# ---- design 1 ----
<file path="config.mk">
export PLATFORM = sky130hd
export DESIGN_NAME = cb_cfg_loader
export DESIGN_NICKNAME = d
export VERILOG_FILES = /design/src/rtl/cb_cfg_pkg.sv /design/src/rtl/cb_cfg_deser.sv /design/src/rtl/cb_cfg_loader.sv
export SDC_FILE = /design/constraint.sdc
export NUM_CORES = 1
export LEC_CHECK = 0
export CELL_PAD_IN_SITES_DETAIL_PLACEMENT = 1
export CELL_PAD_IN_SITES_GLOBAL_PLACEMENT = 1
export CORE_ASPECT_RATIO = 0.5
export CORE_MARGIN = 2
export CORE_UTILIZATION = 44
export DETAILED_ROUTE_END_ITERATION = 8
export PLACE_DENSITY = 0.89
export SYNTH_ARGS = -nofsm -noshare
export SYNTH_HDL_FRONTEND = slang
export SYNTH_SLANG_ARGS = --single-unit
</file>
<file path="constraint.sdc">
create_clock -name clk -period 2.5 [get_ports clk]
set_input_delay 0.375 -clock clk [delete_from_list [all_inputs] [get_ports clk]]
set_output_delay 0.375 -clock clk [all_outputs]
set_load 0.01 [all_outputs]
</file>
<file path="src/rtl/cb_cfg_pkg.sv">
// Shared constants and state type for the connection-block serial config loader.
// Optional trailing parity bit is enabled by defining CB_CFG_PARITY_EN.
package cb_cfg_pkg;

  localparam logic [7:0] CB_SYNC = 8'hA5;
  localparam int ADDR_W   = 4;
  localparam int SEL_W    = 10;
  localparam int SYNC_LEN = 8;
  localparam int ADDR_LEN = ADDR_W;
  localparam int DATA_LEN = SEL_W + 1;
`ifdef CB_CFG_PARITY_EN
  localparam int PAR_LEN  = 1;
`else
  localparam int PAR_LEN  = 0;
`endif
  // Bits that follow the sync pattern; these are the bits the deserialiser collects.
  localparam int FRAME_LEN = ADDR_LEN + DATA_LEN + PAR_LEN;
  localparam int CNT_W     = 5;

  typedef enum logic [1:0] {HUNT, ADDR, DATA, PAR} state_t;

endpackage

</file>
<file path="src/rtl/cb_cfg_deser.sv">
// Counted serial-to-parallel shifter; shifts MSB-first on en, holds otherwise.
// clr empties the register and the count in the same cycle and overrides en.
module cb_cfg_deser
  import cb_cfg_pkg::*;
#(
  parameter int W  = 15,
  parameter int CW = 5
) (
  input  logic          clk,
  input  logic          rst,
  input  logic          clr,
  input  logic          en,
  input  logic          din,
  output logic [W-1:0]  shreg,
  output logic [CW-1:0] cnt
);

  always_ff @(posedge clk) begin
    if (rst || clr) begin
      shreg <= '0;
      cnt   <= '0;
    end else if (en) begin
      shreg <= {shreg[W-2:0], din};
      cnt   <= cnt + 1'b1;
    end
  end

endmodule

</file>
<file path="src/rtl/cb_cfg_loader.sv">
// Serial loader for NUM_CB connection-block sel/q registers: sync A5, addr, sel, q.
// Defining CB_CFG_PARITY_EN appends a required even-parity bit to every frame.
module cb_cfg_loader
  import cb_cfg_pkg::*;
#(
  parameter int NUM_CB = 4
) (
  input  logic                    clk,
  input  logic                    rst,
  input  logic                    cfg_din,
  input  logic                    cfg_valid,
  input  logic                    cfg_abort,
  output logic [NUM_CB*SEL_W-1:0] sel_flat,
  output logic [NUM_CB-1:0]       q_flat,
  output logic                    busy,
  output logic                    cfg_done,
  output logic                    cfg_err
);

  state_t                 state;
  logic [SYNC_LEN-1:0]    window;
  logic [SYNC_LEN-1:0]    window_nxt;
  logic [FRAME_LEN-2:0]   shreg;
  logic [CNT_W-1:0]       cnt;
  logic [FRAME_LEN-1:0]   word;
  logic [ADDR_W-1:0]      addr;
  logic [SEL_W-1:0]       sel;
  logic                   q;
  logic                   accept;
  logic                   last;
  logic                   bad_frame;

  assign accept     = cfg_valid && !cfg_abort;
  assign last       = accept && (state != HUNT) && (cnt == CNT_W'(FRAME_LEN - 1));
  assign window_nxt = {window[SYNC_LEN-2:0], cfg_din};
  assign busy       = (state != HUNT);

  // The final bit is still on cfg_din at commit time, so splice it onto the register.
  assign word = {shreg, cfg_din};
  assign addr = word[FRAME_LEN-1 -: ADDR_W];
  assign sel  = word[FRAME_LEN-1-ADDR_W -: SEL_W];
  assign q    = word[PAR_LEN];

`ifdef CB_CFG_PARITY_EN
  assign bad_frame = (int'(addr) >= NUM_CB) || (^word);
`else
  assign bad_frame = (int'(addr) >= NUM_CB);
`endif

  cb_cfg_deser #(
    .W  (FRAME_LEN - 1),
    .CW (CNT_W)
  ) u_deser (
    .clk   (clk),
    .rst   (rst),
    .clr   (cfg_abort || (state == HUNT) || last),
    .en    (accept && (state != HUNT)),
    .din   (cfg_din),
    .shreg (shreg),
    .cnt   (cnt)
  );

  always_ff @(posedge clk) begin
    if (rst) begin
      state    <= HUNT;
      window   <= '0;
      sel_flat <= '0;
      q_flat   <= '0;
      cfg_done <= 1'b0;
      cfg_err  <= 1'b0;
    end else begin
      cfg_done <= 1'b0;
      cfg_err  <= 1'b0;
      if (cfg_abort) begin
        state  <= HUNT;
        window <= '0;
      end else if (cfg_valid) begin
        case (state)
          HUNT: begin
            if (window_nxt == CB_SYNC) begin
              state  <= ADDR;
              window <= '0;
            end else begin
              window <= window_nxt;
            end
          end
          ADDR: if (cnt == CNT_W'(ADDR_LEN - 1)) state <= DATA;
          DATA: begin
            if (cnt == CNT_W'(ADDR_LEN + DATA_LEN - 1)) begin
`ifdef CB_CFG_PARITY_EN
              state <= PAR;
`else
              state <= HUNT;
`endif
            end
          end
          default: state <= HUNT;
        endcase
      end
      if (last) begin
        if (bad_frame) begin
          cfg_err <= 1'b1;
        end else begin
          cfg_done <= 1'b1;
          for (int k = 0; k < NUM_CB; k++) begin
            if (int'(addr) == k) begin
              sel_flat[k*SEL_W +: SEL_W] <= sel;
              q_flat[k]                  <= q;
            end
          end
        end
      end
    end
  end

endmodule
</file>
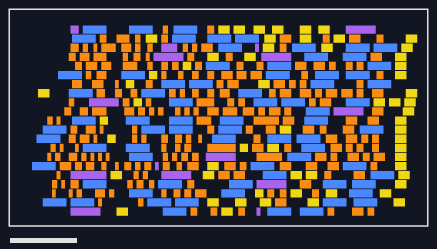
design_1/cell_classes.png
Scale bar: 20 um.
| color | class | cells |
|---|---|---|
| orange | all other logic | 221 |
| blue | flip-flops | 74 |
| yellow | other buffers and delay cells | 59 |
| purple | clock drivers and dummy loads | 15 |
area of all placed cells without fillers: 0.00405 mm2
final standard cell utilization of the core: 59.0%
share of the final layout cell area in sequential cells: 36.6%
total core area: 0.00686 mm2

[state kept, by name, indices dropped and copies added, names as in the netlist]
register / cells
cfg_done: 1
q_flat: 4
window: 7
u_deser.cnt: 5
u_deser.shreg: 14
sel_flat: 40
state: 2
cfg_err: 1
[final cells by class]
cell class | count | area [um2] | share of cell area [%]
multi-input combinational | 219 | 1580 | 39.1
sequential | 74 | 1480 | 36.6
timing repair buffer | 59 | 571 | 14.1
clock buffer | 13 | 250 | 6.18
tap | 92 | 115 | 2.84
clock inverter | 2 | 37.5 | 0.928
inverter | 2 | 7.51 | 0.186
[critical path, cell delays in order (launching register included)]
cell and delay, ns:
sky130_fd_sc_hd__dfxtp_1 0.34, sky130_fd_sc_hd__inv_1 0.08, sky130_fd_sc_hd__ha_1 0.19, sky130_fd_sc_hd__and4b_1 0.62
sky130_fd_sc_hd__and4_1 0.53, sky130_fd_sc_hd__mux2i_1 0.25
[power groups by stage]
stage	logic, mW	clock network (mW)	registers (mW)
4_1_cts	0.0621	1.30	1.18
5_1_grt	0.0668	1.35	1.18
6_report	0.0627	1.28	1.18
3_5_place_dp	0.0618	0	1.21
2_1_floorplan	0.0408	0	1.21
3_3_place_gp	0.0592	0	1.21
==> Slide: Implementation Results <==
Synthesis and Place & Route Summary

Yosys
  – Cell type contributing the most total cell area after synthesis: sky130_fd_sc_hd__dfxtp_1
  – Leading post-synthesis cells by instance count: sky130_fd_sc_hd__dfxtp_1, sky130_fd_sc_hd__nand2b_1, sky130_fd_sc_hd__mux2i_1
  – Cell count listed in synth_stat.txt: 319
  – Main flop type: sky130_fd_sc_hd__dfxtp_1
  – Synth warnings: 0
  – Async SR Flop Fraction: 0%
  – Netlist cell types: 42
  – Most common cell in the netlist: sky130_fd_sc_hd__dfxtp_1
  – Cell count after synthesis: 319
  – Main logic family after synthesis: simple AND/OR/NAND/NOR gates
  – Xor+xnor area frac: 0%

Min path
  – Startpoint of the worst hold path: window[3]
  – End point of the most critical hold path: window[4]

Power
  – Switching part of the total power: 20.6%
  – Power per cell area: 623 mW/mm2

Timing
  – Total negative slack for setup checks: 0 ns
  – Actual transition at the worst max-transition pin: 0.678 ns
  – Clock skew after layout: 0.00751 ns
  – Final number of setup-violating endpoints: 0

GRT
  – Wire length of the first global-routing pass: 14.5 mm
  – Overall Global Routing Usage: 23.6%
  – Pin count of the biggest net entering global routing: 58
  – Met3 GRT Util: 6.87%

Place
  – RePlAce Congestion: 0.771
  – Total placed instance area: 0.00376 mm2

Detailed routing
  – Number of vias per cell: 5.62
  – DRC violations left: 0
  – Routed Wire Length: 8.88 mm
  – 1st-iter DRT viols: 187
  – Mean routed wirelength per cell: 19.3 um

Final layout
  – Filler cells: 734
  – Most instantiated logic cell after routing: sky130_fd_sc_hd__dfxtp_1
  – Fraction of final layout cells with drive strength greater than 1: 8.13%
  – Ant diodes: 0

Clock tree
  – CTS-repair resized insts: 0
  – # clock sinks: 74
  – Number of buffers inserted by hold repair at cts: 0
  – CTS tree: done
  – Clock tree root buffer cell: sky130_fd_sc_hd__clkbuf_16

Floorplanning
  – Standard-cell rows: 21
  – Number of I/O pins: 52

Worst setup path
  – Worst path required time: 2.76 ns
  – FF-to-FF End: sel_flat[14]

Run
  – Maxcap violations: 0

Run status
  – Result of the run: complete, no violations

# ---- design 2 ----
==> src/rtl/pc_unit.sv <==
// pc_unit: program-counter unit for the fetch stage.
//
// Adds a start/halt state machine, branch/jump redirect, trap entry and trap
// return with a saved exception PC, and detection of misaligned redirect
// targets on top of a plain PC register.
//
// Ports
//   clk           in   rising-edge clock
//   rst           in   asynchronous active-high reset
//   startProcess  in   IDLE/HALT -> RUN request
//   haltReq       in   RUN -> HALT request
//   pcWrite       in   1 = advance, 0 = stall (from hazard unit)
//   branchTaken   in   redirect valid
//   branchTarget  in   redirect address [XLEN]
//   trapReq       in   exception/interrupt entry
//   trapRet       in   return from trap (reload saved PC)
//   pcOut         out  current fetch address [XLEN]
//   pcPlus4       out  pcOut + 4, combinational, wraps modulo 2^XLEN
//   epcOut        out  saved exception PC [XLEN]
//   misalignErr   out  one-cycle pulse after a misaligned redirect
//   running       out  1 while the FSM is in RUN (registered)
//   dbgState      out  raw FSM state (0 IDLE, 1 RUN, 2 HALT)
//   traceIdx      in   trace read index      (PC_TRACE_EN build only)
//   traceData     out  {fromPc, toPc} entry  (PC_TRACE_EN build only)
//
// Optional build macro PC_TRACE_EN adds a HIST_DEPTH-entry circular buffer
// recording every non-sequential PC change (trap, trap return, branch,
// misaligned-branch trap).
//
// Handshake note: there is no valid/ready pair here. Requests are level
// qualifiers sampled at each rising edge; in RUN exactly one PC update
// (the highest-priority one) is applied per edge and becomes visible on
// pcOut one clock later. A branch presented while pcWrite=0 is dropped, so
// the hazard unit must hold or re-assert it.

module pc_unit #(
  parameter int              XLEN         = 32,
  parameter logic [XLEN-1:0] RESET_VECTOR = '0,
  parameter logic [31:0]     TRAP_VECTOR  = 32'h0000_0100,
  parameter int              HIST_DEPTH   = 4
) (
  input  logic                          clk,
  input  logic                          rst,
  input  logic                          startProcess,
  input  logic                          haltReq,
  input  logic                          pcWrite,
  input  logic                          branchTaken,
  input  logic [XLEN-1:0]               branchTarget,
  input  logic                          trapReq,
  input  logic                          trapRet,
  output logic [XLEN-1:0]               pcOut,
  output logic [XLEN-1:0]               pcPlus4,
  output logic [XLEN-1:0]               epcOut,
  output logic                          misalignErr,
  output logic                          running,
  output logic [1:0]                    dbgState
`ifdef PC_TRACE_EN
  ,
  input  logic [$clog2(HIST_DEPTH)-1:0] traceIdx,
  output logic [2*XLEN-1:0]             traceData
`endif
);

  // Trap vector is given as 32 bits and truncated (or zero-extended) to XLEN.
  localparam logic [XLEN-1:0] TRAP_PC = XLEN'(TRAP_VECTOR);

  typedef enum logic [1:0] {
    ST_IDLE = 2'd0,
    ST_RUN  = 2'd1,
    ST_HALT = 2'd2
  } state_t;

  state_t            r_state;
  state_t            w_state_nxt;
  logic [XLEN-1:0]   r_pc;
  logic [XLEN-1:0]   r_epc;
  logic              r_misalign;
  logic              r_running;
  logic [XLEN-1:0]   w_pc_nxt;
  logic [XLEN-1:0]   w_epc_nxt;
  logic [XLEN-1:0]   w_pc_plus4;
  logic              w_misalign_nxt;
  logic              w_redirect;
  logic              w_tgt_aligned;

  assign w_pc_plus4    = r_pc + XLEN'(4);
  assign w_tgt_aligned = (branchTarget[1:0] == 2'b00);

  // Next-state and next-PC selection. In RUN the if/else chain encodes the
  // strict priority trap > trap return > branch > sequential > hold. A halt
  // request only changes the state; whatever update won this cycle still
  // lands.
  always_comb begin
    w_state_nxt    = r_state;
    w_pc_nxt       = r_pc;
    w_epc_nxt      = r_epc;
    w_misalign_nxt = 1'b0;
    w_redirect     = 1'b0;
    unique case (r_state)
      ST_IDLE: begin
        // PC parked at the reset vector; the start edge itself does not
        // advance, so the first fetch is at RESET_VECTOR.
        w_pc_nxt = RESET_VECTOR;
        if (startProcess) w_state_nxt = ST_RUN;
      end
      ST_RUN: begin
        if (trapReq) begin
          w_pc_nxt   = TRAP_PC;
          w_epc_nxt  = r_pc;
          w_redirect = 1'b1;
        end else if (trapRet) begin
          w_pc_nxt   = r_epc;
          w_redirect = 1'b1;
        end else if (branchTaken && pcWrite) begin
          w_redirect = 1'b1;
          if (w_tgt_aligned) begin
            w_pc_nxt = branchTarget;
          end else begin
            // Misaligned target is handled as a trap on the branch's PC.
            w_pc_nxt       = TRAP_PC;
            w_epc_nxt      = r_pc;
            w_misalign_nxt = 1'b1;
          end
        end else if (pcWrite) begin
          w_pc_nxt = w_pc_plus4;
        end
        if (haltReq) w_state_nxt = ST_HALT;
      end
      ST_HALT: begin
        if (startProcess) w_state_nxt = ST_RUN;
      end
      default: begin
        w_state_nxt = ST_IDLE;
      end
    endcase
  end

  always_ff @(posedge clk or posedge rst) begin
    if (rst) begin
      r_state    <= ST_IDLE;
      r_pc       <= RESET_VECTOR;
      r_epc      <= '0;
      r_misalign <= 1'b0;
      r_running  <= 1'b0;
    end else begin
      r_state    <= w_state_nxt;
      r_pc       <= w_pc_nxt;
      r_epc      <= w_epc_nxt;
      r_misalign <= w_misalign_nxt;
      // Registered alongside the state so it equals (state == RUN) exactly.
      r_running  <= (w_state_nxt == ST_RUN);
    end
  end

  assign pcOut       = r_pc;
  assign pcPlus4     = w_pc_plus4;
  assign epcOut      = r_epc;
  assign misalignErr = r_misalign;
  assign running     = r_running;
  assign dbgState    = r_state;

`ifdef PC_TRACE_EN
  localparam int TRACE_AW = $clog2(HIST_DEPTH);

  logic [2*XLEN-1:0] r_trace [HIST_DEPTH];
  logic [TRACE_AW-1:0] r_wr_ptr;

  // Pointer wraps naturally because HIST_DEPTH is a power of two; once full,
  // the oldest entry is overwritten.
  always_ff @(posedge clk or posedge rst) begin
    if (rst) begin
      for (int i = 0; i < HIST_DEPTH; i++) r_trace[i] <= '0;
      r_wr_ptr <= '0;
    end else if (w_redirect) begin
      r_trace[r_wr_ptr] <= {r_pc, w_pc_nxt};
      r_wr_ptr          <= r_wr_ptr + TRACE_AW'(1);
    end
  end

  assign traceData = r_trace[traceIdx];
`endif

endmodule

==> config.mk <==
export PLATFORM = sky130hd
export DESIGN_NAME = pc_unit
export DESIGN_NICKNAME = d
export VERILOG_FILES = /design/src/rtl/pc_unit.sv
export SDC_FILE = /design/constraint.sdc
export NUM_CORES = 1
export LEC_CHECK = 0
export CORE_ASPECT_RATIO = 1.4
export CORE_MARGIN = 2
export CORE_UTILIZATION = 46
export CTS_CLUSTER_DIAMETER = 30
export DETAILED_ROUTE_END_ITERATION = 10
export GPL_ROUTABILITY_DRIVEN = 0
export GPL_TIMING_DRIVEN = 0
export PLACE_DENSITY = 0.86
export SYNTH_ARGS = -nofsm -noshare
export SYNTH_HDL_FRONTEND = slang
export SYNTH_SLANG_ARGS = --single-unit
export TNS_END_PERCENT = 50
==> constraint.sdc <==
create_clock -name clk -period 2.7 [get_ports clk]
set_clock_uncertainty 0.1 [all_clocks]
set_input_delay 0.405 -clock clk [delete_from_list [all_inputs] [get_ports clk]]
set_output_delay 0.405 -clock clk [all_outputs]
set_load 0.005 [all_outputs]
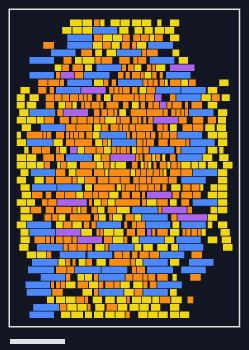
design_2/cell_classes.png
Scale bar: 20 um.
| color | class | cells |
|---|---|---|
| orange | all other logic | 321 |
| yellow | other buffers and delay cells | 218 |
| blue | flip-flops | 68 |
| purple | clock drivers and dummy loads | 16 |
area of all placed cells without fillers: 0.00651 mm2
final standard cell utilization of the core: 76.1%
standard-cell rows: 40

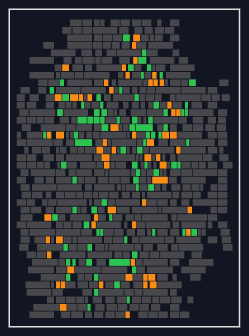
design_2/gate_families.png
| color | family | cells |
|---|---|---|
| green | NAND gates | 82 |
| orange | inverting AOI/OAI gates | 59 |
Post-Layout Cell Count: 728
share of the final layout cell area in multi-input gates: 36.6%
most instantiated logic cell after routing: sky130_fd_sc_hd__clkdlybuf4s50_1

==> Slide: Implementation Results <==
Synthesis and Place & Route Summary

GRT
  – Most used routing layer in global routing: met2
  – Wire length of the first global-routing pass: 24.6 mm

Timing
  – Final number of setup-violating endpoints: 5
  – Fin worst setup slack: -0.0572 ns
  – Min Tclk post-route: 2.76 ns
  – Worst max-slew margin expressed relative to the limit: 43.9%

Final layout
  – Filler cells: 489
  – Area growth from synthesis to layout: 61.3%

Yosys
  – Netlist Area Pre-Place: 0.00404 mm2
  – Post-Synth Adder-Cell Area: 0.310%

Clock tree
  – Maximum buffer depth of the clock tree: 2
  – Clock-pin slew on the worst setup and hold paths: 0.06 ns

Run status
  – Violated checks: negative setup slack
  – Result of the run: complete, but fails checks

Floorplanning
  – Chip area: 0.00955 mm2

Place
  – Pre-CTS worst setup slack: -0.518 ns

Power
  – Switching part of the total power: 28.0%
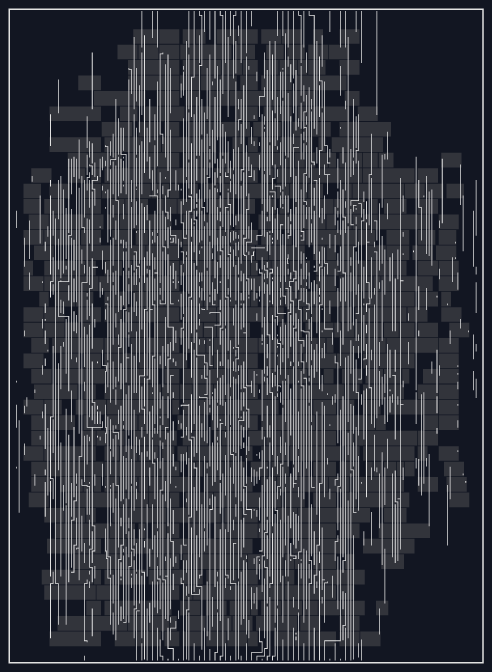
design_2/met2.png
Cells faint in the background.
main direction: vertical
share of all routed wire: 49%
nets with wire on the layer: 617
Routed Wire Length: 16.8 mm
met2 routing resource usage after global routing: 55.4%

## cell type report
| type | count | area, um2 | share of cell area, % |
|---|---|---|---|
| buffer | 27 | 151 | 2.32 |
| clock buffer | 10 | 239 | 3.67 |
| clock inverter | 6 | 87.6 | 1.34 |
| inverter | 9 | 36.3 | 0.557 |
| multi-input combinational | 312 | 2380 | 36.6 |
| sequential | 68 | 1720 | 26.5 |
| tap | 105 | 131 | 2.02 |
| timing repair buffer | 191 | 1760 | 27.1 |
## what timing repair did
item / CTS / global route
setup endpoints to repair: 47 / 46
pin swaps: 17 / 14
resized: 83 / 26
setup buffers: 32 / 22
## power groups by stage
stage | sequential [mW] | clock (mW) | combinational [mW]
after detailed placement | 1.14 | 0 | 0.533
after global routing | 1.13 | 1.36 | 0.634
final | 1.13 | 1.30 | 0.606
after global placement | 1.13 | 0 | 0.523
after floorplan | 1.13 | 0 | 0.247
after CTS | 1.12 | 1.28 | 0.556
## per-layer routing
layer  wire [um]  share of wire, %  up-vias
li1            -                 -     1958
met1        5490                33     2262
met2        8150                49      465
met3        1870                11      134
met4        1240               7.4        0
met5           0                 0        -

# ---- design 3 ----
design_3/clock_map.png
Scale bar: 50 um.
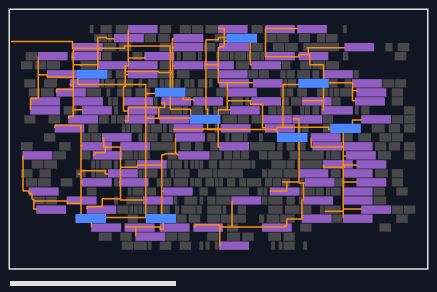
design_3/cell_classes.png
Scale bar: 50 um.
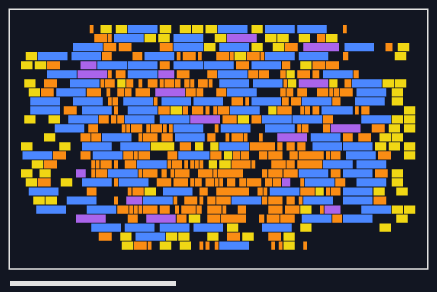
design_3/met2.png
Cells faint in the background.
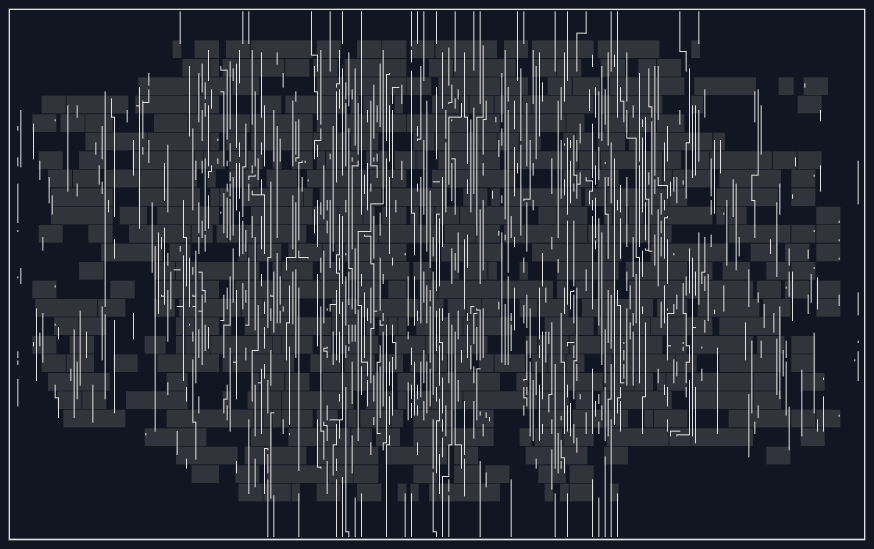
[src/rtl/fc_pkg.sv]
// Shared types and helpers for the FC result read-back path.
// Holds the default cell width, index width, FSM state encoding
// and a width-agnostic signed greater-than used by the argmax tracker.
package fc_pkg;

    localparam int DATA_W_DEF = 16;
    localparam int IDX_W      = 8;

    typedef enum logic [2:0] {
        IDLE,
        ADDR,
        WAIT,
        SEND,
        DONE
    } state_t;

    // Callers sign-extend their operands to 64 bits so one helper serves any DATA_W.
    function automatic logic signed_gt(input logic signed [63:0] a,
                                       input logic signed [63:0] b);
        return (a > b);
    endfunction

endpackage

[src/rtl/fc_argmax_tracker.sv]
// Running signed argmax over a stream of (idx, val) updates.
// Latency: best_idx/best_val reflect an update one cycle after upd.
// No backpressure: accepts one update per cycle whenever upd is high.
module fc_argmax_tracker
    import fc_pkg::*;
#(
    parameter int DATA_W = DATA_W_DEF
) (
    input  logic              clk,
    input  logic              reset,
    input  logic              clear,
    input  logic              upd,
    input  logic [IDX_W-1:0]  idx,
    input  logic [DATA_W-1:0] val,
    output logic [IDX_W-1:0]  best_idx,
    output logic [DATA_W-1:0] best_val
);

    // Set after clear so the first cell loads regardless of the stale best value.
    logic first;

    // Strictly-greater replacement keeps the lowest index on ties.
    always_ff @(posedge clk or posedge reset) begin
        if (reset) begin
            first    <= 1'b1;
            best_idx <= '0;
            best_val <= '0;
        end else if (clear) begin
            first    <= 1'b1;
            best_idx <= '0;
            best_val <= '0;
        end else if (upd) begin
            first <= 1'b0;
            if (first || signed_gt(64'($signed(val)), 64'($signed(best_val)))) begin
                best_idx <= idx;
                best_val <= val;
            end
        end
    end

endmodule

[src/rtl/fc_result_reader.sv]
// Reads BCK_CELL FC output cells from RAM, streams them out and reports the signed argmax.
// Latency: start edge -> out_valid after 3 clocks; 3 clocks per cell when out_ready is high.
// Backpressure: out_data/out_idx/out_last hold and no new read is issued until out_ready.
// Build option FC_RELU_EN clamps negative cells to zero before output and compare.
module fc_result_reader
    import fc_pkg::*;
#(
    parameter int BCK_CELL  = 5,
    parameter int BASE_ADDR = 0,
    parameter int DATA_W    = DATA_W_DEF,
    parameter int ADDR_W    = 16
) (
    input  logic              clk,
    input  logic              reset,
    input  logic              start,
    output logic [ADDR_W-1:0] mem_addr,
    output logic              mem_we,
    input  logic [DATA_W-1:0] mem_q,
    output logic              out_valid,
    input  logic              out_ready,
    output logic [DATA_W-1:0] out_data,
    output logic [IDX_W-1:0]  out_idx,
    output logic              out_last,
    output logic              busy,
    output logic              done,
    output logic [IDX_W-1:0]  class_idx,
    output logic [DATA_W-1:0] class_val
);

    localparam logic [IDX_W-1:0] LAST_IDX = IDX_W'(BCK_CELL - 1);

    state_t            state;
    logic              start_d;
    logic [IDX_W-1:0]  cnt;
    logic [DATA_W-1:0] cell_val;
    logic [IDX_W-1:0]  best_idx;
    logic [DATA_W-1:0] best_val;
    logic              run_start;

    assign run_start = (state == IDLE) && start && !start_d;
    assign mem_we    = 1'b0;

    // Cell value as seen by both the output stream and the argmax compare.
    always_comb begin
        cell_val = mem_q;
`ifdef FC_RELU_EN
        if (mem_q[DATA_W-1]) begin
            cell_val = '0;
        end
`endif
    end

    fc_argmax_tracker #(
        .DATA_W (DATA_W)
    ) u_argmax (
        .clk      (clk),
        .reset    (reset),
        .clear    (run_start),
        .upd      (state == WAIT),
        .idx      (cnt),
        .val      (cell_val),
        .best_idx (best_idx),
        .best_val (best_val)
    );

    // Read/stream sequencer: one RAM read per cell, held until the consumer takes it.
    always_ff @(posedge clk or posedge reset) begin
        if (reset) begin
            state     <= IDLE;
            start_d   <= 1'b1;
            cnt       <= '0;
            mem_addr  <= '0;
            out_valid <= 1'b0;
            out_data  <= '0;
            out_idx   <= '0;
            out_last  <= 1'b0;
            busy      <= 1'b0;
            done      <= 1'b0;
            class_idx <= '0;
            class_val <= '0;
        end else begin
            start_d <= start;
            case (state)
                IDLE: begin
                    if (run_start) begin
                        cnt       <= '0;
                        done      <= 1'b0;
                        class_idx <= '0;
                        class_val <= '0;
                        state     <= ADDR;
                    end
                end
                ADDR: begin
                    mem_addr <= ADDR_W'(BASE_ADDR) + ADDR_W'(cnt);
                    busy     <= 1'b1;
                    state    <= WAIT;
                end
                WAIT: begin
                    out_data  <= cell_val;
                    out_idx   <= cnt;
                    out_last  <= (cnt == LAST_IDX);
                    out_valid <= 1'b1;
                    state     <= SEND;
                end
                SEND: begin
                    if (out_ready) begin
                        out_valid <= 1'b0;
                        if (out_last) begin
                            busy      <= 1'b0;
                            done      <= 1'b1;
                            class_idx <= best_idx;
                            class_val <= best_val;
                            state     <= DONE;
                        end else begin
                            cnt   <= cnt + 1'b1;
                            state <= ADDR;
                        end
                    end
                end
                DONE: begin
                    if (!start) begin
                        state <= IDLE;
                    end
                end
                default: state <= IDLE;
            endcase
        end
    end

endmodule

[config.mk]
export PLATFORM = sky130hd
export DESIGN_NAME = fc_result_reader
export DESIGN_NICKNAME = d
export VERILOG_FILES = /design/src/rtl/fc_pkg.sv /design/src/rtl/fc_argmax_tracker.sv /design/src/rtl/fc_result_reader.sv
export SDC_FILE = /design/constraint.sdc
export NUM_CORES = 1
export LEC_CHECK = 0
export CAP_MARGIN = 10
export CORE_ASPECT_RATIO = 0.6
export CORE_MARGIN = 3
export CORE_UTILIZATION = 52
export DETAILED_ROUTE_END_ITERATION = 10
export GPL_TIMING_DRIVEN = 1
export MAX_ROUTING_LAYER = met4
export PLACE_DENSITY = 0.84
export SYNTH_ARGS = -nofsm -noshare
export SYNTH_HDL_FRONTEND = slang
export SYNTH_SLANG_ARGS = --single-unit
[constraint.sdc]
create_clock -name clk -period 3.3 [get_ports clk]
set_input_delay 0.495 -clock clk [delete_from_list [all_inputs] [get_ports clk]]
set_output_delay 0.495 -clock clk [all_outputs]
set_load 0.005 [all_outputs]
==> Slide: Implementation Results <==
Synthesis and Place & Route Summary

Power
  – Total chip power: 5.38 mW
  – Part of the power in registers: 38.3%
  – Power group with the largest share: combinational cells

Timing
  – Worst max-slew margin expressed relative to the limit: 52.8%
  – Final-layout worst hold slack: 0.488 ns
  – Setup repair after global routing missed its margin: no
  – Min Tclk post-route: 2.98 ns
  – Fin worst setup slack: 0.320 ns
  – Actual transition at the worst max-transition pin: 0.706 ns

Final layout
  – Area growth from synthesis to layout: 27.1%
  – Commonest cells after routing, fill and taps aside: sky130_fd_sc_hd__dfrtp_1, sky130_fd_sc_hd__clkdlybuf4s50_1, sky130_fd_sc_hd__mux2_2
  – Post-Layout Cell Count: 555

GRT
  – Pin count of the biggest net entering global routing: 64
  – Overall Global Routing Usage: 23.3%
  – Via count of the first global-routing pass: 3282

Place
  – Pre-CTS worst setup slack: -0.00128 ns

Worst setup path
  – FF-to-FF End: u_argmax.best_idx[2]
  – Number of cells on the critical path: 9
  – CP bufs+invs: 2
  – Critical path, cell by cell: clkdlybuf4s50_1, ha_1, nand4_2, nor2_1, a21oi_1, a2111oi_4, o21a_1, buf_4, mux2i_1
  – Largest delay share family, worst path: AND-OR/OR-AND gates
  – R2R depth: 9
  – Critical Setup Path Class: in -> reg
  – Critical-path maximum fanout: 10
  – Start of the worst register-to-register path: u_argmax.best_val[15]

Yosys
  – Flop and latch count out of synthesis: 97
  – Simple-gate area share of the yosys netlist: 7.94%
  – Netlist cell types: 45
  – Synth Area in Compound Gates: 13.4%
  – Leading post-synthesis cells by instance count: sky130_fd_sc_hd__dfrtp_1, sky130_fd_sc_hd__inv_1, sky130_fd_sc_hd__mux2_2
  – Netlist Area Pre-Place: 0.00448 mm2

Clock tree
  – Maximum buffer depth of the clock tree: 2
  – Number of post-CTS setup repair buffers: 0
  – Clock tree root buffer cell: sky130_fd_sc_hd__clkbuf_16
  – H-tree depth: 3
  – Total clock buffers created by CTS: 9

Run
  – Maxcap violations: 0

Min path
  – End point of the most critical hold path: done
  – Worst Hold Path Cells: 1

Run status
  – Result of the run: complete, no violations

Floorplanning
  – Number of I/O pins: 89
Notes on design_3/clock_map.png above:
[orange] clock wires | length: 1050 um
[purple] flip-flops | count: 97
[blue] cells driving clock nets | count: 9
flops lie: all over the die
portion of total power attributed to the clock network: 20.4%
Clk. pwr: 1.10 mW
clock skew after layout: 0.00550 ns

Notes on design_3/cell_classes.png above:
| color | class | cells |
|---|---|---|
| purple | clock drivers and dummy loads | 16 |
| orange | all other logic | 244 |
| blue | flip-flops | 97 |
| yellow | other buffers and delay cells | 90 |
standard-cell rows: 25
final standard cell utilization of the core: 70.2%
total core area: 0.00810 mm2

Notes on design_3/met2.png above:
wire length on this layer: 4560 um
main direction: vertical
met2 routing resource usage after global routing: 33.0%
Routed Wire Length: 10.3 mm
count of vias placed by the detailed router: 3118

-- routing by layer --
metal	routed length, um	vias to the layer above	share of wire, %	global-route usage [%]
met5	0	-	0	-
met4	110	0	1.1	6.21
met3	648	12	6.3	6.26
met2	4560	111	44	33.0
met1	5010	1580	48	33.5
li1	-	1415	-	-
-- final cells by class --
| cell class | instances | area [um2] | share of cell area [%] |
|---|---|---|---|
| repair buffers | 90 | 886 | 15.6 |
| well taps | 108 | 135 | 2.38 |
| clock buffers | 13 | 280 | 4.93 |
| flip-flops and latches | 97 | 2430 | 42.7 |
| multi-input cells | 212 | 1790 | 31.4 |
| inverters | 32 | 123 | 2.16 |
| clock inverters | 3 | 46.3 | 0.814 |
-- sequential cells by signal (all words and copies together), names as in the netlist --
signal	cells
out_idx	8
cnt	8
out_valid	1
out_data	16
class_idx	8
mem_addr	8
busy	1
start_d	1
done	1
state	3
out_last	1
u_argmax.best_val	16
u_argmax.best_idx	8
class_val	16
u_argmax.first	1

# ---- design 4 ----
design_4/gate_families.png
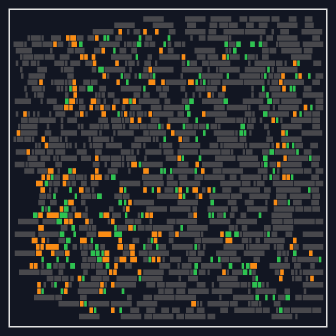
design_4/cell_classes.png
Scale bar: 50 um.
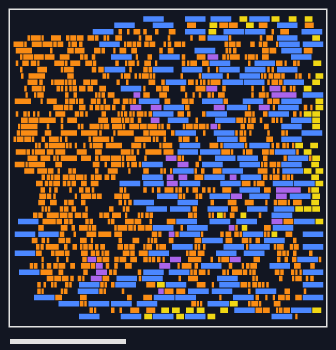
design_4/met2.png
Cells faint in the background.
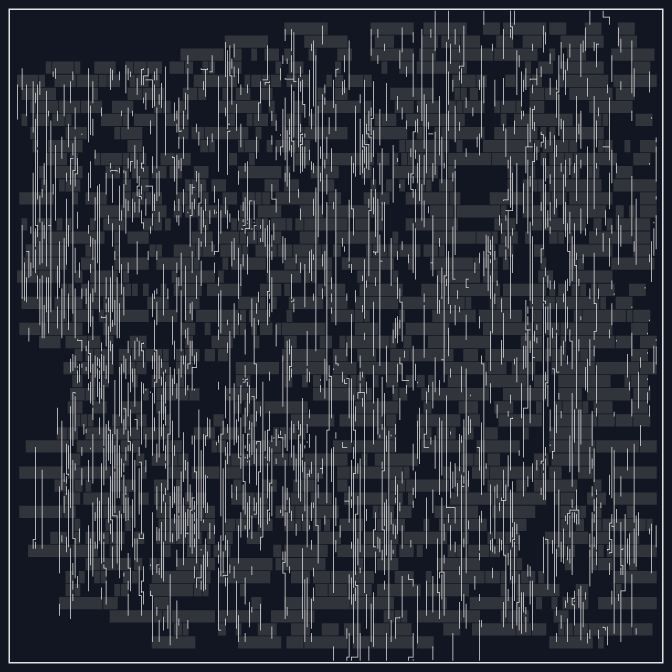
[src/rtl/servo_pwm_decoder.sv]
// servo_pwm_decoder: measures servo PWM width/period in us and
// decodes the width back into a 0..180 degree angle.
module servo_pwm_decoder #(
  parameter int CLK_PER_US   = 50,
  parameter int MIN_PULSE_US = 500,
  parameter int MAX_PULSE_US = 2500,
  parameter int TIMEOUT_US   = 50000
) (
  input  logic        clk,
  input  logic        rst_n,
  input  logic        pwm_in,
  output logic        valid,
  output logic [15:0] pulse_us,
  output logic [15:0] period_us,
  output logic [7:0]  angle,
  output logic        err_range,
  output logic        signal_lost
);

  localparam int PSW =
    (CLK_PER_US > 1) ? $clog2(CLK_PER_US) : 1;
  localparam logic [PSW-1:0] PS_LAST =
    PSW'(CLK_PER_US - 1);
  localparam logic [15:0] MIN_W = 16'(MIN_PULSE_US);
  localparam logic [15:0] MAX_W = 16'(MAX_PULSE_US);
  localparam logic [15:0] TO_LAST =
    16'(TIMEOUT_US - 1);
  localparam logic [23:0] DIV_D =
    24'(MAX_PULSE_US - MIN_PULSE_US);

  typedef enum logic [1:0] {
    WAIT_RISE,
    HIGH,
    LOW
  } meas_t;

  typedef enum logic {
    IDLE,
    DIV
  } dstate_t;

  function automatic logic [15:0] sat_inc(
    input logic [15:0] v,
    input logic        t
  );
    if (t && (v != 16'hFFFF)) return v + 16'd1;
    return v;
  endfunction

  logic           r_s1, r_s2, r_s3;
  logic [1:0]     r_warm;
  logic           r_rise, r_fall;
  logic           w_edge;
  logic [PSW-1:0] r_presc;
  logic           w_tick;
  logic [15:0]    r_width, r_per, r_idle;
  logic [15:0]    w_width_n, w_per_n, w_idle_n;
  logic           w_timeout;
  meas_t          r_state, w_state_n;
  logic           w_load, w_restart, w_per_upd;
  dstate_t        r_dstate, w_dstate_n;
  logic           w_sub, w_done, w_emit;
  logic [23:0]    r_num;
  logic [7:0]     r_q;
  logic [15:0]    r_raw;
  logic           r_fin;
  logic [15:0]    w_wc;
  logic [23:0]    w_off, w_num0;
  logic           r_valid, r_err, r_lost;
  logic [15:0]    r_pulse, r_period;
  logic [7:0]     r_angle;

  assign w_edge    = r_rise | r_fall;
  assign w_tick    = (r_presc == PS_LAST);
  assign w_width_n = sat_inc(r_width, w_tick);
  assign w_per_n   = sat_inc(r_per, w_tick);
  assign w_idle_n  = sat_inc(r_idle, w_tick);
  assign w_timeout =
    !w_edge && w_tick && (r_idle == TO_LAST);

  assign w_wc =
    (w_width_n < MIN_W) ? MIN_W :
    (w_width_n > MAX_W) ? MAX_W : w_width_n;
  assign w_off  = {8'd0, w_wc - MIN_W};
  assign w_num0 = w_off * 24'd180;
  assign w_emit = r_fin & ~w_load;

  // Synchronise pwm_in; edges are ignored until the
  // pipeline has refilled after reset.
  always_ff @(posedge clk or negedge rst_n) begin
    if (!rst_n) begin
      r_s1   <= 1'b0;
      r_s2   <= 1'b0;
      r_s3   <= 1'b0;
      r_warm <= 2'd0;
      r_rise <= 1'b0;
      r_fall <= 1'b0;
    end else begin
      r_s1   <= pwm_in;
      r_s2   <= r_s1;
      r_s3   <= r_s2;
      if (r_warm != 2'd3) r_warm <= r_warm + 2'd1;
      r_rise <= (r_warm == 2'd3) & r_s2 & ~r_s3;
      r_fall <= (r_warm == 2'd3) & ~r_s2 & r_s3;
    end
  end

  // Microsecond prescaler, re-phased on every edge.
  always_ff @(posedge clk or negedge rst_n) begin
    if (!rst_n) begin
      r_presc <= '0;
    end else if (w_edge || w_tick) begin
      r_presc <= '0;
    end else begin
      r_presc <= r_presc + 1'b1;
    end
  end

  // Measurement FSM state register.
  always_ff @(posedge clk or negedge rst_n) begin
    if (!rst_n) r_state <= WAIT_RISE;
    else        r_state <= w_state_n;
  end

  // Measurement FSM next state and control strobes.
  always_comb begin
    w_state_n = r_state;
    w_load    = 1'b0;
    w_restart = 1'b0;
    w_per_upd = 1'b0;
    if (w_timeout) begin
      w_state_n = WAIT_RISE;
    end else begin
      unique case (r_state)
        WAIT_RISE: begin
          if (r_rise) begin
            w_state_n = HIGH;
            w_restart = 1'b1;
          end
        end
        HIGH: begin
          if (r_fall) begin
            w_state_n = LOW;
            w_load    = 1'b1;
          end
        end
        LOW: begin
          if (r_rise) begin
            w_state_n = HIGH;
            w_restart = 1'b1;
            w_per_upd = 1'b1;
          end
        end
        default: w_state_n = WAIT_RISE;
      endcase
    end
  end

  // Width, period and idle counters in us ticks.
  always_ff @(posedge clk or negedge rst_n) begin
    if (!rst_n) begin
      r_width <= '0;
      r_per   <= '0;
      r_idle  <= '0;
    end else begin
      if (w_restart)
        r_width <= '0;
      else if (r_state == HIGH)
        r_width <= w_width_n;
      r_per  <= w_restart ? 16'd0 : w_per_n;
      r_idle <= w_edge ? 16'd0 : w_idle_n;
    end
  end

  // Divider FSM state register.
  always_ff @(posedge clk or negedge rst_n) begin
    if (!rst_n) r_dstate <= IDLE;
    else        r_dstate <= w_dstate_n;
  end

  // Divider next state: one subtraction per cycle.
  always_comb begin
    w_dstate_n = r_dstate;
    w_sub      = 1'b0;
    w_done     = 1'b0;
    if (w_load) begin
      w_dstate_n = DIV;
    end else begin
      unique case (r_dstate)
        IDLE: w_dstate_n = IDLE;
        DIV: begin
          if (r_num >= DIV_D) begin
            w_sub = 1'b1;
          end else begin
            w_done     = 1'b1;
            w_dstate_n = IDLE;
          end
        end
        default: w_dstate_n = IDLE;
      endcase
    end
  end

  // Divider operands; a new width restarts the divide.
  always_ff @(posedge clk or negedge rst_n) begin
    if (!rst_n) begin
      r_num <= '0;
      r_q   <= '0;
      r_raw <= '0;
      r_fin <= 1'b0;
    end else begin
      if (w_load) begin
        r_num <= w_num0;
        r_q   <= '0;
        r_raw <= w_width_n;
      end else if (w_sub) begin
        r_num <= r_num - DIV_D;
        r_q   <= r_q + 8'd1;
      end
      r_fin <= w_done;
    end
  end

  // Result registers and status flags.
  always_ff @(posedge clk or negedge rst_n) begin
    if (!rst_n) begin
      r_valid  <= 1'b0;
      r_pulse  <= '0;
      r_period <= '0;
      r_angle  <= '0;
      r_err    <= 1'b0;
      r_lost   <= 1'b1;
    end else begin
      r_valid <= w_emit;
      if (w_emit) begin
        r_angle <= r_q;
        r_pulse <= r_raw;
        r_err   <= (r_raw < MIN_W) || (r_raw > MAX_W);
      end
      if (w_emit)
        r_lost <= 1'b0;
      else if (w_timeout)
        r_lost <= 1'b1;
      if (w_per_upd)
        r_period <= w_per_n;
    end
  end

  assign valid       = r_valid;
  assign pulse_us    = r_pulse;
  assign period_us   = r_period;
  assign angle       = r_angle;
  assign err_range   = r_err;
  assign signal_lost = r_lost;

endmodule

[config.mk]
export PLATFORM = sky130hd
export DESIGN_NAME = servo_pwm_decoder
export DESIGN_NICKNAME = d
export VERILOG_FILES = /design/src/rtl/servo_pwm_decoder.sv
export SDC_FILE = /design/constraint.sdc
export NUM_CORES = 1
export LEC_CHECK = 0
export CAP_MARGIN = 20
export CELL_PAD_IN_SITES_DETAIL_PLACEMENT = 0
export CELL_PAD_IN_SITES_GLOBAL_PLACEMENT = 1
export CORE_MARGIN = 1
export CORE_UTILIZATION = 53
export CTS_BUF_LIST = sky130_fd_sc_hd__clkbuf_8
export CTS_CLUSTER_DIAMETER = 40
export DETAILED_ROUTE_END_ITERATION = 12
export PLACE_DENSITY_LB_ADDON = 0.1
export SLEW_MARGIN = 20
export SYNTH_ARGS = -nofsm -noshare
export SYNTH_HDL_FRONTEND = slang
export SYNTH_SLANG_ARGS = --single-unit
[constraint.sdc]
create_clock -name clk -period 10 [get_ports clk]
set_input_delay 1 -clock clk [delete_from_list [all_inputs] [get_ports clk]]
set_output_delay 1 -clock clk [all_outputs]
set_load 0.05 [all_outputs]
==> Slide: Implementation Results <==
Synthesis and Place & Route Summary

Run status
  – Result of the run: complete, no violations

Floorplanning
  – Die Wd: 136 um

Final layout
  – Top reg by flops: r_num
  – NonClk Buf Share: 4.59%

Power
  – Worst IR Drop VDD: 0.0965 mV

Worst setup path
  – Worst stage delay on the critical path: 0.60 ns
  – Most repeated library cell on the critical path: sky130_fd_sc_hd__ha_1
  – FF-to-FF End: r_num[20]
  – Critical-path maximum fanout: 13
  – End point of the critical path: r_num[20]

Timing
  – Setup repair after global routing missed its margin: no

Clock tree
  – Total clock buffers created by CTS: 17
  – Maximum buffer depth of the clock tree: 2

Detailed routing
  – Met3 Routed Length: 711 um

Place
  – HPWL after detailed placement: 14.3 mm
  – PortBufs: 45

Yosys
  – EDFF count, synth: 0
Notes on design_4/gate_families.png above:
| color | family | cells | where |
|---|---|---|---|
| orange | inverting AOI/OAI gates | 164 | all over the die |
| green | NAND gates | 170 | all over the die |
share of the final layout cell area in multi-input gates: 49.5%
Post-Layout Cell Count: 1290
most instantiated logic cell after routing: sky130_fd_sc_hd__dfrtp_1

Notes on design_4/cell_classes.png above:
| color | class | cells |
|---|---|---|
| purple | clock drivers and dummy loads | 31 |
| orange | all other logic | 831 |
| yellow | other buffers and delay cells | 49 |
| blue | flip-flops | 154 |
area of all placed cells without fillers: 0.0105 mm2
share of the final layout cell area in sequential cells: 36.8%

Notes on design_4/met2.png above:
main direction: vertical
share of all routed wire: 43%
longest straight run: 48.6 um
wire length on this layer: 8270 um
nets with wire on the layer: 899
count of vias placed by the detailed router: 7055
Routed Wire Length: 19.4 mm
met2 routing resource usage after global routing: 33.8%

## power by group
group | internal, mW | switching (mW) | total [mW] | leakage (nW)
registers | 0.686 | 0.0620 | 0.748 | 2.07
clock network | 0.235 | 0.249 | 0.484 | 0.198
logic | 0.111 | 0.170 | 0.282 | 2.61
total | 1.03 | 0.481 | 1.51 | 4.88
## per-stage QoR
| stage | std cells | cell area, um2 | utilization, % | hold WS [ns] |
|---|---|---|---|---|
| 2_1_floorplan | 1029 | 9500 | - | 0.331 |
| 3_3_place_gp | 1259 | 10100 | 57.8 | 0.344 |
| 3_5_place_dp | 1259 | 10100 | 57.8 | 0.343 |
| 4_1_cts | 1290 | 10500 | 60.2 | 0.375 |
| 5_1_grt | 1290 | 10500 | 60.2 | 0.385 |
| 6_report | 1290 | 10500 | 60.2 | 0.370 |
## cell families (layout without fill, tap and decap cells)
logic type	after synthesis	count (layout)	synth area share (%)
DFF	154	154	40.6
and+or+nand+nor	366	366	18.6
muxes	32	32	3.80
adders and majority gates	75	75	11.2
other	2	7	0.0792
AOI/OAI and AO/OA	181	181	11.6
buffers and inverters	116	152	4.91
xor gates and xnor gates	98	98	9.13

# ---- design 5 ----
`src/rtl/icap_stream_feeder.sv`:
```
// Feeds 64-bit AXI-Stream bitstream beats to ICAPE3 as 32-bit words.
// Handles AVAIL throttling, tkeep checks, PRDONE/PRERROR and status.
module icap_stream_feeder #(
  parameter bit          BIT_SWAP       = 1'b1,
  parameter int unsigned TIMEOUT_CYCLES = 65536
) (
  input  logic        AxiBusClock,
  input  logic        xAxiBusReset_n,
  input  logic [63:0] xS_AXIS_tdata,
  input  logic [7:0]  xS_AXIS_tkeep,
  input  logic        xS_AXIS_tlast,
  input  logic        xS_AXIS_tvalid,
  output logic        xS_AXIS_tready,
  input  logic        xIcapAvail,
  input  logic        xIcapPrDone,
  input  logic        xIcapPrError,
  output logic        xIcapCsib,
  output logic        xIcapRdwrb,
  output logic [31:0] xIcapI,
  input  logic        xEnable,
  input  logic        xAbort,
  output logic        xBusy,
  output logic        xDone,
  output logic [1:0]  xErrCode,
  output logic [31:0] xWordCount
);

  typedef enum logic [2:0] {
    S_IDLE,
    S_STREAM,
    S_DRAIN,
    S_DONE,
    S_ERROR
  } state_t;

  localparam logic [31:0] TMO_LAST = 32'(TIMEOUT_CYCLES - 1);

  state_t      state;
  state_t      state_nxt;
  logic [31:0] w0;
  logic [31:0] w1;
  logic [1:0]  cnt;
  logic        tlast_seen;
  logic        discard_done;
  logic [31:0] tmo;

  logic        hs;
  logic        keep_full;
  logic        keep_ok;
  logic        pend;
  logic        issue;
  logic        tmo_hit;
  logic [1:0]  err_nxt;
  logic        disc_nxt;
  logic        flush;
  logic        arm;
  logic        tmo_clr;
  logic        tmo_inc;

  function automatic logic [31:0] swap_bits(input logic [31:0] d);
    logic [31:0] o;
    for (int k = 0; k < 4; k++) begin
      for (int i = 0; i < 8; i++) begin
        o[8*k+i] = d[8*k+7-i];
      end
    end
    return o;
  endfunction

  assign hs        = xS_AXIS_tvalid & xS_AXIS_tready;
  assign keep_full = (xS_AXIS_tkeep == 8'hFF);
  assign keep_ok   = keep_full |
                     ((xS_AXIS_tkeep == 8'h0F) & xS_AXIS_tlast);
  assign pend      = (cnt != 2'd0);
  assign tmo_hit   = (tmo == TMO_LAST);
  assign issue     = (state == S_STREAM) & pend & xIcapAvail &
                     ~xIcapPrError & ~xAbort;

  assign xIcapRdwrb = 1'b0;
  assign xBusy      = (state == S_STREAM) | (state == S_DRAIN);
  assign xDone      = (state == S_DONE);

  // Ready never depends on tvalid, so no loop through hs.
  always_comb begin
    xS_AXIS_tready = 1'b0;
    unique case (state)
      S_STREAM: xS_AXIS_tready = ~tlast_seen &
                  ((cnt == 2'd0) | ((cnt == 2'd1) & issue));
      S_ERROR:  xS_AXIS_tready = ~discard_done;
      default:  xS_AXIS_tready = 1'b0;
    endcase
    if (xAbort) xS_AXIS_tready = 1'b0;
  end

  always_comb begin
    state_nxt = state;
    err_nxt   = xErrCode;
    disc_nxt  = discard_done;
    flush     = 1'b0;
    arm       = 1'b0;
    tmo_clr   = 1'b0;
    tmo_inc   = 1'b0;
    unique case (state)
      S_IDLE: begin
        if (xEnable) begin
          arm       = 1'b1;
          err_nxt   = 2'd0;
          state_nxt = S_STREAM;
        end
      end
      S_STREAM: begin
        if (xIcapPrError) begin
          state_nxt = S_ERROR;
          err_nxt   = 2'd2;
          flush     = 1'b1;
          disc_nxt  = tlast_seen | (hs & xS_AXIS_tlast);
        end else if (hs && !keep_ok) begin
          state_nxt = S_ERROR;
          err_nxt   = 2'd1;
          flush     = 1'b1;
          disc_nxt  = tlast_seen | xS_AXIS_tlast;
        end else if (pend && !xIcapAvail) begin
          if (tmo_hit) begin
            state_nxt = S_ERROR;
            err_nxt   = 2'd3;
            flush     = 1'b1;
            disc_nxt  = tlast_seen;
          end else begin
            tmo_inc = 1'b1;
          end
        end else if (issue) begin
          tmo_clr = 1'b1;
          if (cnt == 2'd1 && tlast_seen) state_nxt = S_DRAIN;
        end
      end
      S_DRAIN: begin
        if (xIcapPrError) begin
          state_nxt = S_ERROR;
          err_nxt   = 2'd2;
          disc_nxt  = 1'b1;
        end else if (xIcapPrDone) begin
          state_nxt = S_DONE;
        end else if (tmo_hit) begin
          state_nxt = S_ERROR;
          err_nxt   = 2'd3;
          disc_nxt  = 1'b1;
        end else begin
          tmo_inc = 1'b1;
        end
      end
      S_DONE: begin
        if (!xEnable) state_nxt = S_IDLE;
      end
      S_ERROR: begin
        if (hs && xS_AXIS_tlast) disc_nxt = 1'b1;
        if (!xEnable && discard_done) state_nxt = S_IDLE;
      end
      default: state_nxt = S_IDLE;
    endcase
    if (xAbort) begin
      state_nxt = S_IDLE;
      err_nxt   = xErrCode;
      flush     = 1'b1;
      arm       = 1'b0;
    end
  end

  always_ff @(posedge AxiBusClock or negedge xAxiBusReset_n) begin
    if (!xAxiBusReset_n) begin
      state        <= S_IDLE;
      xErrCode     <= 2'd0;
      discard_done <= 1'b0;
      tmo          <= 32'd0;
      xIcapCsib    <= 1'b1;
      xIcapI       <= 32'd0;
      xWordCount   <= 32'd0;
      w0           <= 32'd0;
      w1           <= 32'd0;
      cnt          <= 2'd0;
      tlast_seen   <= 1'b0;
    end else begin
      state        <= state_nxt;
      xErrCode     <= err_nxt;
      discard_done <= disc_nxt;
      if (arm || tmo_clr || state_nxt != state) begin
        tmo <= 32'd0;
      end else if (tmo_inc) begin
        tmo <= tmo + 32'd1;
      end
      xIcapCsib <= ~issue;
      if (issue) xIcapI <= BIT_SWAP ? swap_bits(w0) : w0;
      if (arm) begin
        xWordCount <= 32'd0;
      end else if (issue && xWordCount != 32'hFFFF_FFFF) begin
        xWordCount <= xWordCount + 32'd1;
      end
      // A load only happens when the buffer is empty or draining its last word.
      if (flush || arm) begin
        cnt        <= 2'd0;
        tlast_seen <= 1'b0;
      end else if (hs && state == S_STREAM) begin
        w0         <= xS_AXIS_tdata[31:0];
        w1         <= xS_AXIS_tdata[63:32];
        cnt        <= keep_full ? 2'd2 : 2'd1;
        tlast_seen <= xS_AXIS_tlast;
      end else if (issue) begin
        w0  <= w1;
        cnt <= cnt - 2'd1;
      end
    end
  end

endmodule
```
`config.mk`:
```
export PLATFORM = sky130hd
export DESIGN_NAME = icap_stream_feeder
export DESIGN_NICKNAME = d
export VERILOG_FILES = /design/src/rtl/icap_stream_feeder.sv
export SDC_FILE = /design/constraint.sdc
export NUM_CORES = 1
export LEC_CHECK = 0
export CORE_MARGIN = 4
export CORE_UTILIZATION = 55
export DETAILED_ROUTE_END_ITERATION = 7
export DONT_BUFFER_PORTS = 1
export PLACE_DENSITY = 0.67
export SYNTH_ARGS = -nofsm -noshare
export SYNTH_HDL_FRONTEND = slang
export SYNTH_SLANG_ARGS = --single-unit
```
`constraint.sdc`:
```
create_clock -name AxiBusClock -period 2.7 [get_ports AxiBusClock]
set_clock_uncertainty 0.2 [all_clocks]
set_input_delay 0.54 -clock AxiBusClock [delete_from_list [all_inputs] [get_ports AxiBusClock]]
set_output_delay 0.54 -clock AxiBusClock [all_outputs]
set_load 0.01 [all_outputs]
```
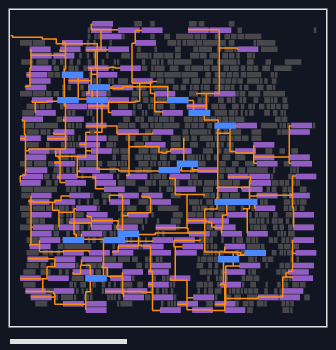
design_5/clock_map.png
Scale bar: 50 um.
[orange] clock wires | length: 2000 um
[blue] cells driving clock nets | count: 17
[purple] flip-flops | count: 170
flops lie: all over the die
Clk. pwr: 2.35 mW
portion of total power attributed to the clock network: 42.5%
clock latency at the later pin of the worst-skew pair: 0.42 ns

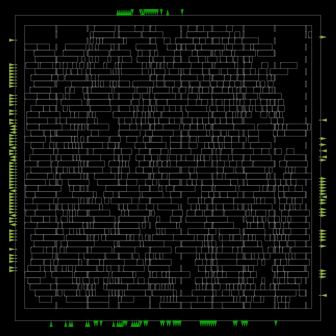
design_5/final_placement.png
standard-cell rows: 46
final standard cell utilization of the core: 66.0%
Filler cells: 1274
count of inserted tapcells: 216
total core area: 0.0159 mm2

==> Slide: Implementation Results <==
Synthesis and Place & Route Summary

Min path
  – Hold crit path type: in -> async

Place
  – Total placed instance area: 0.00941 mm2

Timing
  – Total negative slack for setup checks: -0.0320 ns
  – Final number of setup-violating endpoints: 1
  – Actual transition at the worst max-transition pin: 0.927 ns
  – Final-layout worst hold slack: -0.393 ns
  – Final hold vios: 170
  – Fin worst setup slack: -0.0320 ns
  – Maximum operating frequency: 366 MHz

Floorplanning
  – Vert. Die Dim: 135 um

Final layout
  – Number of combinational gates with multiple inputs: 629
  – Num sequential: 170
  – Area of all placed cells without fillers: 0.0105 mm2

Worst setup path
  – Worst path required time: 1.96 ns
  – Start of the worst register-to-register path: state[1]
  – Largest delay share family, worst path: AND-OR/OR-AND gates

Clock tree
  – # clock sinks: 170
  – CTS tree: done

Yosys
  – Simple-gate area share of the yosys netlist: 20.1%
  – Xor+xnor area frac: 5.82%
  – Area figure in the yosys stat output: 0.00888 mm2
  – Main flop type: sky130_fd_sc_hd__dfrtp_1
  – Netlist cell types: 78
  – Cell type contributing the most total cell area after synthesis: sky130_fd_sc_hd__dfrtp_1

Detailed routing
  – Post-route met1 wirelength: 9.66 mm
  – 1st-iter DRT viols: 581

Power
  – Worst IR Drop VDD: 0.530 mV

Run status
  – Result of the run: complete, but fails checks
  – Violated checks: negative hold slack, negative setup slack
-- timing repair --
item / CTS / global route
endpoints found under the setup margin: 46 / 99
cloned: 3 / 4
resized: 19 / 28
pin swaps: 8 / 8
endpoints found under the hold margin: 173 / 170
buffers inserted: 11 / 9
-- worst max-delay path by stage --
stage               slack, ns              to  cells past startpoint    startpoint
global route            -0.11  xS_AXIS_tready                      5      state[1]
CTS                    -0.005  xS_AXIS_tready                      5      state[1]
global placement        -0.20           w0[1]                      6    xIcapAvail
floorplan                0.03  xS_AXIS_tready                      4  xIcapPrError
detailed placement      -0.34           w0[1]                      7      state[1]
finish                  -0.03  xS_AXIS_tready                      5      state[1]
-- through the flow --
stage | hold WS [ns] | util (%) | instances
after CTS | -0.401 | 64.5 | 1129
after global routing | -0.412 | 66.0 | 1140
after global placement | 0.0492 | 59.2 | 1082
after detailed placement | 0.0491 | 59.2 | 1082
after floorplan | 0.0444 | - | 863
final | -0.393 | 66.0 | 1140
-- power breakdown --
group,total (mW),internal (mW),switching [mW]
clock,2.35,1.33,1.02
combinational,0.477,0.210,0.267
sequential,2.71,2.65,0.0618
total,5.54,4.19,1.35

# ---- design 6 ----
### src/rtl/block_put_if.sv
// block_put_if: tile command, status and single-port memory signals for block_put
interface block_put_if #(
  parameter int DATA_W = 16,
  parameter int J      = 2,
  parameter int K      = 2,
  parameter int ADDR_W = 10
);
  logic                    start;
  logic [9:0]              start_row;
  logic [9:0]              start_col;
  logic [9:0]              num_cols;
  logic [9:0]              matrix_len;
  logic                    accumulate;
  logic [J*K*DATA_W-1:0]   block;
  logic [ADDR_W-1:0]       mem_addr;
  logic                    mem_re;
  logic                    mem_we;
  logic [DATA_W-1:0]       mem_wdata;
  logic [DATA_W-1:0]       mem_rdata;
  logic                    busy;
  logic                    done;
  modport master (
    output start, start_row, start_col, num_cols, matrix_len, accumulate, block, mem_rdata,
    input  mem_addr, mem_re, mem_we, mem_wdata, busy, done
  );
  modport slave (
    input  start, start_row, start_col, num_cols, matrix_len, accumulate, block, mem_rdata,
    output mem_addr, mem_re, mem_we, mem_wdata, busy, done
  );
endinterface

### src/rtl/block_put.sv
// block_put: scatters a JxK tile into a row-major matrix memory with clipping and optional accumulate
module block_put #(
  parameter int DATA_W = 16,
  parameter int J      = 2,
  parameter int K      = 2,
  parameter int ADDR_W = 10
) (
  input logic       clk,
  input logic       rst,
  block_put_if.slave bus
);
  localparam int IW = $clog2(J + 1);
  localparam int JW = $clog2(K + 1);
  typedef enum logic [1:0] {IDLE, RD, WR, DONE} state_t;
  state_t                state_q, state_d;
  logic [9:0]            row_q, row_d, col_q, col_d, nc_q, nc_d, len_q, len_d;
  logic                  acc_q, acc_d;
  logic [J*K*DATA_W-1:0] blk_q, blk_d;
  logic [IW-1:0]         i_q, i_d;
  logic [JW-1:0]         j_q, j_d;
  logic                  inb, last, re, we;
  logic [ADDR_W-1:0]     addr;
  logic [DATA_W-1:0]     elem;
  // r < len/nc is evaluated as (r+1)*nc <= len, which needs no divider
  function automatic logic in_bounds(input logic [9:0] row, col, nc, len, input int i, input int j);
    logic [11:0] r, c;
    r = 12'(row) + 12'(i);
    c = 12'(col) + 12'(j);
    return (nc != 10'd0) && (c < 12'(nc)) && ((23'(r + 12'd1) * 23'(nc)) <= 23'(len));
  endfunction
  function automatic logic [ADDR_W-1:0] addr_of(input logic [9:0] row, col, nc, input int i, input int j);
    logic [11:0] r, c;
    r = 12'(row) + 12'(i);
    c = 12'(col) + 12'(j);
    return ADDR_W'(24'(r) * 24'(nc) + 24'(c));
  endfunction
  always_comb begin
    inb     = in_bounds(row_q, col_q, nc_q, len_q, int'(i_q), int'(j_q));
    addr    = addr_of(row_q, col_q, nc_q, int'(i_q), int'(j_q));
    elem    = blk_q[(int'(i_q) * K + int'(j_q)) * DATA_W +: DATA_W];
    last    = (i_q == IW'(J - 1)) && (j_q == JW'(K - 1));
    state_d = state_q;
    row_d   = row_q;
    col_d   = col_q;
    nc_d    = nc_q;
    len_d   = len_q;
    acc_d   = acc_q;
    blk_d   = blk_q;
    i_d     = i_q;
    j_d     = j_q;
    case (state_q)
      IDLE: if (bus.start) begin
        row_d   = bus.start_row;
        col_d   = bus.start_col;
        nc_d    = bus.num_cols;
        len_d   = bus.matrix_len;
        acc_d   = bus.accumulate;
        blk_d   = bus.block;
        i_d     = '0;
        j_d     = '0;
        state_d = (bus.accumulate && in_bounds(bus.start_row, bus.start_col, bus.num_cols,
                                               bus.matrix_len, 0, 0)) ? RD : WR;
      end
      RD: state_d = WR;
      WR: if (last) begin
        state_d = DONE;
        i_d     = '0;
        j_d     = '0;
      end else begin
        j_d     = (j_q == JW'(K - 1)) ? '0 : j_q + 1'b1;
        i_d     = (j_q == JW'(K - 1)) ? i_q + 1'b1 : i_q;
        state_d = (acc_q && in_bounds(row_q, col_q, nc_q, len_q, int'(i_d), int'(j_d))) ? RD : WR;
      end
      default: state_d = IDLE;
    endcase
  end
  // outputs decode straight from the async-reset state so strobes drop the moment rst rises
  assign re            = state_q == RD;
  assign we            = (state_q == WR) && inb;
  assign bus.mem_re    = re;
  assign bus.mem_we    = we;
  assign bus.mem_addr  = (re || we) ? addr : '0;
  assign bus.mem_wdata = we ? (acc_q ? bus.mem_rdata + elem : elem) : '0;
  assign bus.busy      = re || (state_q == WR);
  assign bus.done      = state_q == DONE;
  always_ff @(posedge clk or posedge rst) begin
    if (rst) begin
      state_q <= IDLE;
      row_q   <= '0;
      col_q   <= '0;
      nc_q    <= '0;
      len_q   <= '0;
      acc_q   <= 1'b0;
      blk_q   <= '0;
      i_q     <= '0;
      j_q     <= '0;
    end else begin
      state_q <= state_d;
      row_q   <= row_d;
      col_q   <= col_d;
      nc_q    <= nc_d;
      len_q   <= len_d;
      acc_q   <= acc_d;
      blk_q   <= blk_d;
      i_q     <= i_d;
      j_q     <= j_d;
    end
  end
endmodule
### src/flat_wrapper.sv
// flat-port wrapper written by rule: the top's interface ports become plain ports
module block_put_flat 
#(
  parameter int DATA_W = 16,
  parameter int J      = 2,
  parameter int K      = 2,
  parameter int ADDR_W = 10
)
  (clk, rst, bus_start, bus_start_row, bus_start_col, bus_num_cols, bus_matrix_len, bus_accumulate, bus_block, bus_mem_rdata, bus_mem_addr, bus_mem_re, bus_mem_we, bus_mem_wdata, bus_busy, bus_done);
  block_put_if #(.DATA_W(DATA_W), .J(J), .K(K), .ADDR_W(ADDR_W)) bus_i ();
  input logic clk;
  input logic rst;
  input wire logic [$bits(bus_i.start)-1:0] bus_start;
  input wire logic [$bits(bus_i.start_row)-1:0] bus_start_row;
  input wire logic [$bits(bus_i.start_col)-1:0] bus_start_col;
  input wire logic [$bits(bus_i.num_cols)-1:0] bus_num_cols;
  input wire logic [$bits(bus_i.matrix_len)-1:0] bus_matrix_len;
  input wire logic [$bits(bus_i.accumulate)-1:0] bus_accumulate;
  input wire logic [$bits(bus_i.block)-1:0] bus_block;
  input wire logic [$bits(bus_i.mem_rdata)-1:0] bus_mem_rdata;
  output wire logic [$bits(bus_i.mem_addr)-1:0] bus_mem_addr;
  output wire logic [$bits(bus_i.mem_re)-1:0] bus_mem_re;
  output wire logic [$bits(bus_i.mem_we)-1:0] bus_mem_we;
  output wire logic [$bits(bus_i.mem_wdata)-1:0] bus_mem_wdata;
  output wire logic [$bits(bus_i.busy)-1:0] bus_busy;
  output wire logic [$bits(bus_i.done)-1:0] bus_done;
  assign bus_i.start = bus_start;
  assign bus_i.start_row = bus_start_row;
  assign bus_i.start_col = bus_start_col;
  assign bus_i.num_cols = bus_num_cols;
  assign bus_i.matrix_len = bus_matrix_len;
  assign bus_i.accumulate = bus_accumulate;
  assign bus_i.block = bus_block;
  assign bus_i.mem_rdata = bus_mem_rdata;
  assign bus_mem_addr = bus_i.mem_addr;
  assign bus_mem_re = bus_i.mem_re;
  assign bus_mem_we = bus_i.mem_we;
  assign bus_mem_wdata = bus_i.mem_wdata;
  assign bus_busy = bus_i.busy;
  assign bus_done = bus_i.done;
  block_put #(.DATA_W(DATA_W), .J(J), .K(K), .ADDR_W(ADDR_W)) u_core (.clk(clk), .rst(rst), .bus(bus_i));
endmodule
### config.mk
export PLATFORM = sky130hd
export DESIGN_NAME = block_put_flat
export DESIGN_NICKNAME = d
export VERILOG_FILES = /design/src/rtl/block_put_if.sv /design/src/rtl/block_put.sv /design/src/flat_wrapper.sv
export SDC_FILE = /design/constraint.sdc
export NUM_CORES = 1
export LEC_CHECK = 0
export CORE_ASPECT_RATIO = 0.6
export CORE_MARGIN = 3
export CORE_UTILIZATION = 70
export DETAILED_ROUTE_END_ITERATION = 7
export DONT_BUFFER_PORTS = 1
export PLACE_DENSITY = 0.95
export SLEW_MARGIN = 20
export SYNTH_ARGS = -nofsm -noshare
export SYNTH_HDL_FRONTEND = slang
export SYNTH_SLANG_ARGS = --single-unit
### constraint.sdc
create_clock -name clk -period 26 [get_ports clk]
set_input_delay 3.9 -clock clk [delete_from_list [all_inputs] [get_ports clk]]
set_output_delay 3.9 -clock clk [all_outputs]
set_load 0.02 [all_outputs]
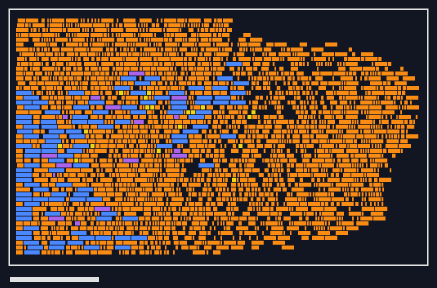
design_6/cell_classes.png
Scale bar: 50 um.
| color | class | cells |
|---|---|---|
| purple | clock drivers and dummy loads | 16 |
| yellow | other buffers and delay cells | 18 |
| orange | all other logic | 2255 |
| blue | flip-flops | 111 |
area of all placed cells without fillers: 0.0227 mm2
share of the final layout cell area in sequential cells: 12.3%
final standard cell utilization of the core: 74.5%

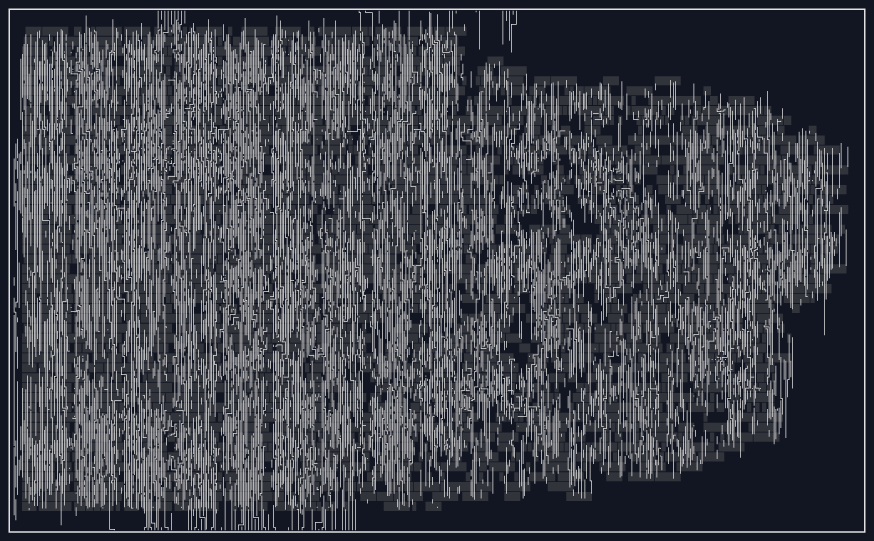
design_6/met2.png
Cells faint in the background.
nets with wire on the layer: 2746
share of all routed wire: 44%
Routed Wire Length: 65.6 mm
count of vias placed by the detailed router: 18.9k
met2 routing resource usage after global routing: 61.5%

==> Slide: Implementation Results <==
Synthesis and Place & Route Summary

Worst setup path
  – Launching instance or port of the critical path: u_core.i_q[1]
  – FF-to-FF End: u_core.state_q[0]

Detailed routing
  – Number of vias per cell: 6.74
  – 1st-iter DRT viols: 2444
  – Met3 Routed Length: 9.31 mm
  – Antenna-violating nets left: 0
  – DRC violations left: 5

Run status
  – Violated checks: design-rule violations
  – Result of the run: complete, but fails checks

Yosys
  – Main flop type: sky130_fd_sc_hd__dfrtp_1
  – Async SR Flop Fraction: 100%
  – Cell count listed in synth_stat.txt: 2433
  – Most common cell in the netlist: sky130_fd_sc_hd__inv_1
  – Netlist Area Pre-Place: 0.0220 mm2

GRT
  – Via count of the first global-routing pass: 19.9k
  – Overall Global Routing Usage: 39.2%

Floorplanning
  – Chip area: 0.0336 mm2
  – Standard-cell rows: 49
  – Vert. Die Dim: 143 um
  – Total core area: 0.0304 mm2

Timing
  – Maximum operating frequency: 70.6 MHz
  – Final-layout worst hold slack: 0.507 ns
  – Min Tclk post-route: 14.17 ns

Final layout
  – NonClk Buf Share: 0.596%
  – Total of plain and repair buffers excluding clock buffers: 18
  – Area growth from synthesis to layout: 3.16%
  – Post-layout net count: 3083

Clock tree
  – # clock sinks: 111
  – Maximum buffer depth of the clock tree: 2

Run
  – Maxcap violations: 0
  – Number of warning messages in the logs: 35
[flip-flops by register name, indices dropped and copies added (netlist names)]
signal          flops
u_core.acc_q        1
u_core.blk_q       64
u_core.col_q       10
u_core.i_q          2
u_core.j_q          2
u_core.len_q       10
u_core.nc_q        10
u_core.row_q       10
u_core.state_q      2
[kinds of logic (layout without fill, tap and decap cells)]
family	count (synthesis)	count (layout)	synth area share [%]
fa+ha+maj	564	564	41.2
xor+xnor	112	112	4.53
other cells	2	22	0.0342
compound gates	313	313	9.56
simple gates	761	761	17.3
flops	111	111	12.6
buf+inv	451	398	7.90
mux	119	119	6.85
[cell usage in the layout, fill, tap and decap left out, types with 71 or more instances in the layout]
cell                      instances
sky130_fd_sc_hd__dfrtp_1        111
sky130_fd_sc_hd__ha_1           300
sky130_fd_sc_hd__and2_1         171
sky130_fd_sc_hd__inv_1          363
sky130_fd_sc_hd__fa_1           264
sky130_fd_sc_hd__xnor2_1         78
sky130_fd_sc_hd__nor2_1         127
sky130_fd_sc_hd__nand2_1        255
sky130_fd_sc_hd__o21ai_0         71
sky130_fd_sc_hd__mux2_2          90

# ---- design 7 ----
design_7/clock_map.png
Scale bar: 100 um.
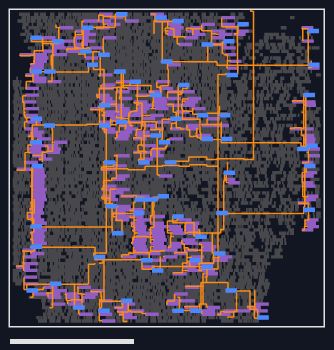
design_7/cell_classes.png
Scale bar: 100 um.
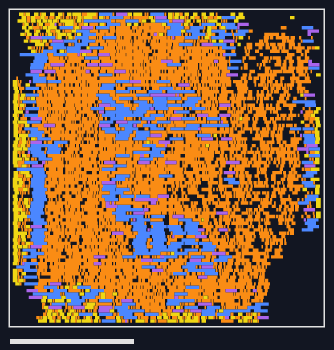
`config.mk`:
```
export PLATFORM = sky130hd
export DESIGN_NAME = snn_mac_arbiter_flat
export DESIGN_NICKNAME = d
export VERILOG_FILES = /design/src/rtl/snn_mac_arbiter_if.sv /design/src/rtl/snn_mac_arbiter.sv /design/src/flat_wrapper.sv
export SDC_FILE = /design/constraint.sdc
export NUM_CORES = 2
export LEC_CHECK = 0
export ABC_AREA = 0
export ABC_CLOCK_PERIOD_IN_PS = 43100
export CAP_MARGIN = 20
export CORE_AREA = 2 2 251 253
export CTS_CLUSTER_DIAMETER = 30
export DETAILED_ROUTE_END_ITERATION = 7
export DIE_AREA = 0 0 253 255
export PLACE_DENSITY = 0.87
export SLEW_MARGIN = 15
export SYNTH_ARGS = -nofsm -noshare
export SYNTH_HDL_FRONTEND = slang
export SYNTH_SLANG_ARGS = --single-unit
export TNS_END_PERCENT = 5
```
`constraint.sdc`:
```
create_clock -name clk -period 43.1 [get_ports clk]
set_input_delay 4.31 -clock clk [delete_from_list [all_inputs] [get_ports clk]]
set_output_delay 4.31 -clock clk [all_outputs]
set_load 0.01 [all_outputs]
```
`src/rtl/snn_mac_arbiter_if.sv`:
```
// snn_mac_arbiter_if
//   Request/grant and response bundle for the shared 9-lane MAC engine.
//   master : requester/consumer side (drives stall, req*, mode*, pix*, coef*)
//   slave  : engine side (drives gnt*, rsp_*, busy)
//   pix*/coef* pack nine 8-bit unsigned lanes; lane k is bits [8k+7:8k].
interface snn_mac_arbiter_if;
  logic        stall;
  logic        req0;
  logic        req1;
  logic        mode0;
  logic        mode1;
  logic [71:0] pix0;
  logic [71:0] pix1;
  logic [71:0] coef0;
  logic [71:0] coef1;
  logic        gnt0;
  logic        gnt1;
  logic        rsp_valid;
  logic        rsp_id;
  logic [19:0] rsp_raw;
  logic [7:0]  rsp_q;
  logic        busy;

  modport master (
    output stall, req0, req1, mode0, mode1, pix0, pix1, coef0, coef1,
    input  gnt0, gnt1, rsp_valid, rsp_id, rsp_raw, rsp_q, busy
  );

  modport slave (
    input  stall, req0, req1, mode0, mode1, pix0, pix1, coef0, coef1,
    output gnt0, gnt1, rsp_valid, rsp_id, rsp_raw, rsp_q, busy
  );
endinterface

```
`src/rtl/snn_mac_arbiter.sv`:
```
// snn_mac_arbiter
//   Two-requester round-robin arbiter in front of a 3-stage MAC pipeline.
//   S1 captures the granted job, S2 holds the nine lane products, S3 is the
//   output register carrying the reduced sum and its quantized value.
//   CONV jobs use all nine lanes and quantize by 2295; FC jobs use lanes 0-1
//   and quantize by 510.
// Ports
//   clk   : rising-edge clock
//   rst_n : asynchronous, ACTIVE-HIGH reset (name kept for compatibility)
//   bus   : snn_mac_arbiter_if.slave (stall, requests, grants, response, busy)
module snn_mac_arbiter (
  input  logic                   clk,
  input  logic                   rst_n,
  snn_mac_arbiter_if.slave       bus
);

  logic        last;      // requester granted most recently
  logic        winner;
  logic        hs;
  logic        hs_id;

  logic        v1;
  logic        v2;

  logic        s1_id;
  logic        s1_mode;
  logic [71:0] s1_pix;
  logic [71:0] s1_coef;

  logic        s2_id;
  logic        s2_mode;
  logic [15:0] s2_prod [9];

  logic [15:0] prod_next [9];
  logic [19:0] raw_sum;
  logic [7:0]  q_next;

  // On a tie the requester that did not win last time gets the grant.
  always_comb begin
    if (bus.req0 && bus.req1) winner = ~last;
    else                      winner = bus.req1;
  end

  assign bus.gnt0 = bus.req0 & ~bus.stall & ~rst_n & ~winner;
  assign bus.gnt1 = bus.req1 & ~bus.stall & ~rst_n &  winner;
  assign hs       = bus.gnt0 | bus.gnt1;
  assign hs_id    = bus.gnt1;

  // FC jobs only use lanes 0-1; the rest are forced to zero.
  always_comb begin
    for (int unsigned k = 0; k < 9; k++) begin
      if (s1_mode && k >= 2) prod_next[k] = '0;
      else prod_next[k] = 16'(s1_pix[8*k +: 8]) * 16'(s1_coef[8*k +: 8]);
    end
  end

  always_comb begin
    raw_sum = '0;
    for (int unsigned k = 0; k < 9; k++) raw_sum = raw_sum + 20'(s2_prod[k]);
  end

  // Both quotients are bounded by 255 for any legal operand set.
  assign q_next = s2_mode ? 8'(raw_sum / 20'd510) : 8'(raw_sum / 20'd2295);

  always_ff @(posedge clk or posedge rst_n) begin
    if (rst_n) begin
      last          <= 1'b1;
      v1            <= 1'b0;
      v2            <= 1'b0;
      bus.rsp_valid <= 1'b0;
      bus.rsp_id    <= 1'b0;
      bus.rsp_raw   <= '0;
      bus.rsp_q     <= '0;
    end else begin
      if (hs) last <= hs_id;
      // Under stall S1/S2 freeze and S3 takes a bubble; the held S2 job is
      // released exactly once on the first unstalled edge.
      if (!bus.stall) begin
        v1 <= hs;
        v2 <= v1;
      end
      bus.rsp_valid <= v2 & ~bus.stall;
      if (v2 && !bus.stall) begin
        bus.rsp_id  <= s2_id;
        bus.rsp_raw <= raw_sum;
        bus.rsp_q   <= q_next;
      end
    end
  end

  // Payload registers: qualified by the valid bits, so no reset needed.
  always_ff @(posedge clk) begin
    if (hs) begin
      s1_id   <= hs_id;
      s1_mode <= hs_id ? bus.mode1 : bus.mode0;
      s1_pix  <= hs_id ? bus.pix1  : bus.pix0;
      s1_coef <= hs_id ? bus.coef1 : bus.coef0;
    end
    if (!bus.stall) begin
      s2_id   <= s1_id;
      s2_mode <= s1_mode;
      s2_prod <= prod_next;
    end
  end

  assign bus.busy = v1 | v2 | bus.rsp_valid;

endmodule

```
`src/flat_wrapper.sv`:
```
// flat-port wrapper written by rule: the top's interface ports become plain ports
module snn_mac_arbiter_flat 
  (clk, rst_n, bus_stall, bus_req0, bus_req1, bus_mode0, bus_mode1, bus_pix0, bus_pix1, bus_coef0, bus_coef1, bus_gnt0, bus_gnt1, bus_rsp_valid, bus_rsp_id, bus_rsp_raw, bus_rsp_q, bus_busy);
  snn_mac_arbiter_if bus_i ();
  input  logic clk;
  input  logic rst_n;
  input wire logic [$bits(bus_i.stall)-1:0] bus_stall;
  input wire logic [$bits(bus_i.req0)-1:0] bus_req0;
  input wire logic [$bits(bus_i.req1)-1:0] bus_req1;
  input wire logic [$bits(bus_i.mode0)-1:0] bus_mode0;
  input wire logic [$bits(bus_i.mode1)-1:0] bus_mode1;
  input wire logic [$bits(bus_i.pix0)-1:0] bus_pix0;
  input wire logic [$bits(bus_i.pix1)-1:0] bus_pix1;
  input wire logic [$bits(bus_i.coef0)-1:0] bus_coef0;
  input wire logic [$bits(bus_i.coef1)-1:0] bus_coef1;
  output wire logic [$bits(bus_i.gnt0)-1:0] bus_gnt0;
  output wire logic [$bits(bus_i.gnt1)-1:0] bus_gnt1;
  output wire logic [$bits(bus_i.rsp_valid)-1:0] bus_rsp_valid;
  output wire logic [$bits(bus_i.rsp_id)-1:0] bus_rsp_id;
  output wire logic [$bits(bus_i.rsp_raw)-1:0] bus_rsp_raw;
  output wire logic [$bits(bus_i.rsp_q)-1:0] bus_rsp_q;
  output wire logic [$bits(bus_i.busy)-1:0] bus_busy;
  assign bus_i.stall = bus_stall;
  assign bus_i.req0 = bus_req0;
  assign bus_i.req1 = bus_req1;
  assign bus_i.mode0 = bus_mode0;
  assign bus_i.mode1 = bus_mode1;
  assign bus_i.pix0 = bus_pix0;
  assign bus_i.pix1 = bus_pix1;
  assign bus_i.coef0 = bus_coef0;
  assign bus_i.coef1 = bus_coef1;
  assign bus_gnt0 = bus_i.gnt0;
  assign bus_gnt1 = bus_i.gnt1;
  assign bus_rsp_valid = bus_i.rsp_valid;
  assign bus_rsp_id = bus_i.rsp_id;
  assign bus_rsp_raw = bus_i.rsp_raw;
  assign bus_rsp_q = bus_i.rsp_q;
  assign bus_busy = bus_i.busy;
  snn_mac_arbiter u_core (.clk(clk), .rst_n(rst_n), .bus(bus_i));
endmodule
```
==> Slide: Implementation Results <==
Synthesis and Place & Route Summary

Clock tree
  – Maximum buffer depth of the clock tree: 3
  – Number of post-CTS setup repair buffers: 0
  – CTS tree: done

GRT
  – Met2 routing resource usage after global routing: 57.4%

Worst setup path
  – Launching instance or port of the critical path: u_core.s2_prod[112]
  – Most repeated library cell on the critical path: sky130_fd_sc_hd__ha_1
  – R2R depth: 131
  – Kind of end point of the critical path: flop

Yosys
  – Netlist cell types: 127
  – Leading post-synthesis cells by instance count: sky130_fd_sc_hd__nand2_1, sky130_fd_sc_hd__inv_1, sky130_fd_sc_hd__fa_1
  – Cell count after synthesis: 4404

Final layout
  – Register area: 0.00960 mm2

Detailed routing
  – DRC violations left: 0

Run status
  – Result of the run: complete, no violations

Run
  – Number of warning messages in the logs: 30

Timing
  – Setup repair after global routing missed its margin: no
## Picture notes: design_7/clock_map.png
[purple] flip-flops | count: 325
[blue] cells driving clock nets | count: 71
[orange] clock wires | length: 5510 um
routed clock nets: 72
flops lie: all over the die
clock latency at the later pin of the worst-skew pair: 0.63 ns
clock skew after layout: 0.0348 ns

## Picture notes: design_7/cell_classes.png
| color | class | cells |
|---|---|---|
| purple | clock drivers and dummy loads | 127 |
| orange | all other logic | 3997 |
| yellow | other buffers and delay cells | 339 |
| blue | flip-flops | 325 |
total core area: 0.0622 mm2
standard-cell rows: 92
area of all placed cells without fillers: 0.0469 mm2
share of the final layout cell area in sequential cells: 20.4%

state kept, by name, summed over array words and instances, names as in the netlist:
signal                count
u_core.bus.rsp_raw       20
u_core.last               1
u_core.s2_mode            1
u_core.s2_prod          144
u_core.s1_coef           72
u_core.s2_id              1
u_core.v1                 1
u_core.s1_id              1
u_core.bus.rsp_valid      1
u_core.s1_mode            1
u_core.s1_pix            72
u_core.v2                 1
u_core.bus.rsp_id         1
u_core.bus.rsp_q          8
worst max-delay path: cells and delay by family (launching register included):
kind / cells / cell delay (ns)
buffers and inverters: 11 / 0.78
AND-OR/OR-AND: 45 / 10.98
adder cells (fa/ha/maj): 19 / 6.99
flip-flops: 1 / 0.34
XOR/XNOR: 11 / 2.23
AND/OR/NAND/NOR: 43 / 10.10
multiplexers: 2 / 0.59

# ---- design 8 ----
### src/rtl/serial_compare_32.sv
// Digit-serial magnitude comparator: one 2-bit digit pair per cycle, MSB first, fixed WIDTH/2 latency.
// Optional build macro CMP_SIGNED_EN adds a signed_mode input for two's-complement compares.
module serial_compare_32 #(
    parameter int WIDTH = 32
) (
    input  logic             clk,
    input  logic             rst_n,
    input  logic             start,
    input  logic [WIDTH-1:0] a,
    input  logic [WIDTH-1:0] b,
`ifdef CMP_SIGNED_EN
    input  logic             signed_mode,
`endif
    output logic             busy,
    output logic             done,
    output logic             lt,
    output logic             gt,
    output logic             eq
);
    localparam int DIGITS = WIDTH / 2;
    localparam int CNT_W  = $clog2(DIGITS + 1);
    localparam logic [CNT_W-1:0] LAST = CNT_W'(DIGITS - 1);

    typedef enum logic [1:0] {IDLE, RUN, DONE} state_t;

    state_t           state_q, state_d;
    logic [WIDTH-1:0] a_q, a_d, b_q, b_d;
    logic [CNT_W-1:0] cnt_q, cnt_d;
    logic             dec_q, dec_d, dlt_q, dlt_d;
    logic             lt_q, lt_d, gt_q, gt_d, eq_q, eq_d;
    logic             accept, last;
    logic [1:0]       da, db;
    logic             dig_lt, dig_gt;
    logic [WIDTH-1:0] load_mask;
    int               dig_idx;

    // Flipping both MSBs maps two's-complement order onto unsigned order.
`ifdef CMP_SIGNED_EN
    assign load_mask = {signed_mode, {(WIDTH-1){1'b0}}};
`else
    assign load_mask = '0;
`endif

    assign accept = start && (state_q == IDLE || state_q == DONE);
    assign last   = (state_q == RUN) && (cnt_q == LAST);

    always_comb begin
        dig_idx = DIGITS - 1 - int'(cnt_q);
        da      = a_q[2*dig_idx +: 2];
        db      = b_q[2*dig_idx +: 2];
        dig_lt  = (!da[1] && db[1]) || (!(da[1] ^ db[1]) && !da[0] && db[0]);
        dig_gt  = (da[1] && !db[1]) || (!(da[1] ^ db[1]) && da[0] && !db[0]);
    end

    always_ff @(posedge clk or negedge rst_n) begin
        if (!rst_n) begin
            state_q <= IDLE;
        end else begin
            state_q <= state_d;
        end
    end

    always_comb begin
        state_d = state_q;
        case (state_q)
            IDLE:    if (start) state_d = RUN;
            RUN:     if (last) state_d = DONE;
            DONE:    state_d = start ? RUN : IDLE;
            default: state_d = IDLE;
        endcase
    end

    always_comb begin
        busy = (state_q == RUN);
        done = (state_q == DONE);
        lt   = lt_q;
        gt   = gt_q;
        eq   = eq_q;
    end

    always_comb begin
        a_d   = a_q;
        b_d   = b_q;
        cnt_d = cnt_q;
        dec_d = dec_q;
        dlt_d = dlt_q;
        lt_d  = lt_q;
        gt_d  = gt_q;
        eq_d  = eq_q;
        if (accept) begin
            a_d   = a ^ load_mask;
            b_d   = b ^ load_mask;
            cnt_d = '0;
            dec_d = 1'b0;
            dlt_d = 1'b0;
        end else if (state_q == RUN) begin
            if (!last) cnt_d = cnt_q + 1'b1;
            // First unequal digit wins; later digits are ignored.
            if (!dec_q && (dig_lt || dig_gt)) begin
                dec_d = 1'b1;
                dlt_d = dig_lt;
            end
            if (last) begin
                lt_d = dec_q ? dlt_q  : dig_lt;
                gt_d = dec_q ? !dlt_q : dig_gt;
                eq_d = !dec_q && !dig_lt && !dig_gt;
            end
        end
    end

    always_ff @(posedge clk or negedge rst_n) begin
        if (!rst_n) begin
            a_q   <= '0;
            b_q   <= '0;
            cnt_q <= '0;
            dec_q <= 1'b0;
            dlt_q <= 1'b0;
            lt_q  <= 1'b0;
            gt_q  <= 1'b0;
            eq_q  <= 1'b0;
        end else begin
            a_q   <= a_d;
            b_q   <= b_d;
            cnt_q <= cnt_d;
            dec_q <= dec_d;
            dlt_q <= dlt_d;
            lt_q  <= lt_d;
            gt_q  <= gt_d;
            eq_q  <= eq_d;
        end
    end
endmodule

### config.mk
export PLATFORM = sky130hd
export DESIGN_NAME = serial_compare_32
export DESIGN_NICKNAME = d
export VERILOG_FILES = /design/src/rtl/serial_compare_32.sv
export SDC_FILE = /design/constraint.sdc
export NUM_CORES = 1
export LEC_CHECK = 0
export CORE_MARGIN = 3
export CORE_UTILIZATION = 40
export DETAILED_ROUTE_END_ITERATION = 6
export PLACE_DENSITY_LB_ADDON = 0.3
export SLEW_MARGIN = 20
export SYNTH_ARGS = -nofsm -noshare
export SYNTH_HDL_FRONTEND = slang
export SYNTH_SLANG_ARGS = --single-unit
### constraint.sdc
create_clock -name clk -period 3.4 [get_ports clk]
set_input_delay 0.85 -clock clk [delete_from_list [all_inputs] [get_ports clk]]
set_output_delay 0.85 -clock clk [all_outputs]
set_load 0.02 [all_outputs]
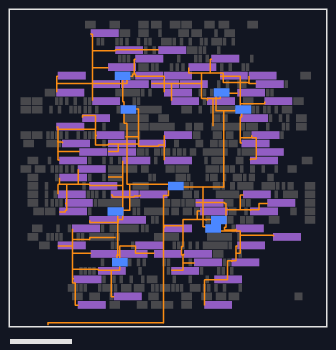
design_8/clock_map.png
Scale bar: 20 um.
[orange] clock wires | length: 929 um
[purple] flip-flops | count: 76
[blue] cells driving clock nets | count: 9
routed clock nets: 10
portion of total power attributed to the clock network: 17.6%
clock latency at the later pin of the worst-skew pair: 0.34 ns
Clk. pwr: 0.710 mW
clock skew after layout: 0.0130 ns

## synth_stat cells (all sizes together), types with 2 or more instances
master	instances
mux2	2
a22o	2
mux2i	6
a41oi	2
a21oi	5
nor3b	2
nor3	2
a211oi	2
dfrtp	76
buf	10
o31ai	3
a21o	2
mux4	14
nor2b	8
nand2	199
a211o	2
ha	3
clkbuf	12
inv	7
o21ai	3
nand2b	2
nor2	5
## flip-flops by register name, summed over array words and instances (netlist names)
register,flops
eq,1
cnt_q,5
dec_q,1
b_q,32
a_q,32
dlt_q,1
lt,1
gt,1
state_q,2
## power by group through the flow
stage	clock network, mW	logic [mW]	registers, mW
detailed placement	0	1.73	1.63
floorplan	0	1.42	1.49
global placement	0	1.68	1.62
global route	0.770	1.94	1.67
CTS	0.727	1.75	1.61
finish	0.710	1.72	1.61
## kinds of logic after synthesis
kind of cell             count (synthesis)  share of synthesized area (%)
buffers and inverters                   29                           3.69
adder cells (fa/ha/maj)                  3                           1.03
AND/OR/NAND/NOR                        225                           24.9
flip-flops                              76                           52.4
AND-OR/OR-AND                           26                           6.00
XOR/XNOR                                 1                          0.241
multiplexers                            22                           11.7
==> Slide: Implementation Results <==
Synthesis and Place & Route Summary

Clock tree
  – Clock tree root buffer cell: sky130_fd_sc_hd__clkbuf_8
  – CTS tree: done
  – Total clock buffers created by CTS: 9
  – # clock sinks: 76
  – Number of post-CTS setup repair buffers: 0
  – H-tree depth: 3

Final layout
  – Share of the final layout cell area in multi-input gates: 34.7%
  – Post-Layout Cell Count: 561
  – Ant diodes: 0
  – NonClk Buf Share: 16.3%
  – Total of plain and repair buffers excluding clock buffers: 77
  – Area of all placed cells without fillers: 0.00463 mm2

Power
  – Switching part of the total power: 36.6%

Timing
  – Actual transition at the worst max-transition pin: 0.938 ns
  – Min Tclk post-route: 2.91 ns
  – Worst max-slew margin expressed relative to the limit: 37.5%

Run status
  – Result of the run: complete, no violations

Detailed routing
  – Mean routed wirelength per cell: 13.6 um
  – Antenna-violating nets left: 0
  – Met3 Routed Length: 254 um
  – Count of vias placed by the detailed router: 2767
  – Total iterations of the first detailed-routing run: 4

Worst setup path
  – Worst path required time: 3.61 ns
  – Worst reg2reg setup slack: 0.49 ns
  – Launching instance or port of the critical path: cnt_q[1]
  – Worst stage delay on the critical path: 0.63 ns
  – CP bufs+invs: 1
  – Critical Setup Path Class: reg -> reg

GRT
  – Via count of the first global-routing pass: 2812
  – Wire length of the first global-routing pass: 13.2 mm
  – Most used routing layer in global routing: met2
  – Met3 GRT Util: 3.86%

Yosys
  – Cell count after synthesis: 382

# ---- design 9 ----
design_9/clock_map.png
Scale bar: 50 um.
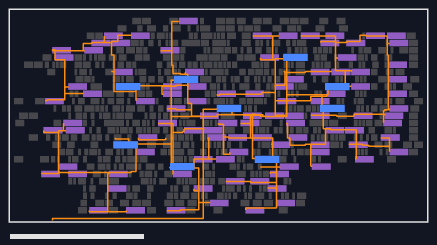
design_9/met2.png
Cells faint in the background.
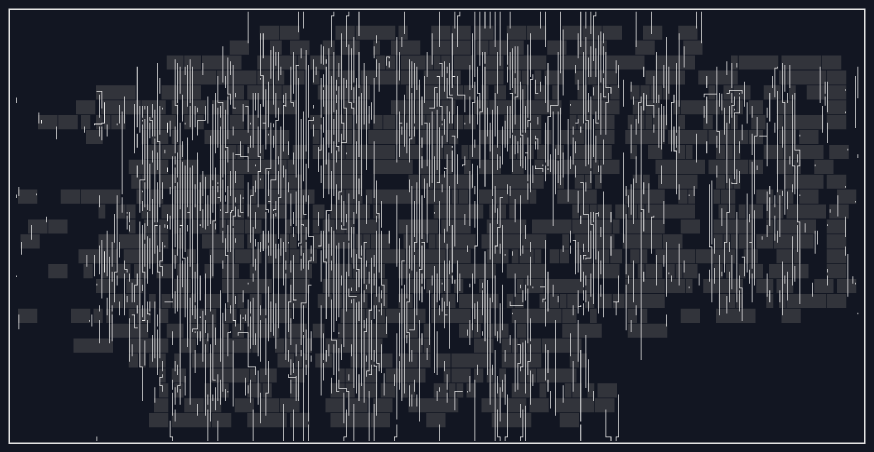
File: config.mk
export PLATFORM = sky130hd
export DESIGN_NAME = fetch_instruction
export DESIGN_NICKNAME = d
export VERILOG_FILES = /design/src/rtl/fetch_instruction.sv
export SDC_FILE = /design/constraint.sdc
export NUM_CORES = 1
export LEC_CHECK = 0
export CORE_ASPECT_RATIO = 0.5
export CORE_UTILIZATION = 45
export CTS_CLUSTER_DIAMETER = 50
export DETAILED_ROUTE_END_ITERATION = 8
export PLACE_DENSITY = 0.76
export SLEW_MARGIN = 30
export SYNTH_ARGS = -nofsm -noshare
export SYNTH_HDL_FRONTEND = slang
export SYNTH_SLANG_ARGS = --single-unit
File: constraint.sdc
create_clock -name clk -period 3.5 [get_ports clk]
set_clock_uncertainty 0.2 [all_clocks]
set_input_delay 0.525 -clock clk [delete_from_list [all_inputs] [get_ports clk]]
set_output_delay 0.525 -clock clk [all_outputs]
set_load 0.05 [all_outputs]
File: src/rtl/fetch_instruction.sv
// Fetch stage: owns the PC, issues reads to a variable-latency instruction memory and loads IF/ID.
// Latency: data accepted on the mem_done edge is visible on instr_out the following cycle.
// Backpressure: decode stall holds IF/ID; a read finishing under stall parks in a one-entry skid.
module fetch_instruction #(
    parameter logic [15:0] RESET_PC = 16'h0000
) (
    input  logic        clk,
    input  logic        rst,
    input  logic        stall,
    input  logic        redirect_en,
    input  logic [15:0] redirect_pc,
    input  logic        halt_dec,
    output logic        mem_rd,
    output logic [15:0] mem_addr,
    input  logic [15:0] mem_data,
    input  logic        mem_done,
    output logic [15:0] instr_out,
    output logic [15:0] pc_plus2_out,
    output logic        instr_valid,
    output logic        fetch_busy,
    output logic        halted
);
    localparam logic [15:0] NOP = 16'h0800;

    typedef enum logic [1:0] {S_REQ, S_HOLD, S_DRAIN, S_HALTED} state_t;

    state_t      state_q, state_d;
    logic [15:0] pc_q, pc_d;
    logic [15:0] req_addr_q, req_addr_d;
    logic [15:0] skid_instr_q, skid_instr_d;
    logic [15:0] skid_pc2_q, skid_pc2_d;
    logic        discard_q, discard_d;
    logic [15:0] instr_q, instr_d;
    logic [15:0] pc2_q, pc2_d;
    logic        valid_q, valid_d;

    always_comb begin
        state_d      = state_q;
        pc_d         = pc_q;
        req_addr_d   = req_addr_q;
        skid_instr_d = skid_instr_q;
        skid_pc2_d   = skid_pc2_q;
        discard_d    = discard_q;
        instr_d      = instr_q;
        pc2_d        = pc2_q;
        valid_d      = valid_q;

        unique case (state_q)
            S_REQ: begin
                if (redirect_en) begin
                    instr_d = NOP;
                    valid_d = 1'b0;
                    pc_d    = redirect_pc;
                    // A read in flight cannot be aborted; its data is dropped when it lands.
                    if (mem_done) begin
                        req_addr_d = redirect_pc;
                        discard_d  = 1'b0;
                    end else begin
                        discard_d  = 1'b1;
                    end
                end else if (halt_dec) begin
                    instr_d = NOP;
                    valid_d = 1'b0;
                    state_d = mem_done ? S_HALTED : S_DRAIN;
                end else if (mem_done) begin
                    if (discard_q) begin
                        req_addr_d = pc_q;
                        discard_d  = 1'b0;
                        if (!stall) begin
                            instr_d = NOP;
                            valid_d = 1'b0;
                        end
                    end else if (!stall) begin
                        instr_d    = mem_data;
                        pc2_d      = req_addr_q + 16'd2;
                        valid_d    = 1'b1;
                        req_addr_d = req_addr_q + 16'd2;
                        pc_d       = req_addr_q + 16'd4;
                    end else begin
                        skid_instr_d = mem_data;
                        skid_pc2_d   = req_addr_q + 16'd2;
                        pc_d         = req_addr_q + 16'd2;
                        state_d      = S_HOLD;
                    end
                end else if (!stall) begin
                    instr_d = NOP;
                    valid_d = 1'b0;
                end
            end
            S_HOLD: begin
                if (redirect_en) begin
                    instr_d    = NOP;
                    valid_d    = 1'b0;
                    pc_d       = redirect_pc;
                    req_addr_d = redirect_pc;
                    state_d    = S_REQ;
                end else if (halt_dec) begin
                    instr_d = NOP;
                    valid_d = 1'b0;
                    state_d = S_HALTED;
                end else if (!stall) begin
                    instr_d    = skid_instr_q;
                    pc2_d      = skid_pc2_q;
                    valid_d    = 1'b1;
                    req_addr_d = pc_q;
                    state_d    = S_REQ;
                end
            end
            S_DRAIN: begin
                instr_d = NOP;
                valid_d = 1'b0;
                if (mem_done) begin
                    state_d = S_HALTED;
                end
            end
            S_HALTED: begin
                instr_d = NOP;
                valid_d = 1'b0;
            end
        endcase
    end

    always_ff @(posedge clk) begin
        if (rst) begin
            state_q      <= S_REQ;
            pc_q         <= RESET_PC;
            req_addr_q   <= RESET_PC;
            skid_instr_q <= 16'h0000;
            skid_pc2_q   <= 16'h0000;
            discard_q    <= 1'b0;
            instr_q      <= NOP;
            pc2_q        <= 16'h0000;
            valid_q      <= 1'b0;
        end else begin
            state_q      <= state_d;
            pc_q         <= pc_d;
            req_addr_q   <= req_addr_d;
            skid_instr_q <= skid_instr_d;
            skid_pc2_q   <= skid_pc2_d;
            discard_q    <= discard_d;
            instr_q      <= instr_d;
            pc2_q        <= pc2_d;
            valid_q      <= valid_d;
        end
    end

    // Memory-side outputs depend only on registered state, never on stall/redirect.
    assign mem_rd       = (state_q == S_REQ) || (state_q == S_DRAIN);
    assign mem_addr     = req_addr_q;
    assign fetch_busy   = mem_rd & ~mem_done;
    assign halted       = (state_q == S_HALTED);
    assign instr_out    = instr_q;
    assign pc_plus2_out = pc2_q;
    assign instr_valid  = valid_q;

endmodule

==> Slide: Implementation Results <==
Synthesis and Place & Route Summary

Run status
  – Result of the run: complete, no violations

Min path
  – End point of the most critical hold path: pc_plus2_out[10]
  – Worst Hold Path Cells: 2

Timing
  – Maximum operating frequency: 338 MHz
  – Total negative slack for setup checks: 0 ns
  – Final hold vios: 0

Yosys
  – Most common cell in the netlist: sky130_fd_sc_hd__dfxtp_1
  – Netlist cell types: 68
  – Cell count listed in synth_stat.txt: 672

Floorplanning
  – Starting Density: 47.4%
  – Chip area: 0.0123 mm2

Detailed routing
  – Met3 Routed Length: 977 um
  – Total iterations of the first detailed-routing run: 4

Worst setup path
  – Critical Setup Path Class: reg -> out
  – FF-to-FF End: instr_out[9]
  – End point of the critical path: fetch_busy
  – Startpoint type of the worst setup path: flop
  – Number of cells on the critical path: 5
  – Worst path arrival time: 2.23 ns
  – Start of the worst register-to-register path: state_q[1]

Place
  – RePlAce Congestion: 0.944

GRT
  – Fraction of met1 tracks used by global routing: 33.7%
  – Wire length of the first global-routing pass: 23.9 mm
  – Most used routing layer in global routing: met2

Final layout
  – Area growth from synthesis to layout: 22.7%

Run
  – Maxcap violations: 0

Power
  – Switching power total: 1.95 mW
  – P_comb: 1.98 mW
About design_9/clock_map.png:
[blue] cells driving clock nets | count: 9
[orange] clock wires | length: 1200 um
[purple] flip-flops | count: 100
routed clock nets: 10
flops lie: all over the die
Clk. pwr: 0.960 mW
portion of total power attributed to the clock network: 21.6%
clock latency at the later pin of the worst-skew pair: 0.35 ns

About design_9/met2.png:
main direction: vertical
longest straight run: 34.0 um
wire length on this layer: 6460 um
count of vias placed by the detailed router: 5076
met2 routing resource usage after global routing: 37.7%
Routed Wire Length: 14.7 mm

==> layout make-up <==
| cell class | count | area, um2 | area share (%) |
|---|---|---|---|
| Inverter | 11 | 41.3 | 0.632 |
| Clock inverter | 7 | 58.8 | 0.900 |
| Sequential cell | 100 | 2000 | 30.6 |
| Multi-Input combinational cell | 497 | 3000 | 46.0 |
| Timing Repair Buffer | 103 | 1010 | 15.4 |
| Clock buffer | 9 | 225 | 3.44 |
| Tap cell | 159 | 199 | 3.04 |
==> cell families after synthesis <==
kind of cell	Yosys count	synth area share, %
flops	100	37.6
mux	12	2.28
compound gates	198	25.6
buf+inv	75	6.32
simple gates	256	22.7
xor+xnor	24	3.94
fa+ha+maj	7	1.64
==> per-stage QoR <==
step | setup WS, ns | hold WS (ns) | cells | power [mW] | utilization, %
floorplan | 0.660 | 0.227 | 672 | 2.91 | -
global placement | 0.561 | 0.236 | 870 | 3.40 | 55.5
detailed placement | 0.507 | 0.242 | 870 | 3.45 | 55.6
CTS | 0.538 | 0.254 | 886 | 4.43 | 58.1
global route | 0.257 | 0.269 | 886 | 4.69 | 58.1
finish | 0.544 | 0.251 | 886 | 4.44 | 58.1

# ---- design 10 ----
design_10/met2.png
Cells faint in the background.
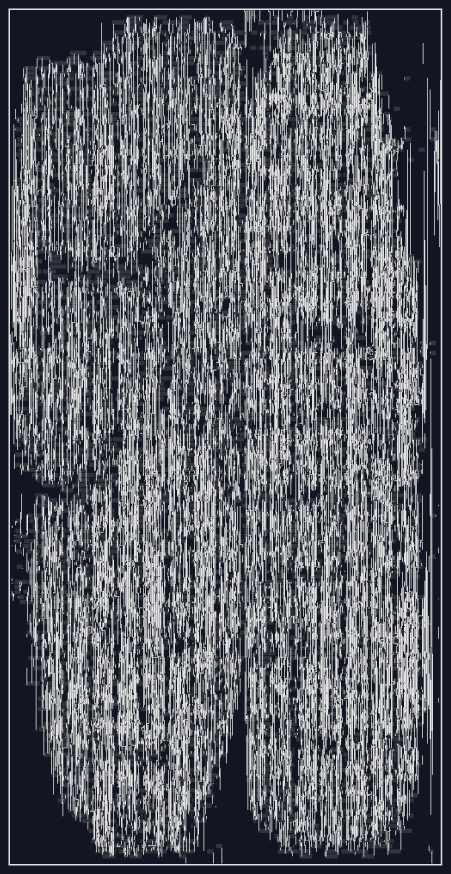
design_10/clock_map.png
Scale bar: 50 um.
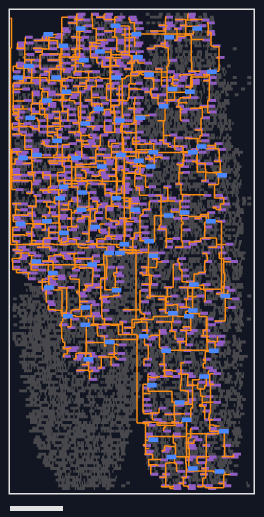
--- src/rtl/ann_dense_layer_if.sv ---
// Sequencer-to-core bus for the dense output layer: strobes, the shared
// data bus and the accumulator / classification results.
interface ann_dense_layer_if #(
    parameter int DATA_W = 16,
    parameter int ACC_W  = 32
);
    logic              rst_sum;
    logic              ld_in;
    logic              ld_weight;
    logic              ld_multiplication;
    logic              shift_in;
    logic              change;
    logic              ld_bias_LSB;
    logic              ld_bias_MSB;
    logic              bias_addition;
    logic              ReLU_computation;
    logic              ld_max_func;
    logic [3:0]        ld_neuron;
    logic [DATA_W-1:0] in;
    logic [ACC_W-1:0]  acc_out;
    logic [3:0]        class_idx;
    logic [ACC_W-1:0]  class_val;
    logic              class_valid;

    // Sequencer side: drives every strobe and the data bus.
    modport master (
        output rst_sum, ld_in, ld_weight, ld_multiplication, shift_in, change,
               ld_bias_LSB, ld_bias_MSB, bias_addition, ReLU_computation,
               ld_max_func, ld_neuron, in,
        input  acc_out, class_idx, class_val, class_valid
    );

    // Core side.
    modport slave (
        input  rst_sum, ld_in, ld_weight, ld_multiplication, shift_in, change,
               ld_bias_LSB, ld_bias_MSB, bias_addition, ReLU_computation,
               ld_max_func, ld_neuron, in,
        output acc_out, class_idx, class_val, class_valid
    );
endinterface

--- src/rtl/ann_dense_layer_core.sv ---
// Fixed-point dense output layer: rotating Q8.8 input register, one shared
// 16x16 MAC over streamed weights, bias add, ReLU into a neuron bank, and a
// registered argmax that picks the winning class.
module ann_dense_layer_core #(
    parameter int DATA_W    = 16,
    parameter int ACC_W     = 32,
    parameter int N_INPUTS  = 32,
    parameter int N_NEURONS = 10
) (
    input logic               clk,
    input logic               rst,
    ann_dense_layer_if.slave  bus
);
    localparam int CNT_W = $clog2(N_INPUTS + 1);
    localparam int IDX_W = 4;

    // Two-cycle MAC slot: fetch latches the weight, accum adds the product.
    typedef enum logic {PH_FETCH, PH_ACCUM} phase_t;

    logic [N_INPUTS-1:0][DATA_W-1:0]  x;
    logic [DATA_W-1:0]                head;
    logic [DATA_W-1:0]                w_reg;
    logic [ACC_W-1:0]                 acc;
    logic [ACC_W-1:0]                 bias;
    logic [CNT_W-1:0]                 wcnt;
    logic [N_NEURONS-1:0][ACC_W-1:0]  neuron;
    phase_t                           phase, phase_nxt;

    logic                             mac_en;
    logic                             w_load;
    logic                             mac_acc;
    logic                             mac_rot;
    logic                             rotate;
    logic signed [2*DATA_W-1:0]       prod_full;
    logic [ACC_W-1:0]                 prod;
    logic [IDX_W-1:0]                 best_idx;
    logic [ACC_W-1:0]                 best_val;
    logic [IDX_W-1:0]                 class_idx;
    logic [ACC_W-1:0]                 class_val;
    logic                             class_valid;

    assign head = x[0];

    // A MAC slot only counts while weights remain; a pending clear wins.
    assign mac_en = bus.ld_weight & bus.ld_multiplication & ~bus.rst_sum
                  & (wcnt < CNT_W'(N_INPUTS));

    // Signed Q8.8 x Q8.8 product, sign-extended into the Q16.16 accumulator.
    assign prod_full = $signed(head) * $signed(w_reg);
    assign prod      = ACC_W'(prod_full);

    // The standalone rotation only applies while the MAC is idle.
    assign rotate = mac_rot | (~bus.ld_multiplication & bus.change);

    // MAC phase register.
    always_ff @(posedge clk) begin
        if (rst || bus.rst_sum) phase <= PH_FETCH;
        else                    phase <= phase_nxt;
    end

    // MAC slot sequencing: weight latch, optional rotation, accumulate.
    always_comb begin
        phase_nxt = phase;
        w_load    = 1'b0;
        mac_acc   = 1'b0;
        mac_rot   = 1'b0;
        if (!bus.ld_multiplication) begin
            phase_nxt = PH_FETCH;
        end else if (mac_en) begin
            case (phase)
                PH_FETCH: begin
                    w_load    = 1'b1;
                    mac_rot   = bus.shift_in;
                    phase_nxt = PH_ACCUM;
                end
                PH_ACCUM: begin
                    mac_acc   = 1'b1;
                    phase_nxt = PH_FETCH;
                end
                default: phase_nxt = PH_FETCH;
            endcase
        end
    end

    // Input register: shift-in of new data beats rotation; x[0] is the head.
    always_ff @(posedge clk) begin
        if (rst)             x <= '0;
        else if (bus.ld_in)  x <= {bus.in, x[N_INPUTS-1:1]};
        else if (rotate)     x <= {x[0], x[N_INPUTS-1:1]};
    end

    // Weight latch, accumulator and weight counter; all adds wrap.
    always_ff @(posedge clk) begin
        if (rst) begin
            w_reg <= '0;
            acc   <= '0;
            wcnt  <= '0;
        end else if (bus.rst_sum) begin
            acc   <= '0;
            wcnt  <= '0;
        end else begin
            if (w_load) w_reg <= bus.in;
            if (mac_acc) begin
                acc  <= acc + prod;
                wcnt <= wcnt + CNT_W'(1);
            end else if (bus.bias_addition) begin
                acc  <= acc + bias;
            end
        end
    end

    // Bias is loaded in two halves from the data bus and survives rst_sum.
    always_ff @(posedge clk) begin
        if (rst) begin
            bias <= '0;
        end else begin
            if (bus.ld_bias_LSB) bias[DATA_W-1:0]     <= bus.in;
            if (bus.ld_bias_MSB) bias[ACC_W-1:DATA_W] <= bus.in;
        end
    end

    // Neuron bank write through ReLU; out-of-range indices are dropped.
    always_ff @(posedge clk) begin
        if (rst) begin
            neuron <= '0;
        end else if (bus.ReLU_computation && (bus.ld_neuron < IDX_W'(N_NEURONS))) begin
            neuron[bus.ld_neuron] <= acc[ACC_W-1] ? '0 : acc;
        end
    end

    // Argmax over the bank; strict compare keeps the lowest index on ties.
    always_comb begin
        best_idx = '0;
        best_val = neuron[0];
        for (int i = 1; i < N_NEURONS; i++) begin
            if ($signed(neuron[i]) > $signed(best_val)) begin
                best_val = neuron[i];
                best_idx = IDX_W'(i);
            end
        end
    end

    // Classification result, held until reset once computed.
    always_ff @(posedge clk) begin
        if (rst) begin
            class_idx   <= '0;
            class_val   <= '0;
            class_valid <= 1'b0;
        end else if (bus.ld_max_func) begin
            class_idx   <= best_idx;
            class_val   <= best_val;
            class_valid <= 1'b1;
        end
    end

    assign bus.acc_out     = acc;
    assign bus.class_idx   = class_idx;
    assign bus.class_val   = class_val;
    assign bus.class_valid = class_valid;
endmodule

--- src/flat_wrapper.sv ---
// flat-port wrapper written by rule: the top's interface ports become plain ports
module ann_dense_layer_core_flat 
#(
    parameter int DATA_W    = 16,
    parameter int ACC_W     = 32,
    parameter int N_INPUTS  = 32,
    parameter int N_NEURONS = 10
)
  (clk, rst, bus_rst_sum, bus_ld_in, bus_ld_weight, bus_ld_multiplication, bus_shift_in, bus_change, bus_ld_bias_LSB, bus_ld_bias_MSB, bus_bias_addition, bus_ReLU_computation, bus_ld_max_func, bus_ld_neuron, bus_in, bus_acc_out, bus_class_idx, bus_class_val, bus_class_valid);
  ann_dense_layer_if #(.DATA_W(DATA_W), .ACC_W(ACC_W)) bus_i ();
  input logic clk;
  input logic rst;
  input wire logic [$bits(bus_i.rst_sum)-1:0] bus_rst_sum;
  input wire logic [$bits(bus_i.ld_in)-1:0] bus_ld_in;
  input wire logic [$bits(bus_i.ld_weight)-1:0] bus_ld_weight;
  input wire logic [$bits(bus_i.ld_multiplication)-1:0] bus_ld_multiplication;
  input wire logic [$bits(bus_i.shift_in)-1:0] bus_shift_in;
  input wire logic [$bits(bus_i.change)-1:0] bus_change;
  input wire logic [$bits(bus_i.ld_bias_LSB)-1:0] bus_ld_bias_LSB;
  input wire logic [$bits(bus_i.ld_bias_MSB)-1:0] bus_ld_bias_MSB;
  input wire logic [$bits(bus_i.bias_addition)-1:0] bus_bias_addition;
  input wire logic [$bits(bus_i.ReLU_computation)-1:0] bus_ReLU_computation;
  input wire logic [$bits(bus_i.ld_max_func)-1:0] bus_ld_max_func;
  input wire logic [$bits(bus_i.ld_neuron)-1:0] bus_ld_neuron;
  input wire logic [$bits(bus_i.in)-1:0] bus_in;
  output wire logic [$bits(bus_i.acc_out)-1:0] bus_acc_out;
  output wire logic [$bits(bus_i.class_idx)-1:0] bus_class_idx;
  output wire logic [$bits(bus_i.class_val)-1:0] bus_class_val;
  output wire logic [$bits(bus_i.class_valid)-1:0] bus_class_valid;
  assign bus_i.rst_sum = bus_rst_sum;
  assign bus_i.ld_in = bus_ld_in;
  assign bus_i.ld_weight = bus_ld_weight;
  assign bus_i.ld_multiplication = bus_ld_multiplication;
  assign bus_i.shift_in = bus_shift_in;
  assign bus_i.change = bus_change;
  assign bus_i.ld_bias_LSB = bus_ld_bias_LSB;
  assign bus_i.ld_bias_MSB = bus_ld_bias_MSB;
  assign bus_i.bias_addition = bus_bias_addition;
  assign bus_i.ReLU_computation = bus_ReLU_computation;
  assign bus_i.ld_max_func = bus_ld_max_func;
  assign bus_i.ld_neuron = bus_ld_neuron;
  assign bus_i.in = bus_in;
  assign bus_acc_out = bus_i.acc_out;
  assign bus_class_idx = bus_i.class_idx;
  assign bus_class_val = bus_i.class_val;
  assign bus_class_valid = bus_i.class_valid;
  ann_dense_layer_core #(.DATA_W(DATA_W), .ACC_W(ACC_W), .N_INPUTS(N_INPUTS), .N_NEURONS(N_NEURONS)) u_core (.clk(clk), .rst(rst), .bus(bus_i));
endmodule
--- config.mk ---
export PLATFORM = sky130hd
export DESIGN_NAME = ann_dense_layer_core_flat
export DESIGN_NICKNAME = d
export VERILOG_FILES = /design/src/rtl/ann_dense_layer_if.sv /design/src/rtl/ann_dense_layer_core.sv /design/src/flat_wrapper.sv
export SDC_FILE = /design/constraint.sdc
export NUM_CORES = 2
export LEC_CHECK = 0
export CAP_MARGIN = 20
export CORE_ASPECT_RATIO = 2
export CORE_MARGIN = 2
export CORE_UTILIZATION = 55
export DETAILED_ROUTE_END_ITERATION = 6
export GPL_TIMING_DRIVEN = 0
export PLACE_DENSITY = 0.72
export SYNTH_ARGS = -nofsm -noshare
export SYNTH_HDL_FRONTEND = slang
export SYNTH_SLANG_ARGS = --single-unit
--- constraint.sdc ---
create_clock -name clk -period 53.5 [get_ports clk]
set_clock_uncertainty 0.2 [all_clocks]
set_input_delay 10.7 -clock clk [delete_from_list [all_inputs] [get_ports clk]]
set_output_delay 10.7 -clock clk [all_outputs]
set_load 0.1 [all_outputs]
==> Slide: Implementation Results <==
Synthesis and Place & Route Summary

Worst setup path
  – Worst path arrival time: 33.71 ns
  – Worst path required time: 53.90 ns
  – CP bufs+invs: 25
  – Most repeated library cell on the critical path: sky130_fd_sc_hd__a21o_1
  – Start of the worst register-to-register path: u_core.neuron[27]
  – FF-to-FF End: u_core.bus.class_val[27]

Power
  – Power per cell area: 37.2 mW/mm2
  – Worst IR Drop VDD: 0.0381 mV
  – Leakage power: 24.7 nW

Place
  – Number of placed cells counting well taps: 8572
  – PortBufs: 96

GRT
  – Most used routing layer in global routing: met2
  – Total congestion overflow: 0
  – Met3 GRT Util: 5.60%

Yosys
  – Seq share, synth: 33.5%
  – Cell type contributing the most total cell area after synthesis: sky130_fd_sc_hd__dfxtp_1
  – Cell count after synthesis: 7127
  – Area figure in the yosys stat output: 0.0564 mm2
  – Cell count listed in synth_stat.txt: 7127
  – Net count after synthesis: 7820
  – EDFF count, synth: 0
  – Most common cell in the netlist: sky130_fd_sc_hd__nand2_1
  – Netlist cell types: 102
  – Top cells, area: sky130_fd_sc_hd__dfxtp_1, sky130_fd_sc_hd__nand2_1, sky130_fd_sc_hd__fa_1

Timing
  – Setup repair after global routing missed its margin: no
  – Final hold vios: 0
  – Final number of setup-violating endpoints: 0

Detailed routing
  – Mean routed wirelength per cell: 20.3 um
  – Post-route met1 wirelength: 58.2 mm

Final layout
  – Filler cells: 9318
  – Footprint of the multi-input gates: 0.0335 mm2
  – Commonest cells after routing, fill and taps aside: sky130_fd_sc_hd__nand2_1, sky130_fd_sc_hd__a21oi_1, sky130_fd_sc_hd__dfxtp_1
  – Area of all placed cells without fillers: 0.0621 mm2

Floorplanning
  – Die Wd: 230 um
  – Starting Density: 55.3%

Run status
  – Result of the run: complete, no violations

Clock tree
  – Number of post-CTS setup repair buffers: 0
  – H-tree depth: 3

Min path
  – Worst Hold Path Cells: 2
  – Startpoint of the worst hold path: u_core.x[198]

Run
  – Number of warning messages in the logs: 26
About design_10/met2.png:
nets with wire on the layer: 6609
wire length on this layer: 91.7 mm
share of all routed wire: 52%
main direction: vertical
Routed Wire Length: 177 mm
count of vias placed by the detailed router: 49.6k

About design_10/clock_map.png:
[purple] flip-flops | count: 945
[orange] clock wires | length: 11700 um
[blue] cells driving clock nets | count: 83
routed clock nets: 84
flops lie: all over the die
portion of total power attributed to the clock network: 28.2%
Clk. pwr: 0.651 mW

==> cells by family after synthesis <==
| logic type | count (synthesis) | share of synthesized area, % |
|---|---|---|
| adders and majority gates | 672 | 18.8 |
| other | 1 | 0.00665 |
| xor gates and xnor gates | 88 | 1.37 |
| buffers and inverters | 1019 | 7.02 |
| DFF | 945 | 33.5 |
| muxes | 177 | 3.29 |
| and+or+nand+nor | 2657 | 19.8 |
| AOI/OAI and AO/OA | 1568 | 16.2 |
==> area by class of cell <==
class                           instances  share of cell area (%)
Clock buffer                          114                    3.76
Antenna cell                            7                  0.0282
Inverter                              540                    3.26
Buffer                                479                    3.12
Sequential cell                       945                    30.5
Clock inverter                         38                   0.929
Timing Repair Buffer                  103                    1.75
Multi-Input combinational cell       5163                    54.0
Tap cell                             1344                    2.71
==> power breakdown <==
group / internal, mW / switching (mW)
registers: 0.716 / 0.0120
logic: 0.302 / 0.629
clock network: 0.359 / 0.291
total: 1.38 / 0.933
==> tightest hold or removal path: cells and delay by family (launching register included) <==
kind,cells,cell delay [ns]
flops,1,0.31
simple gates,1,0.05
compound gates,1,0.05

# ---- design 11 ----
design_11/cell_classes.png
Scale bar: 20 um.
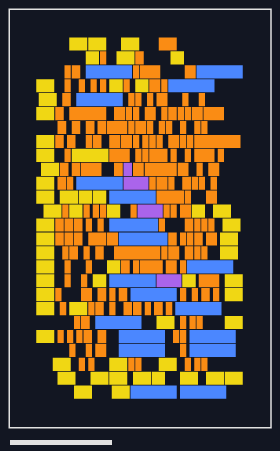
design_11/met2.png
Cells faint in the background.
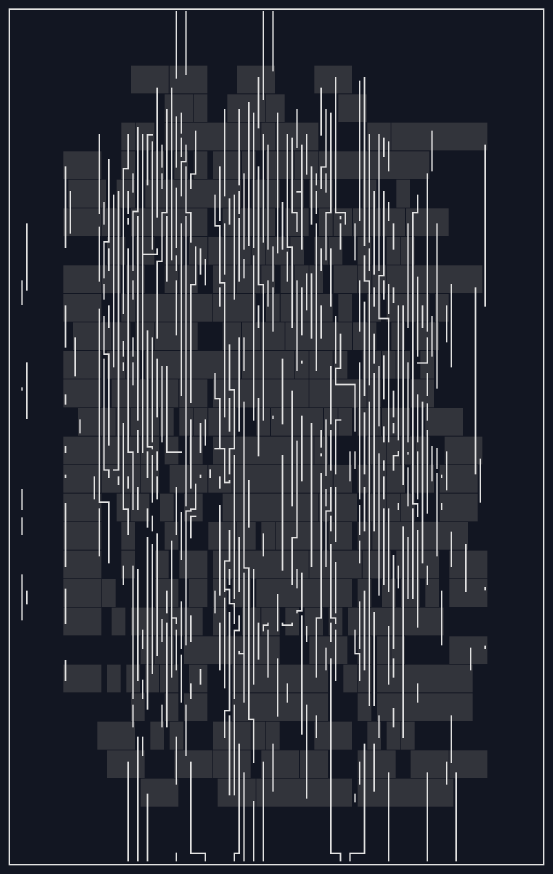
design_11/gate_families.png
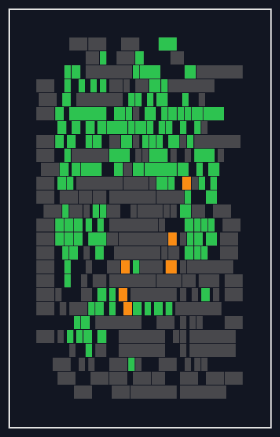
### config.mk
export PLATFORM = sky130hd
export DESIGN_NAME = regwrite_port_arbiter
export DESIGN_NICKNAME = d
export VERILOG_FILES = /design/src/rtl/regwrite_port_arbiter.sv
export SDC_FILE = /design/constraint.sdc
export NUM_CORES = 1
export LEC_CHECK = 0
export ABC_AREA = 1
export CAP_MARGIN = 5
export CORE_ASPECT_RATIO = 1.75
export CORE_MARGIN = 5
export CORE_UTILIZATION = 46
export DETAILED_ROUTE_END_ITERATION = 6
export PLACE_DENSITY = 0.8
export SLEW_MARGIN = 10
export SYNTH_ARGS = -nofsm -noshare
export SYNTH_HDL_FRONTEND = slang
export SYNTH_SLANG_ARGS = --single-unit
### constraint.sdc
create_clock -name clk -period 2.3 [get_ports clk]
set_input_delay 0.345 -clock clk [delete_from_list [all_inputs] [get_ports clk]]
set_output_delay 0.345 -clock clk [all_outputs]
set_load 0.005 [all_outputs]
### src/rtl/regwrite_port_arbiter.sv
// Round-robin arbiter sharing the register-bank write port among N_REQ write-back sources.
// Each grant runs IDLE -> SETUP (mux selects settle) -> WRITE (one-cycle RegWrite + grant).
module regwrite_port_arbiter #(
  parameter int N_REQ = 4
) (
  input  logic               clk,
  input  logic               reset,
  input  logic [N_REQ-1:0]   req,
  input  logic [3*N_REQ-1:0] req_regdst,
  input  logic [3*N_REQ-1:0] req_wdsel,
  input  logic               hold,
  output logic [2:0]         regdst,
  output logic [2:0]         memtoreg,
  output logic               reg_write,
  output logic [N_REQ-1:0]   gnt,
  output logic               busy,
  output logic               err
);

  localparam int IDX_W = (N_REQ > 1) ? $clog2(N_REQ) : 1;

  typedef enum logic [1:0] {IDLE, SETUP, WRITE} state_t;

  state_t             state_q, state_d;
  logic [IDX_W-1:0]   ptr_q, ptr_d, cur_q, cur_d;
  logic [2:0]         regdst_q, regdst_d, wdsel_q, wdsel_d;
  logic               rw_q, rw_d, err_q, err_d, busy_q, busy_d;
  logic [N_REQ-1:0]   gnt_q, gnt_d;

  logic [N_REQ-1:0]   cur_oh, arb_req;
  logic [IDX_W-1:0]   arb_ptr, pick_idx;
  logic [IDX_W:0]     pick;
  logic               arb_take;

  // Returns {found, index} of the first set bit scanning from p upward, wrapping.
  function automatic logic [IDX_W:0] rr_pick(input logic [N_REQ-1:0] r,
                                              input logic [IDX_W-1:0] p);
    logic [IDX_W:0] res;
    int             idx;
    res = '0;
    for (int j = N_REQ - 1; j >= 0; j--) begin
      idx = (int'(p) + j) % N_REQ;
      if (r[idx]) res = {1'b1, IDX_W'(idx)};
    end
    return res;
  endfunction

  function automatic logic [IDX_W-1:0] next_idx(input logic [IDX_W-1:0] c);
    return (c == IDX_W'(N_REQ - 1)) ? '0 : c + 1'b1;
  endfunction

  function automatic logic legal_dst(input logic [2:0] code);
    return code <= 3'd5;
  endfunction

  assign cur_oh   = N_REQ'(1) << cur_q;
  // At the end of WRITE the granted requester still holds req, so it is masked out.
  assign arb_ptr  = (state_q == WRITE) ? next_idx(cur_q) : ptr_q;
  assign arb_req  = (state_q == WRITE) ? (req & ~cur_oh) : req;
  assign pick     = rr_pick(arb_req, arb_ptr);
  assign pick_idx = pick[IDX_W-1:0];

  always_ff @(posedge clk or negedge reset) begin
    if (!reset) state_q <= IDLE;
    else        state_q <= state_d;
  end

  always_comb begin
    state_d  = state_q;
    ptr_d    = ptr_q;
    cur_d    = cur_q;
    regdst_d = regdst_q;
    wdsel_d  = wdsel_q;
    arb_take = 1'b0;
    case (state_q)
      IDLE: begin
        if (!hold && pick[IDX_W]) begin
          state_d  = SETUP;
          arb_take = 1'b1;
        end
      end
      SETUP: begin
        if (!req[cur_q])  state_d = IDLE;
        else if (!hold)   state_d = WRITE;
      end
      WRITE: begin
        ptr_d = arb_ptr;
        if (!hold && pick[IDX_W]) begin
          state_d  = SETUP;
          arb_take = 1'b1;
        end else begin
          state_d  = IDLE;
        end
      end
      default: state_d = IDLE;
    endcase
    if (arb_take) begin
      cur_d    = pick_idx;
      regdst_d = req_regdst[3*pick_idx +: 3];
      wdsel_d  = req_wdsel[3*pick_idx +: 3];
    end
  end

  always_comb begin
    rw_d   = 1'b0;
    err_d  = 1'b0;
    gnt_d  = '0;
    busy_d = (state_d != IDLE);
    if (state_q == SETUP && state_d == WRITE) begin
      gnt_d = cur_oh;
      rw_d  = legal_dst(regdst_q);
      err_d = !legal_dst(regdst_q);
    end
  end

  always_ff @(posedge clk or negedge reset) begin
    if (!reset) begin
      ptr_q    <= '0;
      cur_q    <= '0;
      regdst_q <= '0;
      wdsel_q  <= '0;
      rw_q     <= 1'b0;
      err_q    <= 1'b0;
      busy_q   <= 1'b0;
      gnt_q    <= '0;
    end else begin
      ptr_q    <= ptr_d;
      cur_q    <= cur_d;
      regdst_q <= regdst_d;
      wdsel_q  <= wdsel_d;
      rw_q     <= rw_d;
      err_q    <= err_d;
      busy_q   <= busy_d;
      gnt_q    <= gnt_d;
    end
  end

  assign regdst    = regdst_q;
  assign memtoreg  = wdsel_q;
  assign reg_write = rw_q;
  assign gnt       = gnt_q;
  assign busy      = busy_q;
  assign err       = err_q;

endmodule
==> Slide: Implementation Results <==
Synthesis and Place & Route Summary

Worst setup path
  – FF-to-FF End: memtoreg[2]
  – Worst path required time: 2.44 ns
  – End point of the critical path: memtoreg[2]
  – R2R depth: 14
  – Most repeated library cell on the critical path: sky130_fd_sc_hd__nand3_1
  – Number of cells on the critical path: 14

Floorplanning
  – Die Wd: 50.8 um
  – Total core area: 0.00286 mm2
  – Chip area: 0.00414 mm2
  – Vert. Die Dim: 81.4 um

Run
  – Maxcap violations: 0
  – Number of warning messages in the logs: 30

Detailed routing
  – Antenna-violating nets left: 0
  – Post-route met1 wirelength: 1.31 mm
  – Met3 Routed Length: 196 um
  – DRC violations left: 0
  – Highest metal layer with signal wires: met4

Clock tree
  – CTS-repair resized insts: 0
  – Number of buffers inserted by hold repair at cts: 0
  – CTS tree: done
  – Clock-pin slew on the worst setup and hold paths: 0.07 ns
  – Maximum buffer depth of the clock tree: 2

GRT
  – Pin count of the biggest net entering global routing: 20
  – Most used routing layer in global routing: met2
  – Number of antenna violations at the first check in global routing: 0
  – Wire length of the first global-routing pass: 5.75 mm

Yosys
  – Area figure in the yosys stat output: 0.00134 mm2
  – Net count after synthesis: 235
  – Avg Inst Size Synth: 6.71 um2
  – Seq share, synth: 35.4%
  – Cell type contributing the most total cell area after synthesis: sky130_fd_sc_hd__dfrtp_1
  – Top cell area share: 35.4%

Timing
  – Final period utilization: 97.1%
  – Final number of setup-violating endpoints: 0

Final layout
  – Fraction of final layout cells with drive strength greater than 1: 22.3%
  – Ant diodes: 0
  – Final standard cell utilization of the core: 71.7%
  – Register area: 478 um2
  – NonClk Buf Share: 26.7%

Power
  – Clk. pwr: 0.234 mW
  – Worst IR Drop VDD: 0.974 mV
  – Power per cell area: 1490 mW/mm2
  – Switching part of the total power: 49.2%

Run status
  – Result of the run: complete, no violations
About design_11/cell_classes.png:
| color | class | cells |
|---|---|---|
| yellow | other buffers and delay cells | 57 |
| blue | flip-flops | 19 |
| orange | all other logic | 180 |
| purple | clock drivers and dummy loads | 4 |
standard-cell rows: 26
area of all placed cells without fillers: 0.00205 mm2
share of the final layout cell area in sequential cells: 23.3%

About design_11/met2.png:
share of all routed wire: 59%
main direction: vertical
longest straight run: 30.3 um
nets with wire on the layer: 249
wire length on this layer: 2270 um
met2 routing resource usage after global routing: 35.1%
Routed Wire Length: 3.85 mm

About design_11/gate_families.png:
| color | family | cells |
|---|---|---|
| orange | inverting AOI/OAI gates | 6 |
| green | NAND gates | 121 |
share of the final layout cell area in multi-input gates: 40.2%
most instantiated logic cell after routing: sky130_fd_sc_hd__nand2_1

-- flip-flops by register name, summed over array words and instances, names as in the netlist --
name	count
busy	1
cur_q	2
err	1
gnt	4
memtoreg	3
ptr_q	2
reg_write	1
regdst	3
state_q	2
-- cell usage after synthesis --
cell and instances:
sky130_fd_sc_hd__o22ai_1 1, sky130_fd_sc_hd__nand3_1 37, sky130_fd_sc_hd__buf_8 1, sky130_fd_sc_hd__nand4_1 1, sky130_fd_sc_hd__nand2_4 4, sky130_fd_sc_hd__nand2_1 68, sky130_fd_sc_hd__dfrtp_1 19, sky130_fd_sc_hd__nor2_1 15
sky130_fd_sc_hd__nand2_2 8, sky130_fd_sc_hd__o21ai_0 3, sky130_fd_sc_hd__a21oi_1 2, sky130_fd_sc_hd__ha_1 4, sky130_fd_sc_hd__nand3_2 2, sky130_fd_sc_hd__inv_2 2, sky130_fd_sc_hd__inv_1 29, sky130_fd_sc_hd__nor2_4 1
sky130_fd_sc_hd__or2_1 2, sky130_fd_sc_hd__buf_6 1


## Gallery

Gate families picked out.
shot_01.png
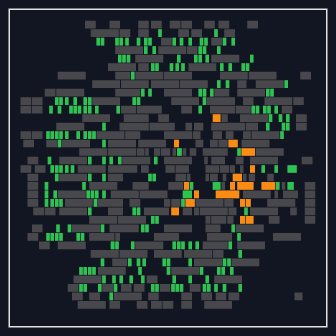
shot_02.png
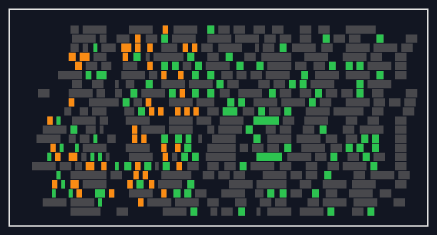
shot_03.png
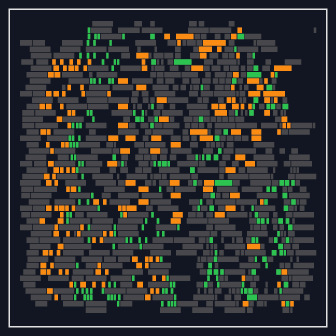
shot_04.png
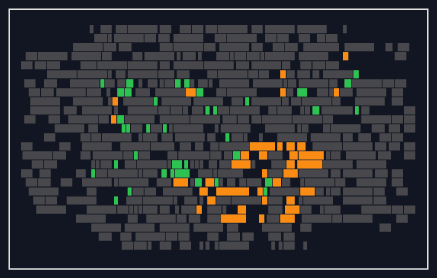
shot_05.png
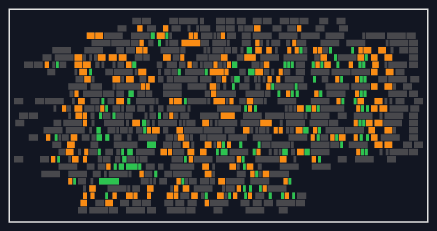
shot_06.png
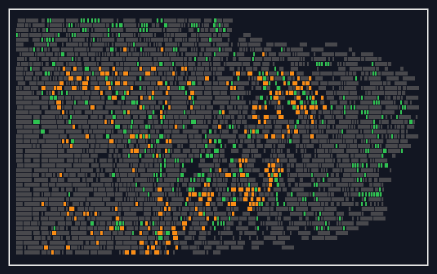
- fewest cells: shot_02.png
- most cells: shot_06.png
shot_05.png: design 9
shot_01.png: design 8
shot_04.png: design 3
shot_06.png: design 6
shot_02.png: design 1
shot_03.png: design 5


==> screenshots <==
Met2 routing.
Cells faint in the background.
Plate I
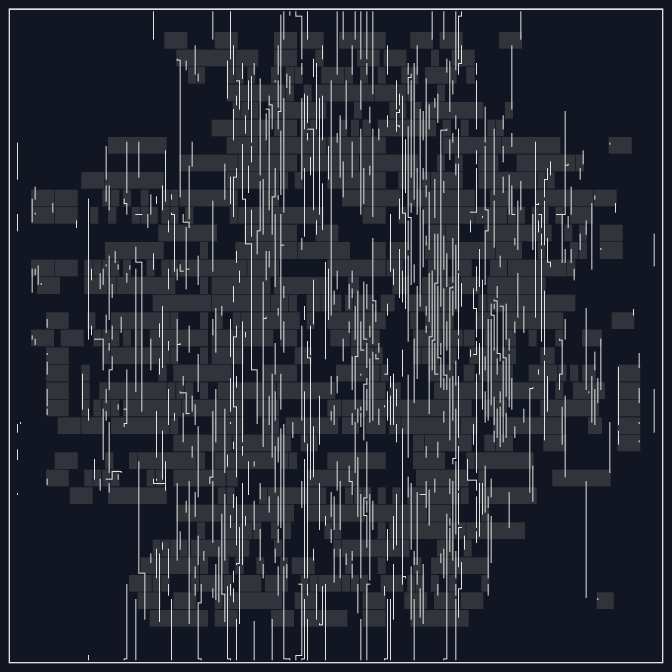
Plate II
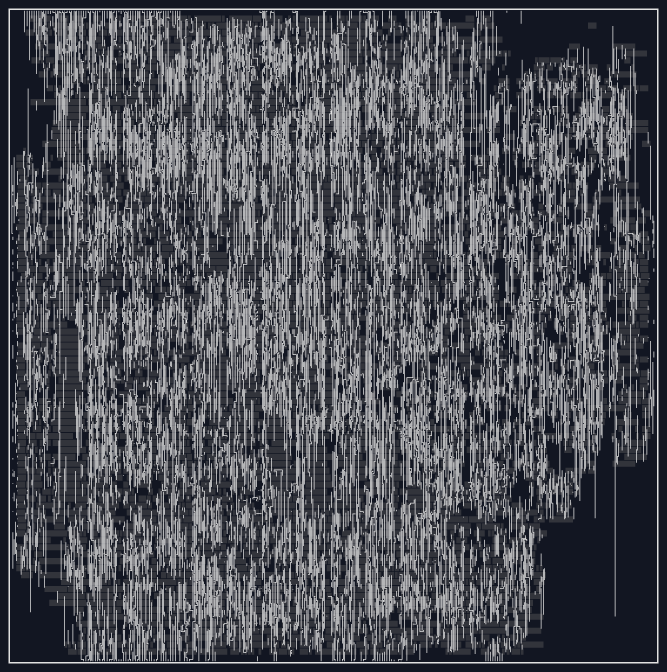
Plate III
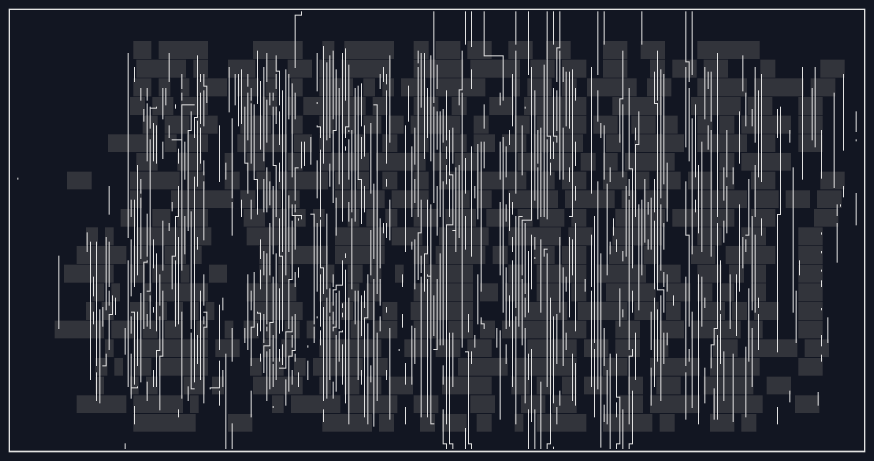
Plate IV
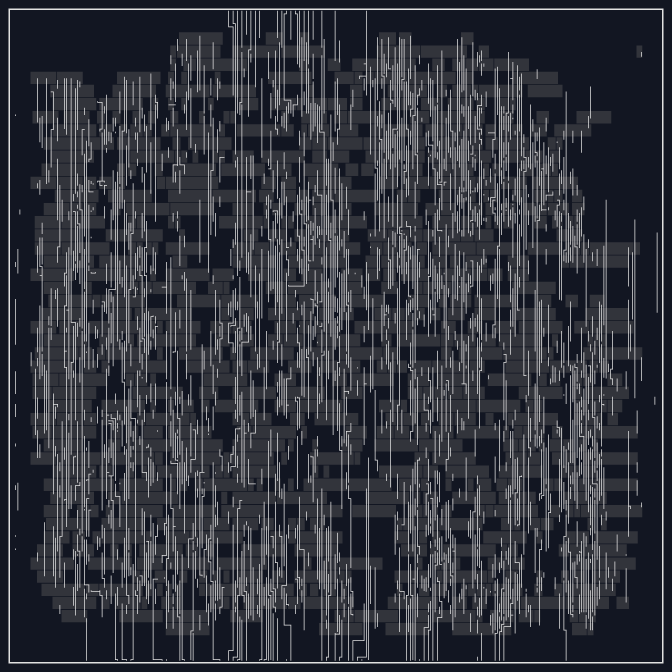
Plate III: design 1
Plate II: design 7
Plate IV: design 5
Plate I: design 8

Key to Plate II:
share of all routed wire: 49%
wire length on this layer: 52.4 mm
longest straight run: 92.5 um
main direction: vertical

Power and IR drop assume default switching activity.
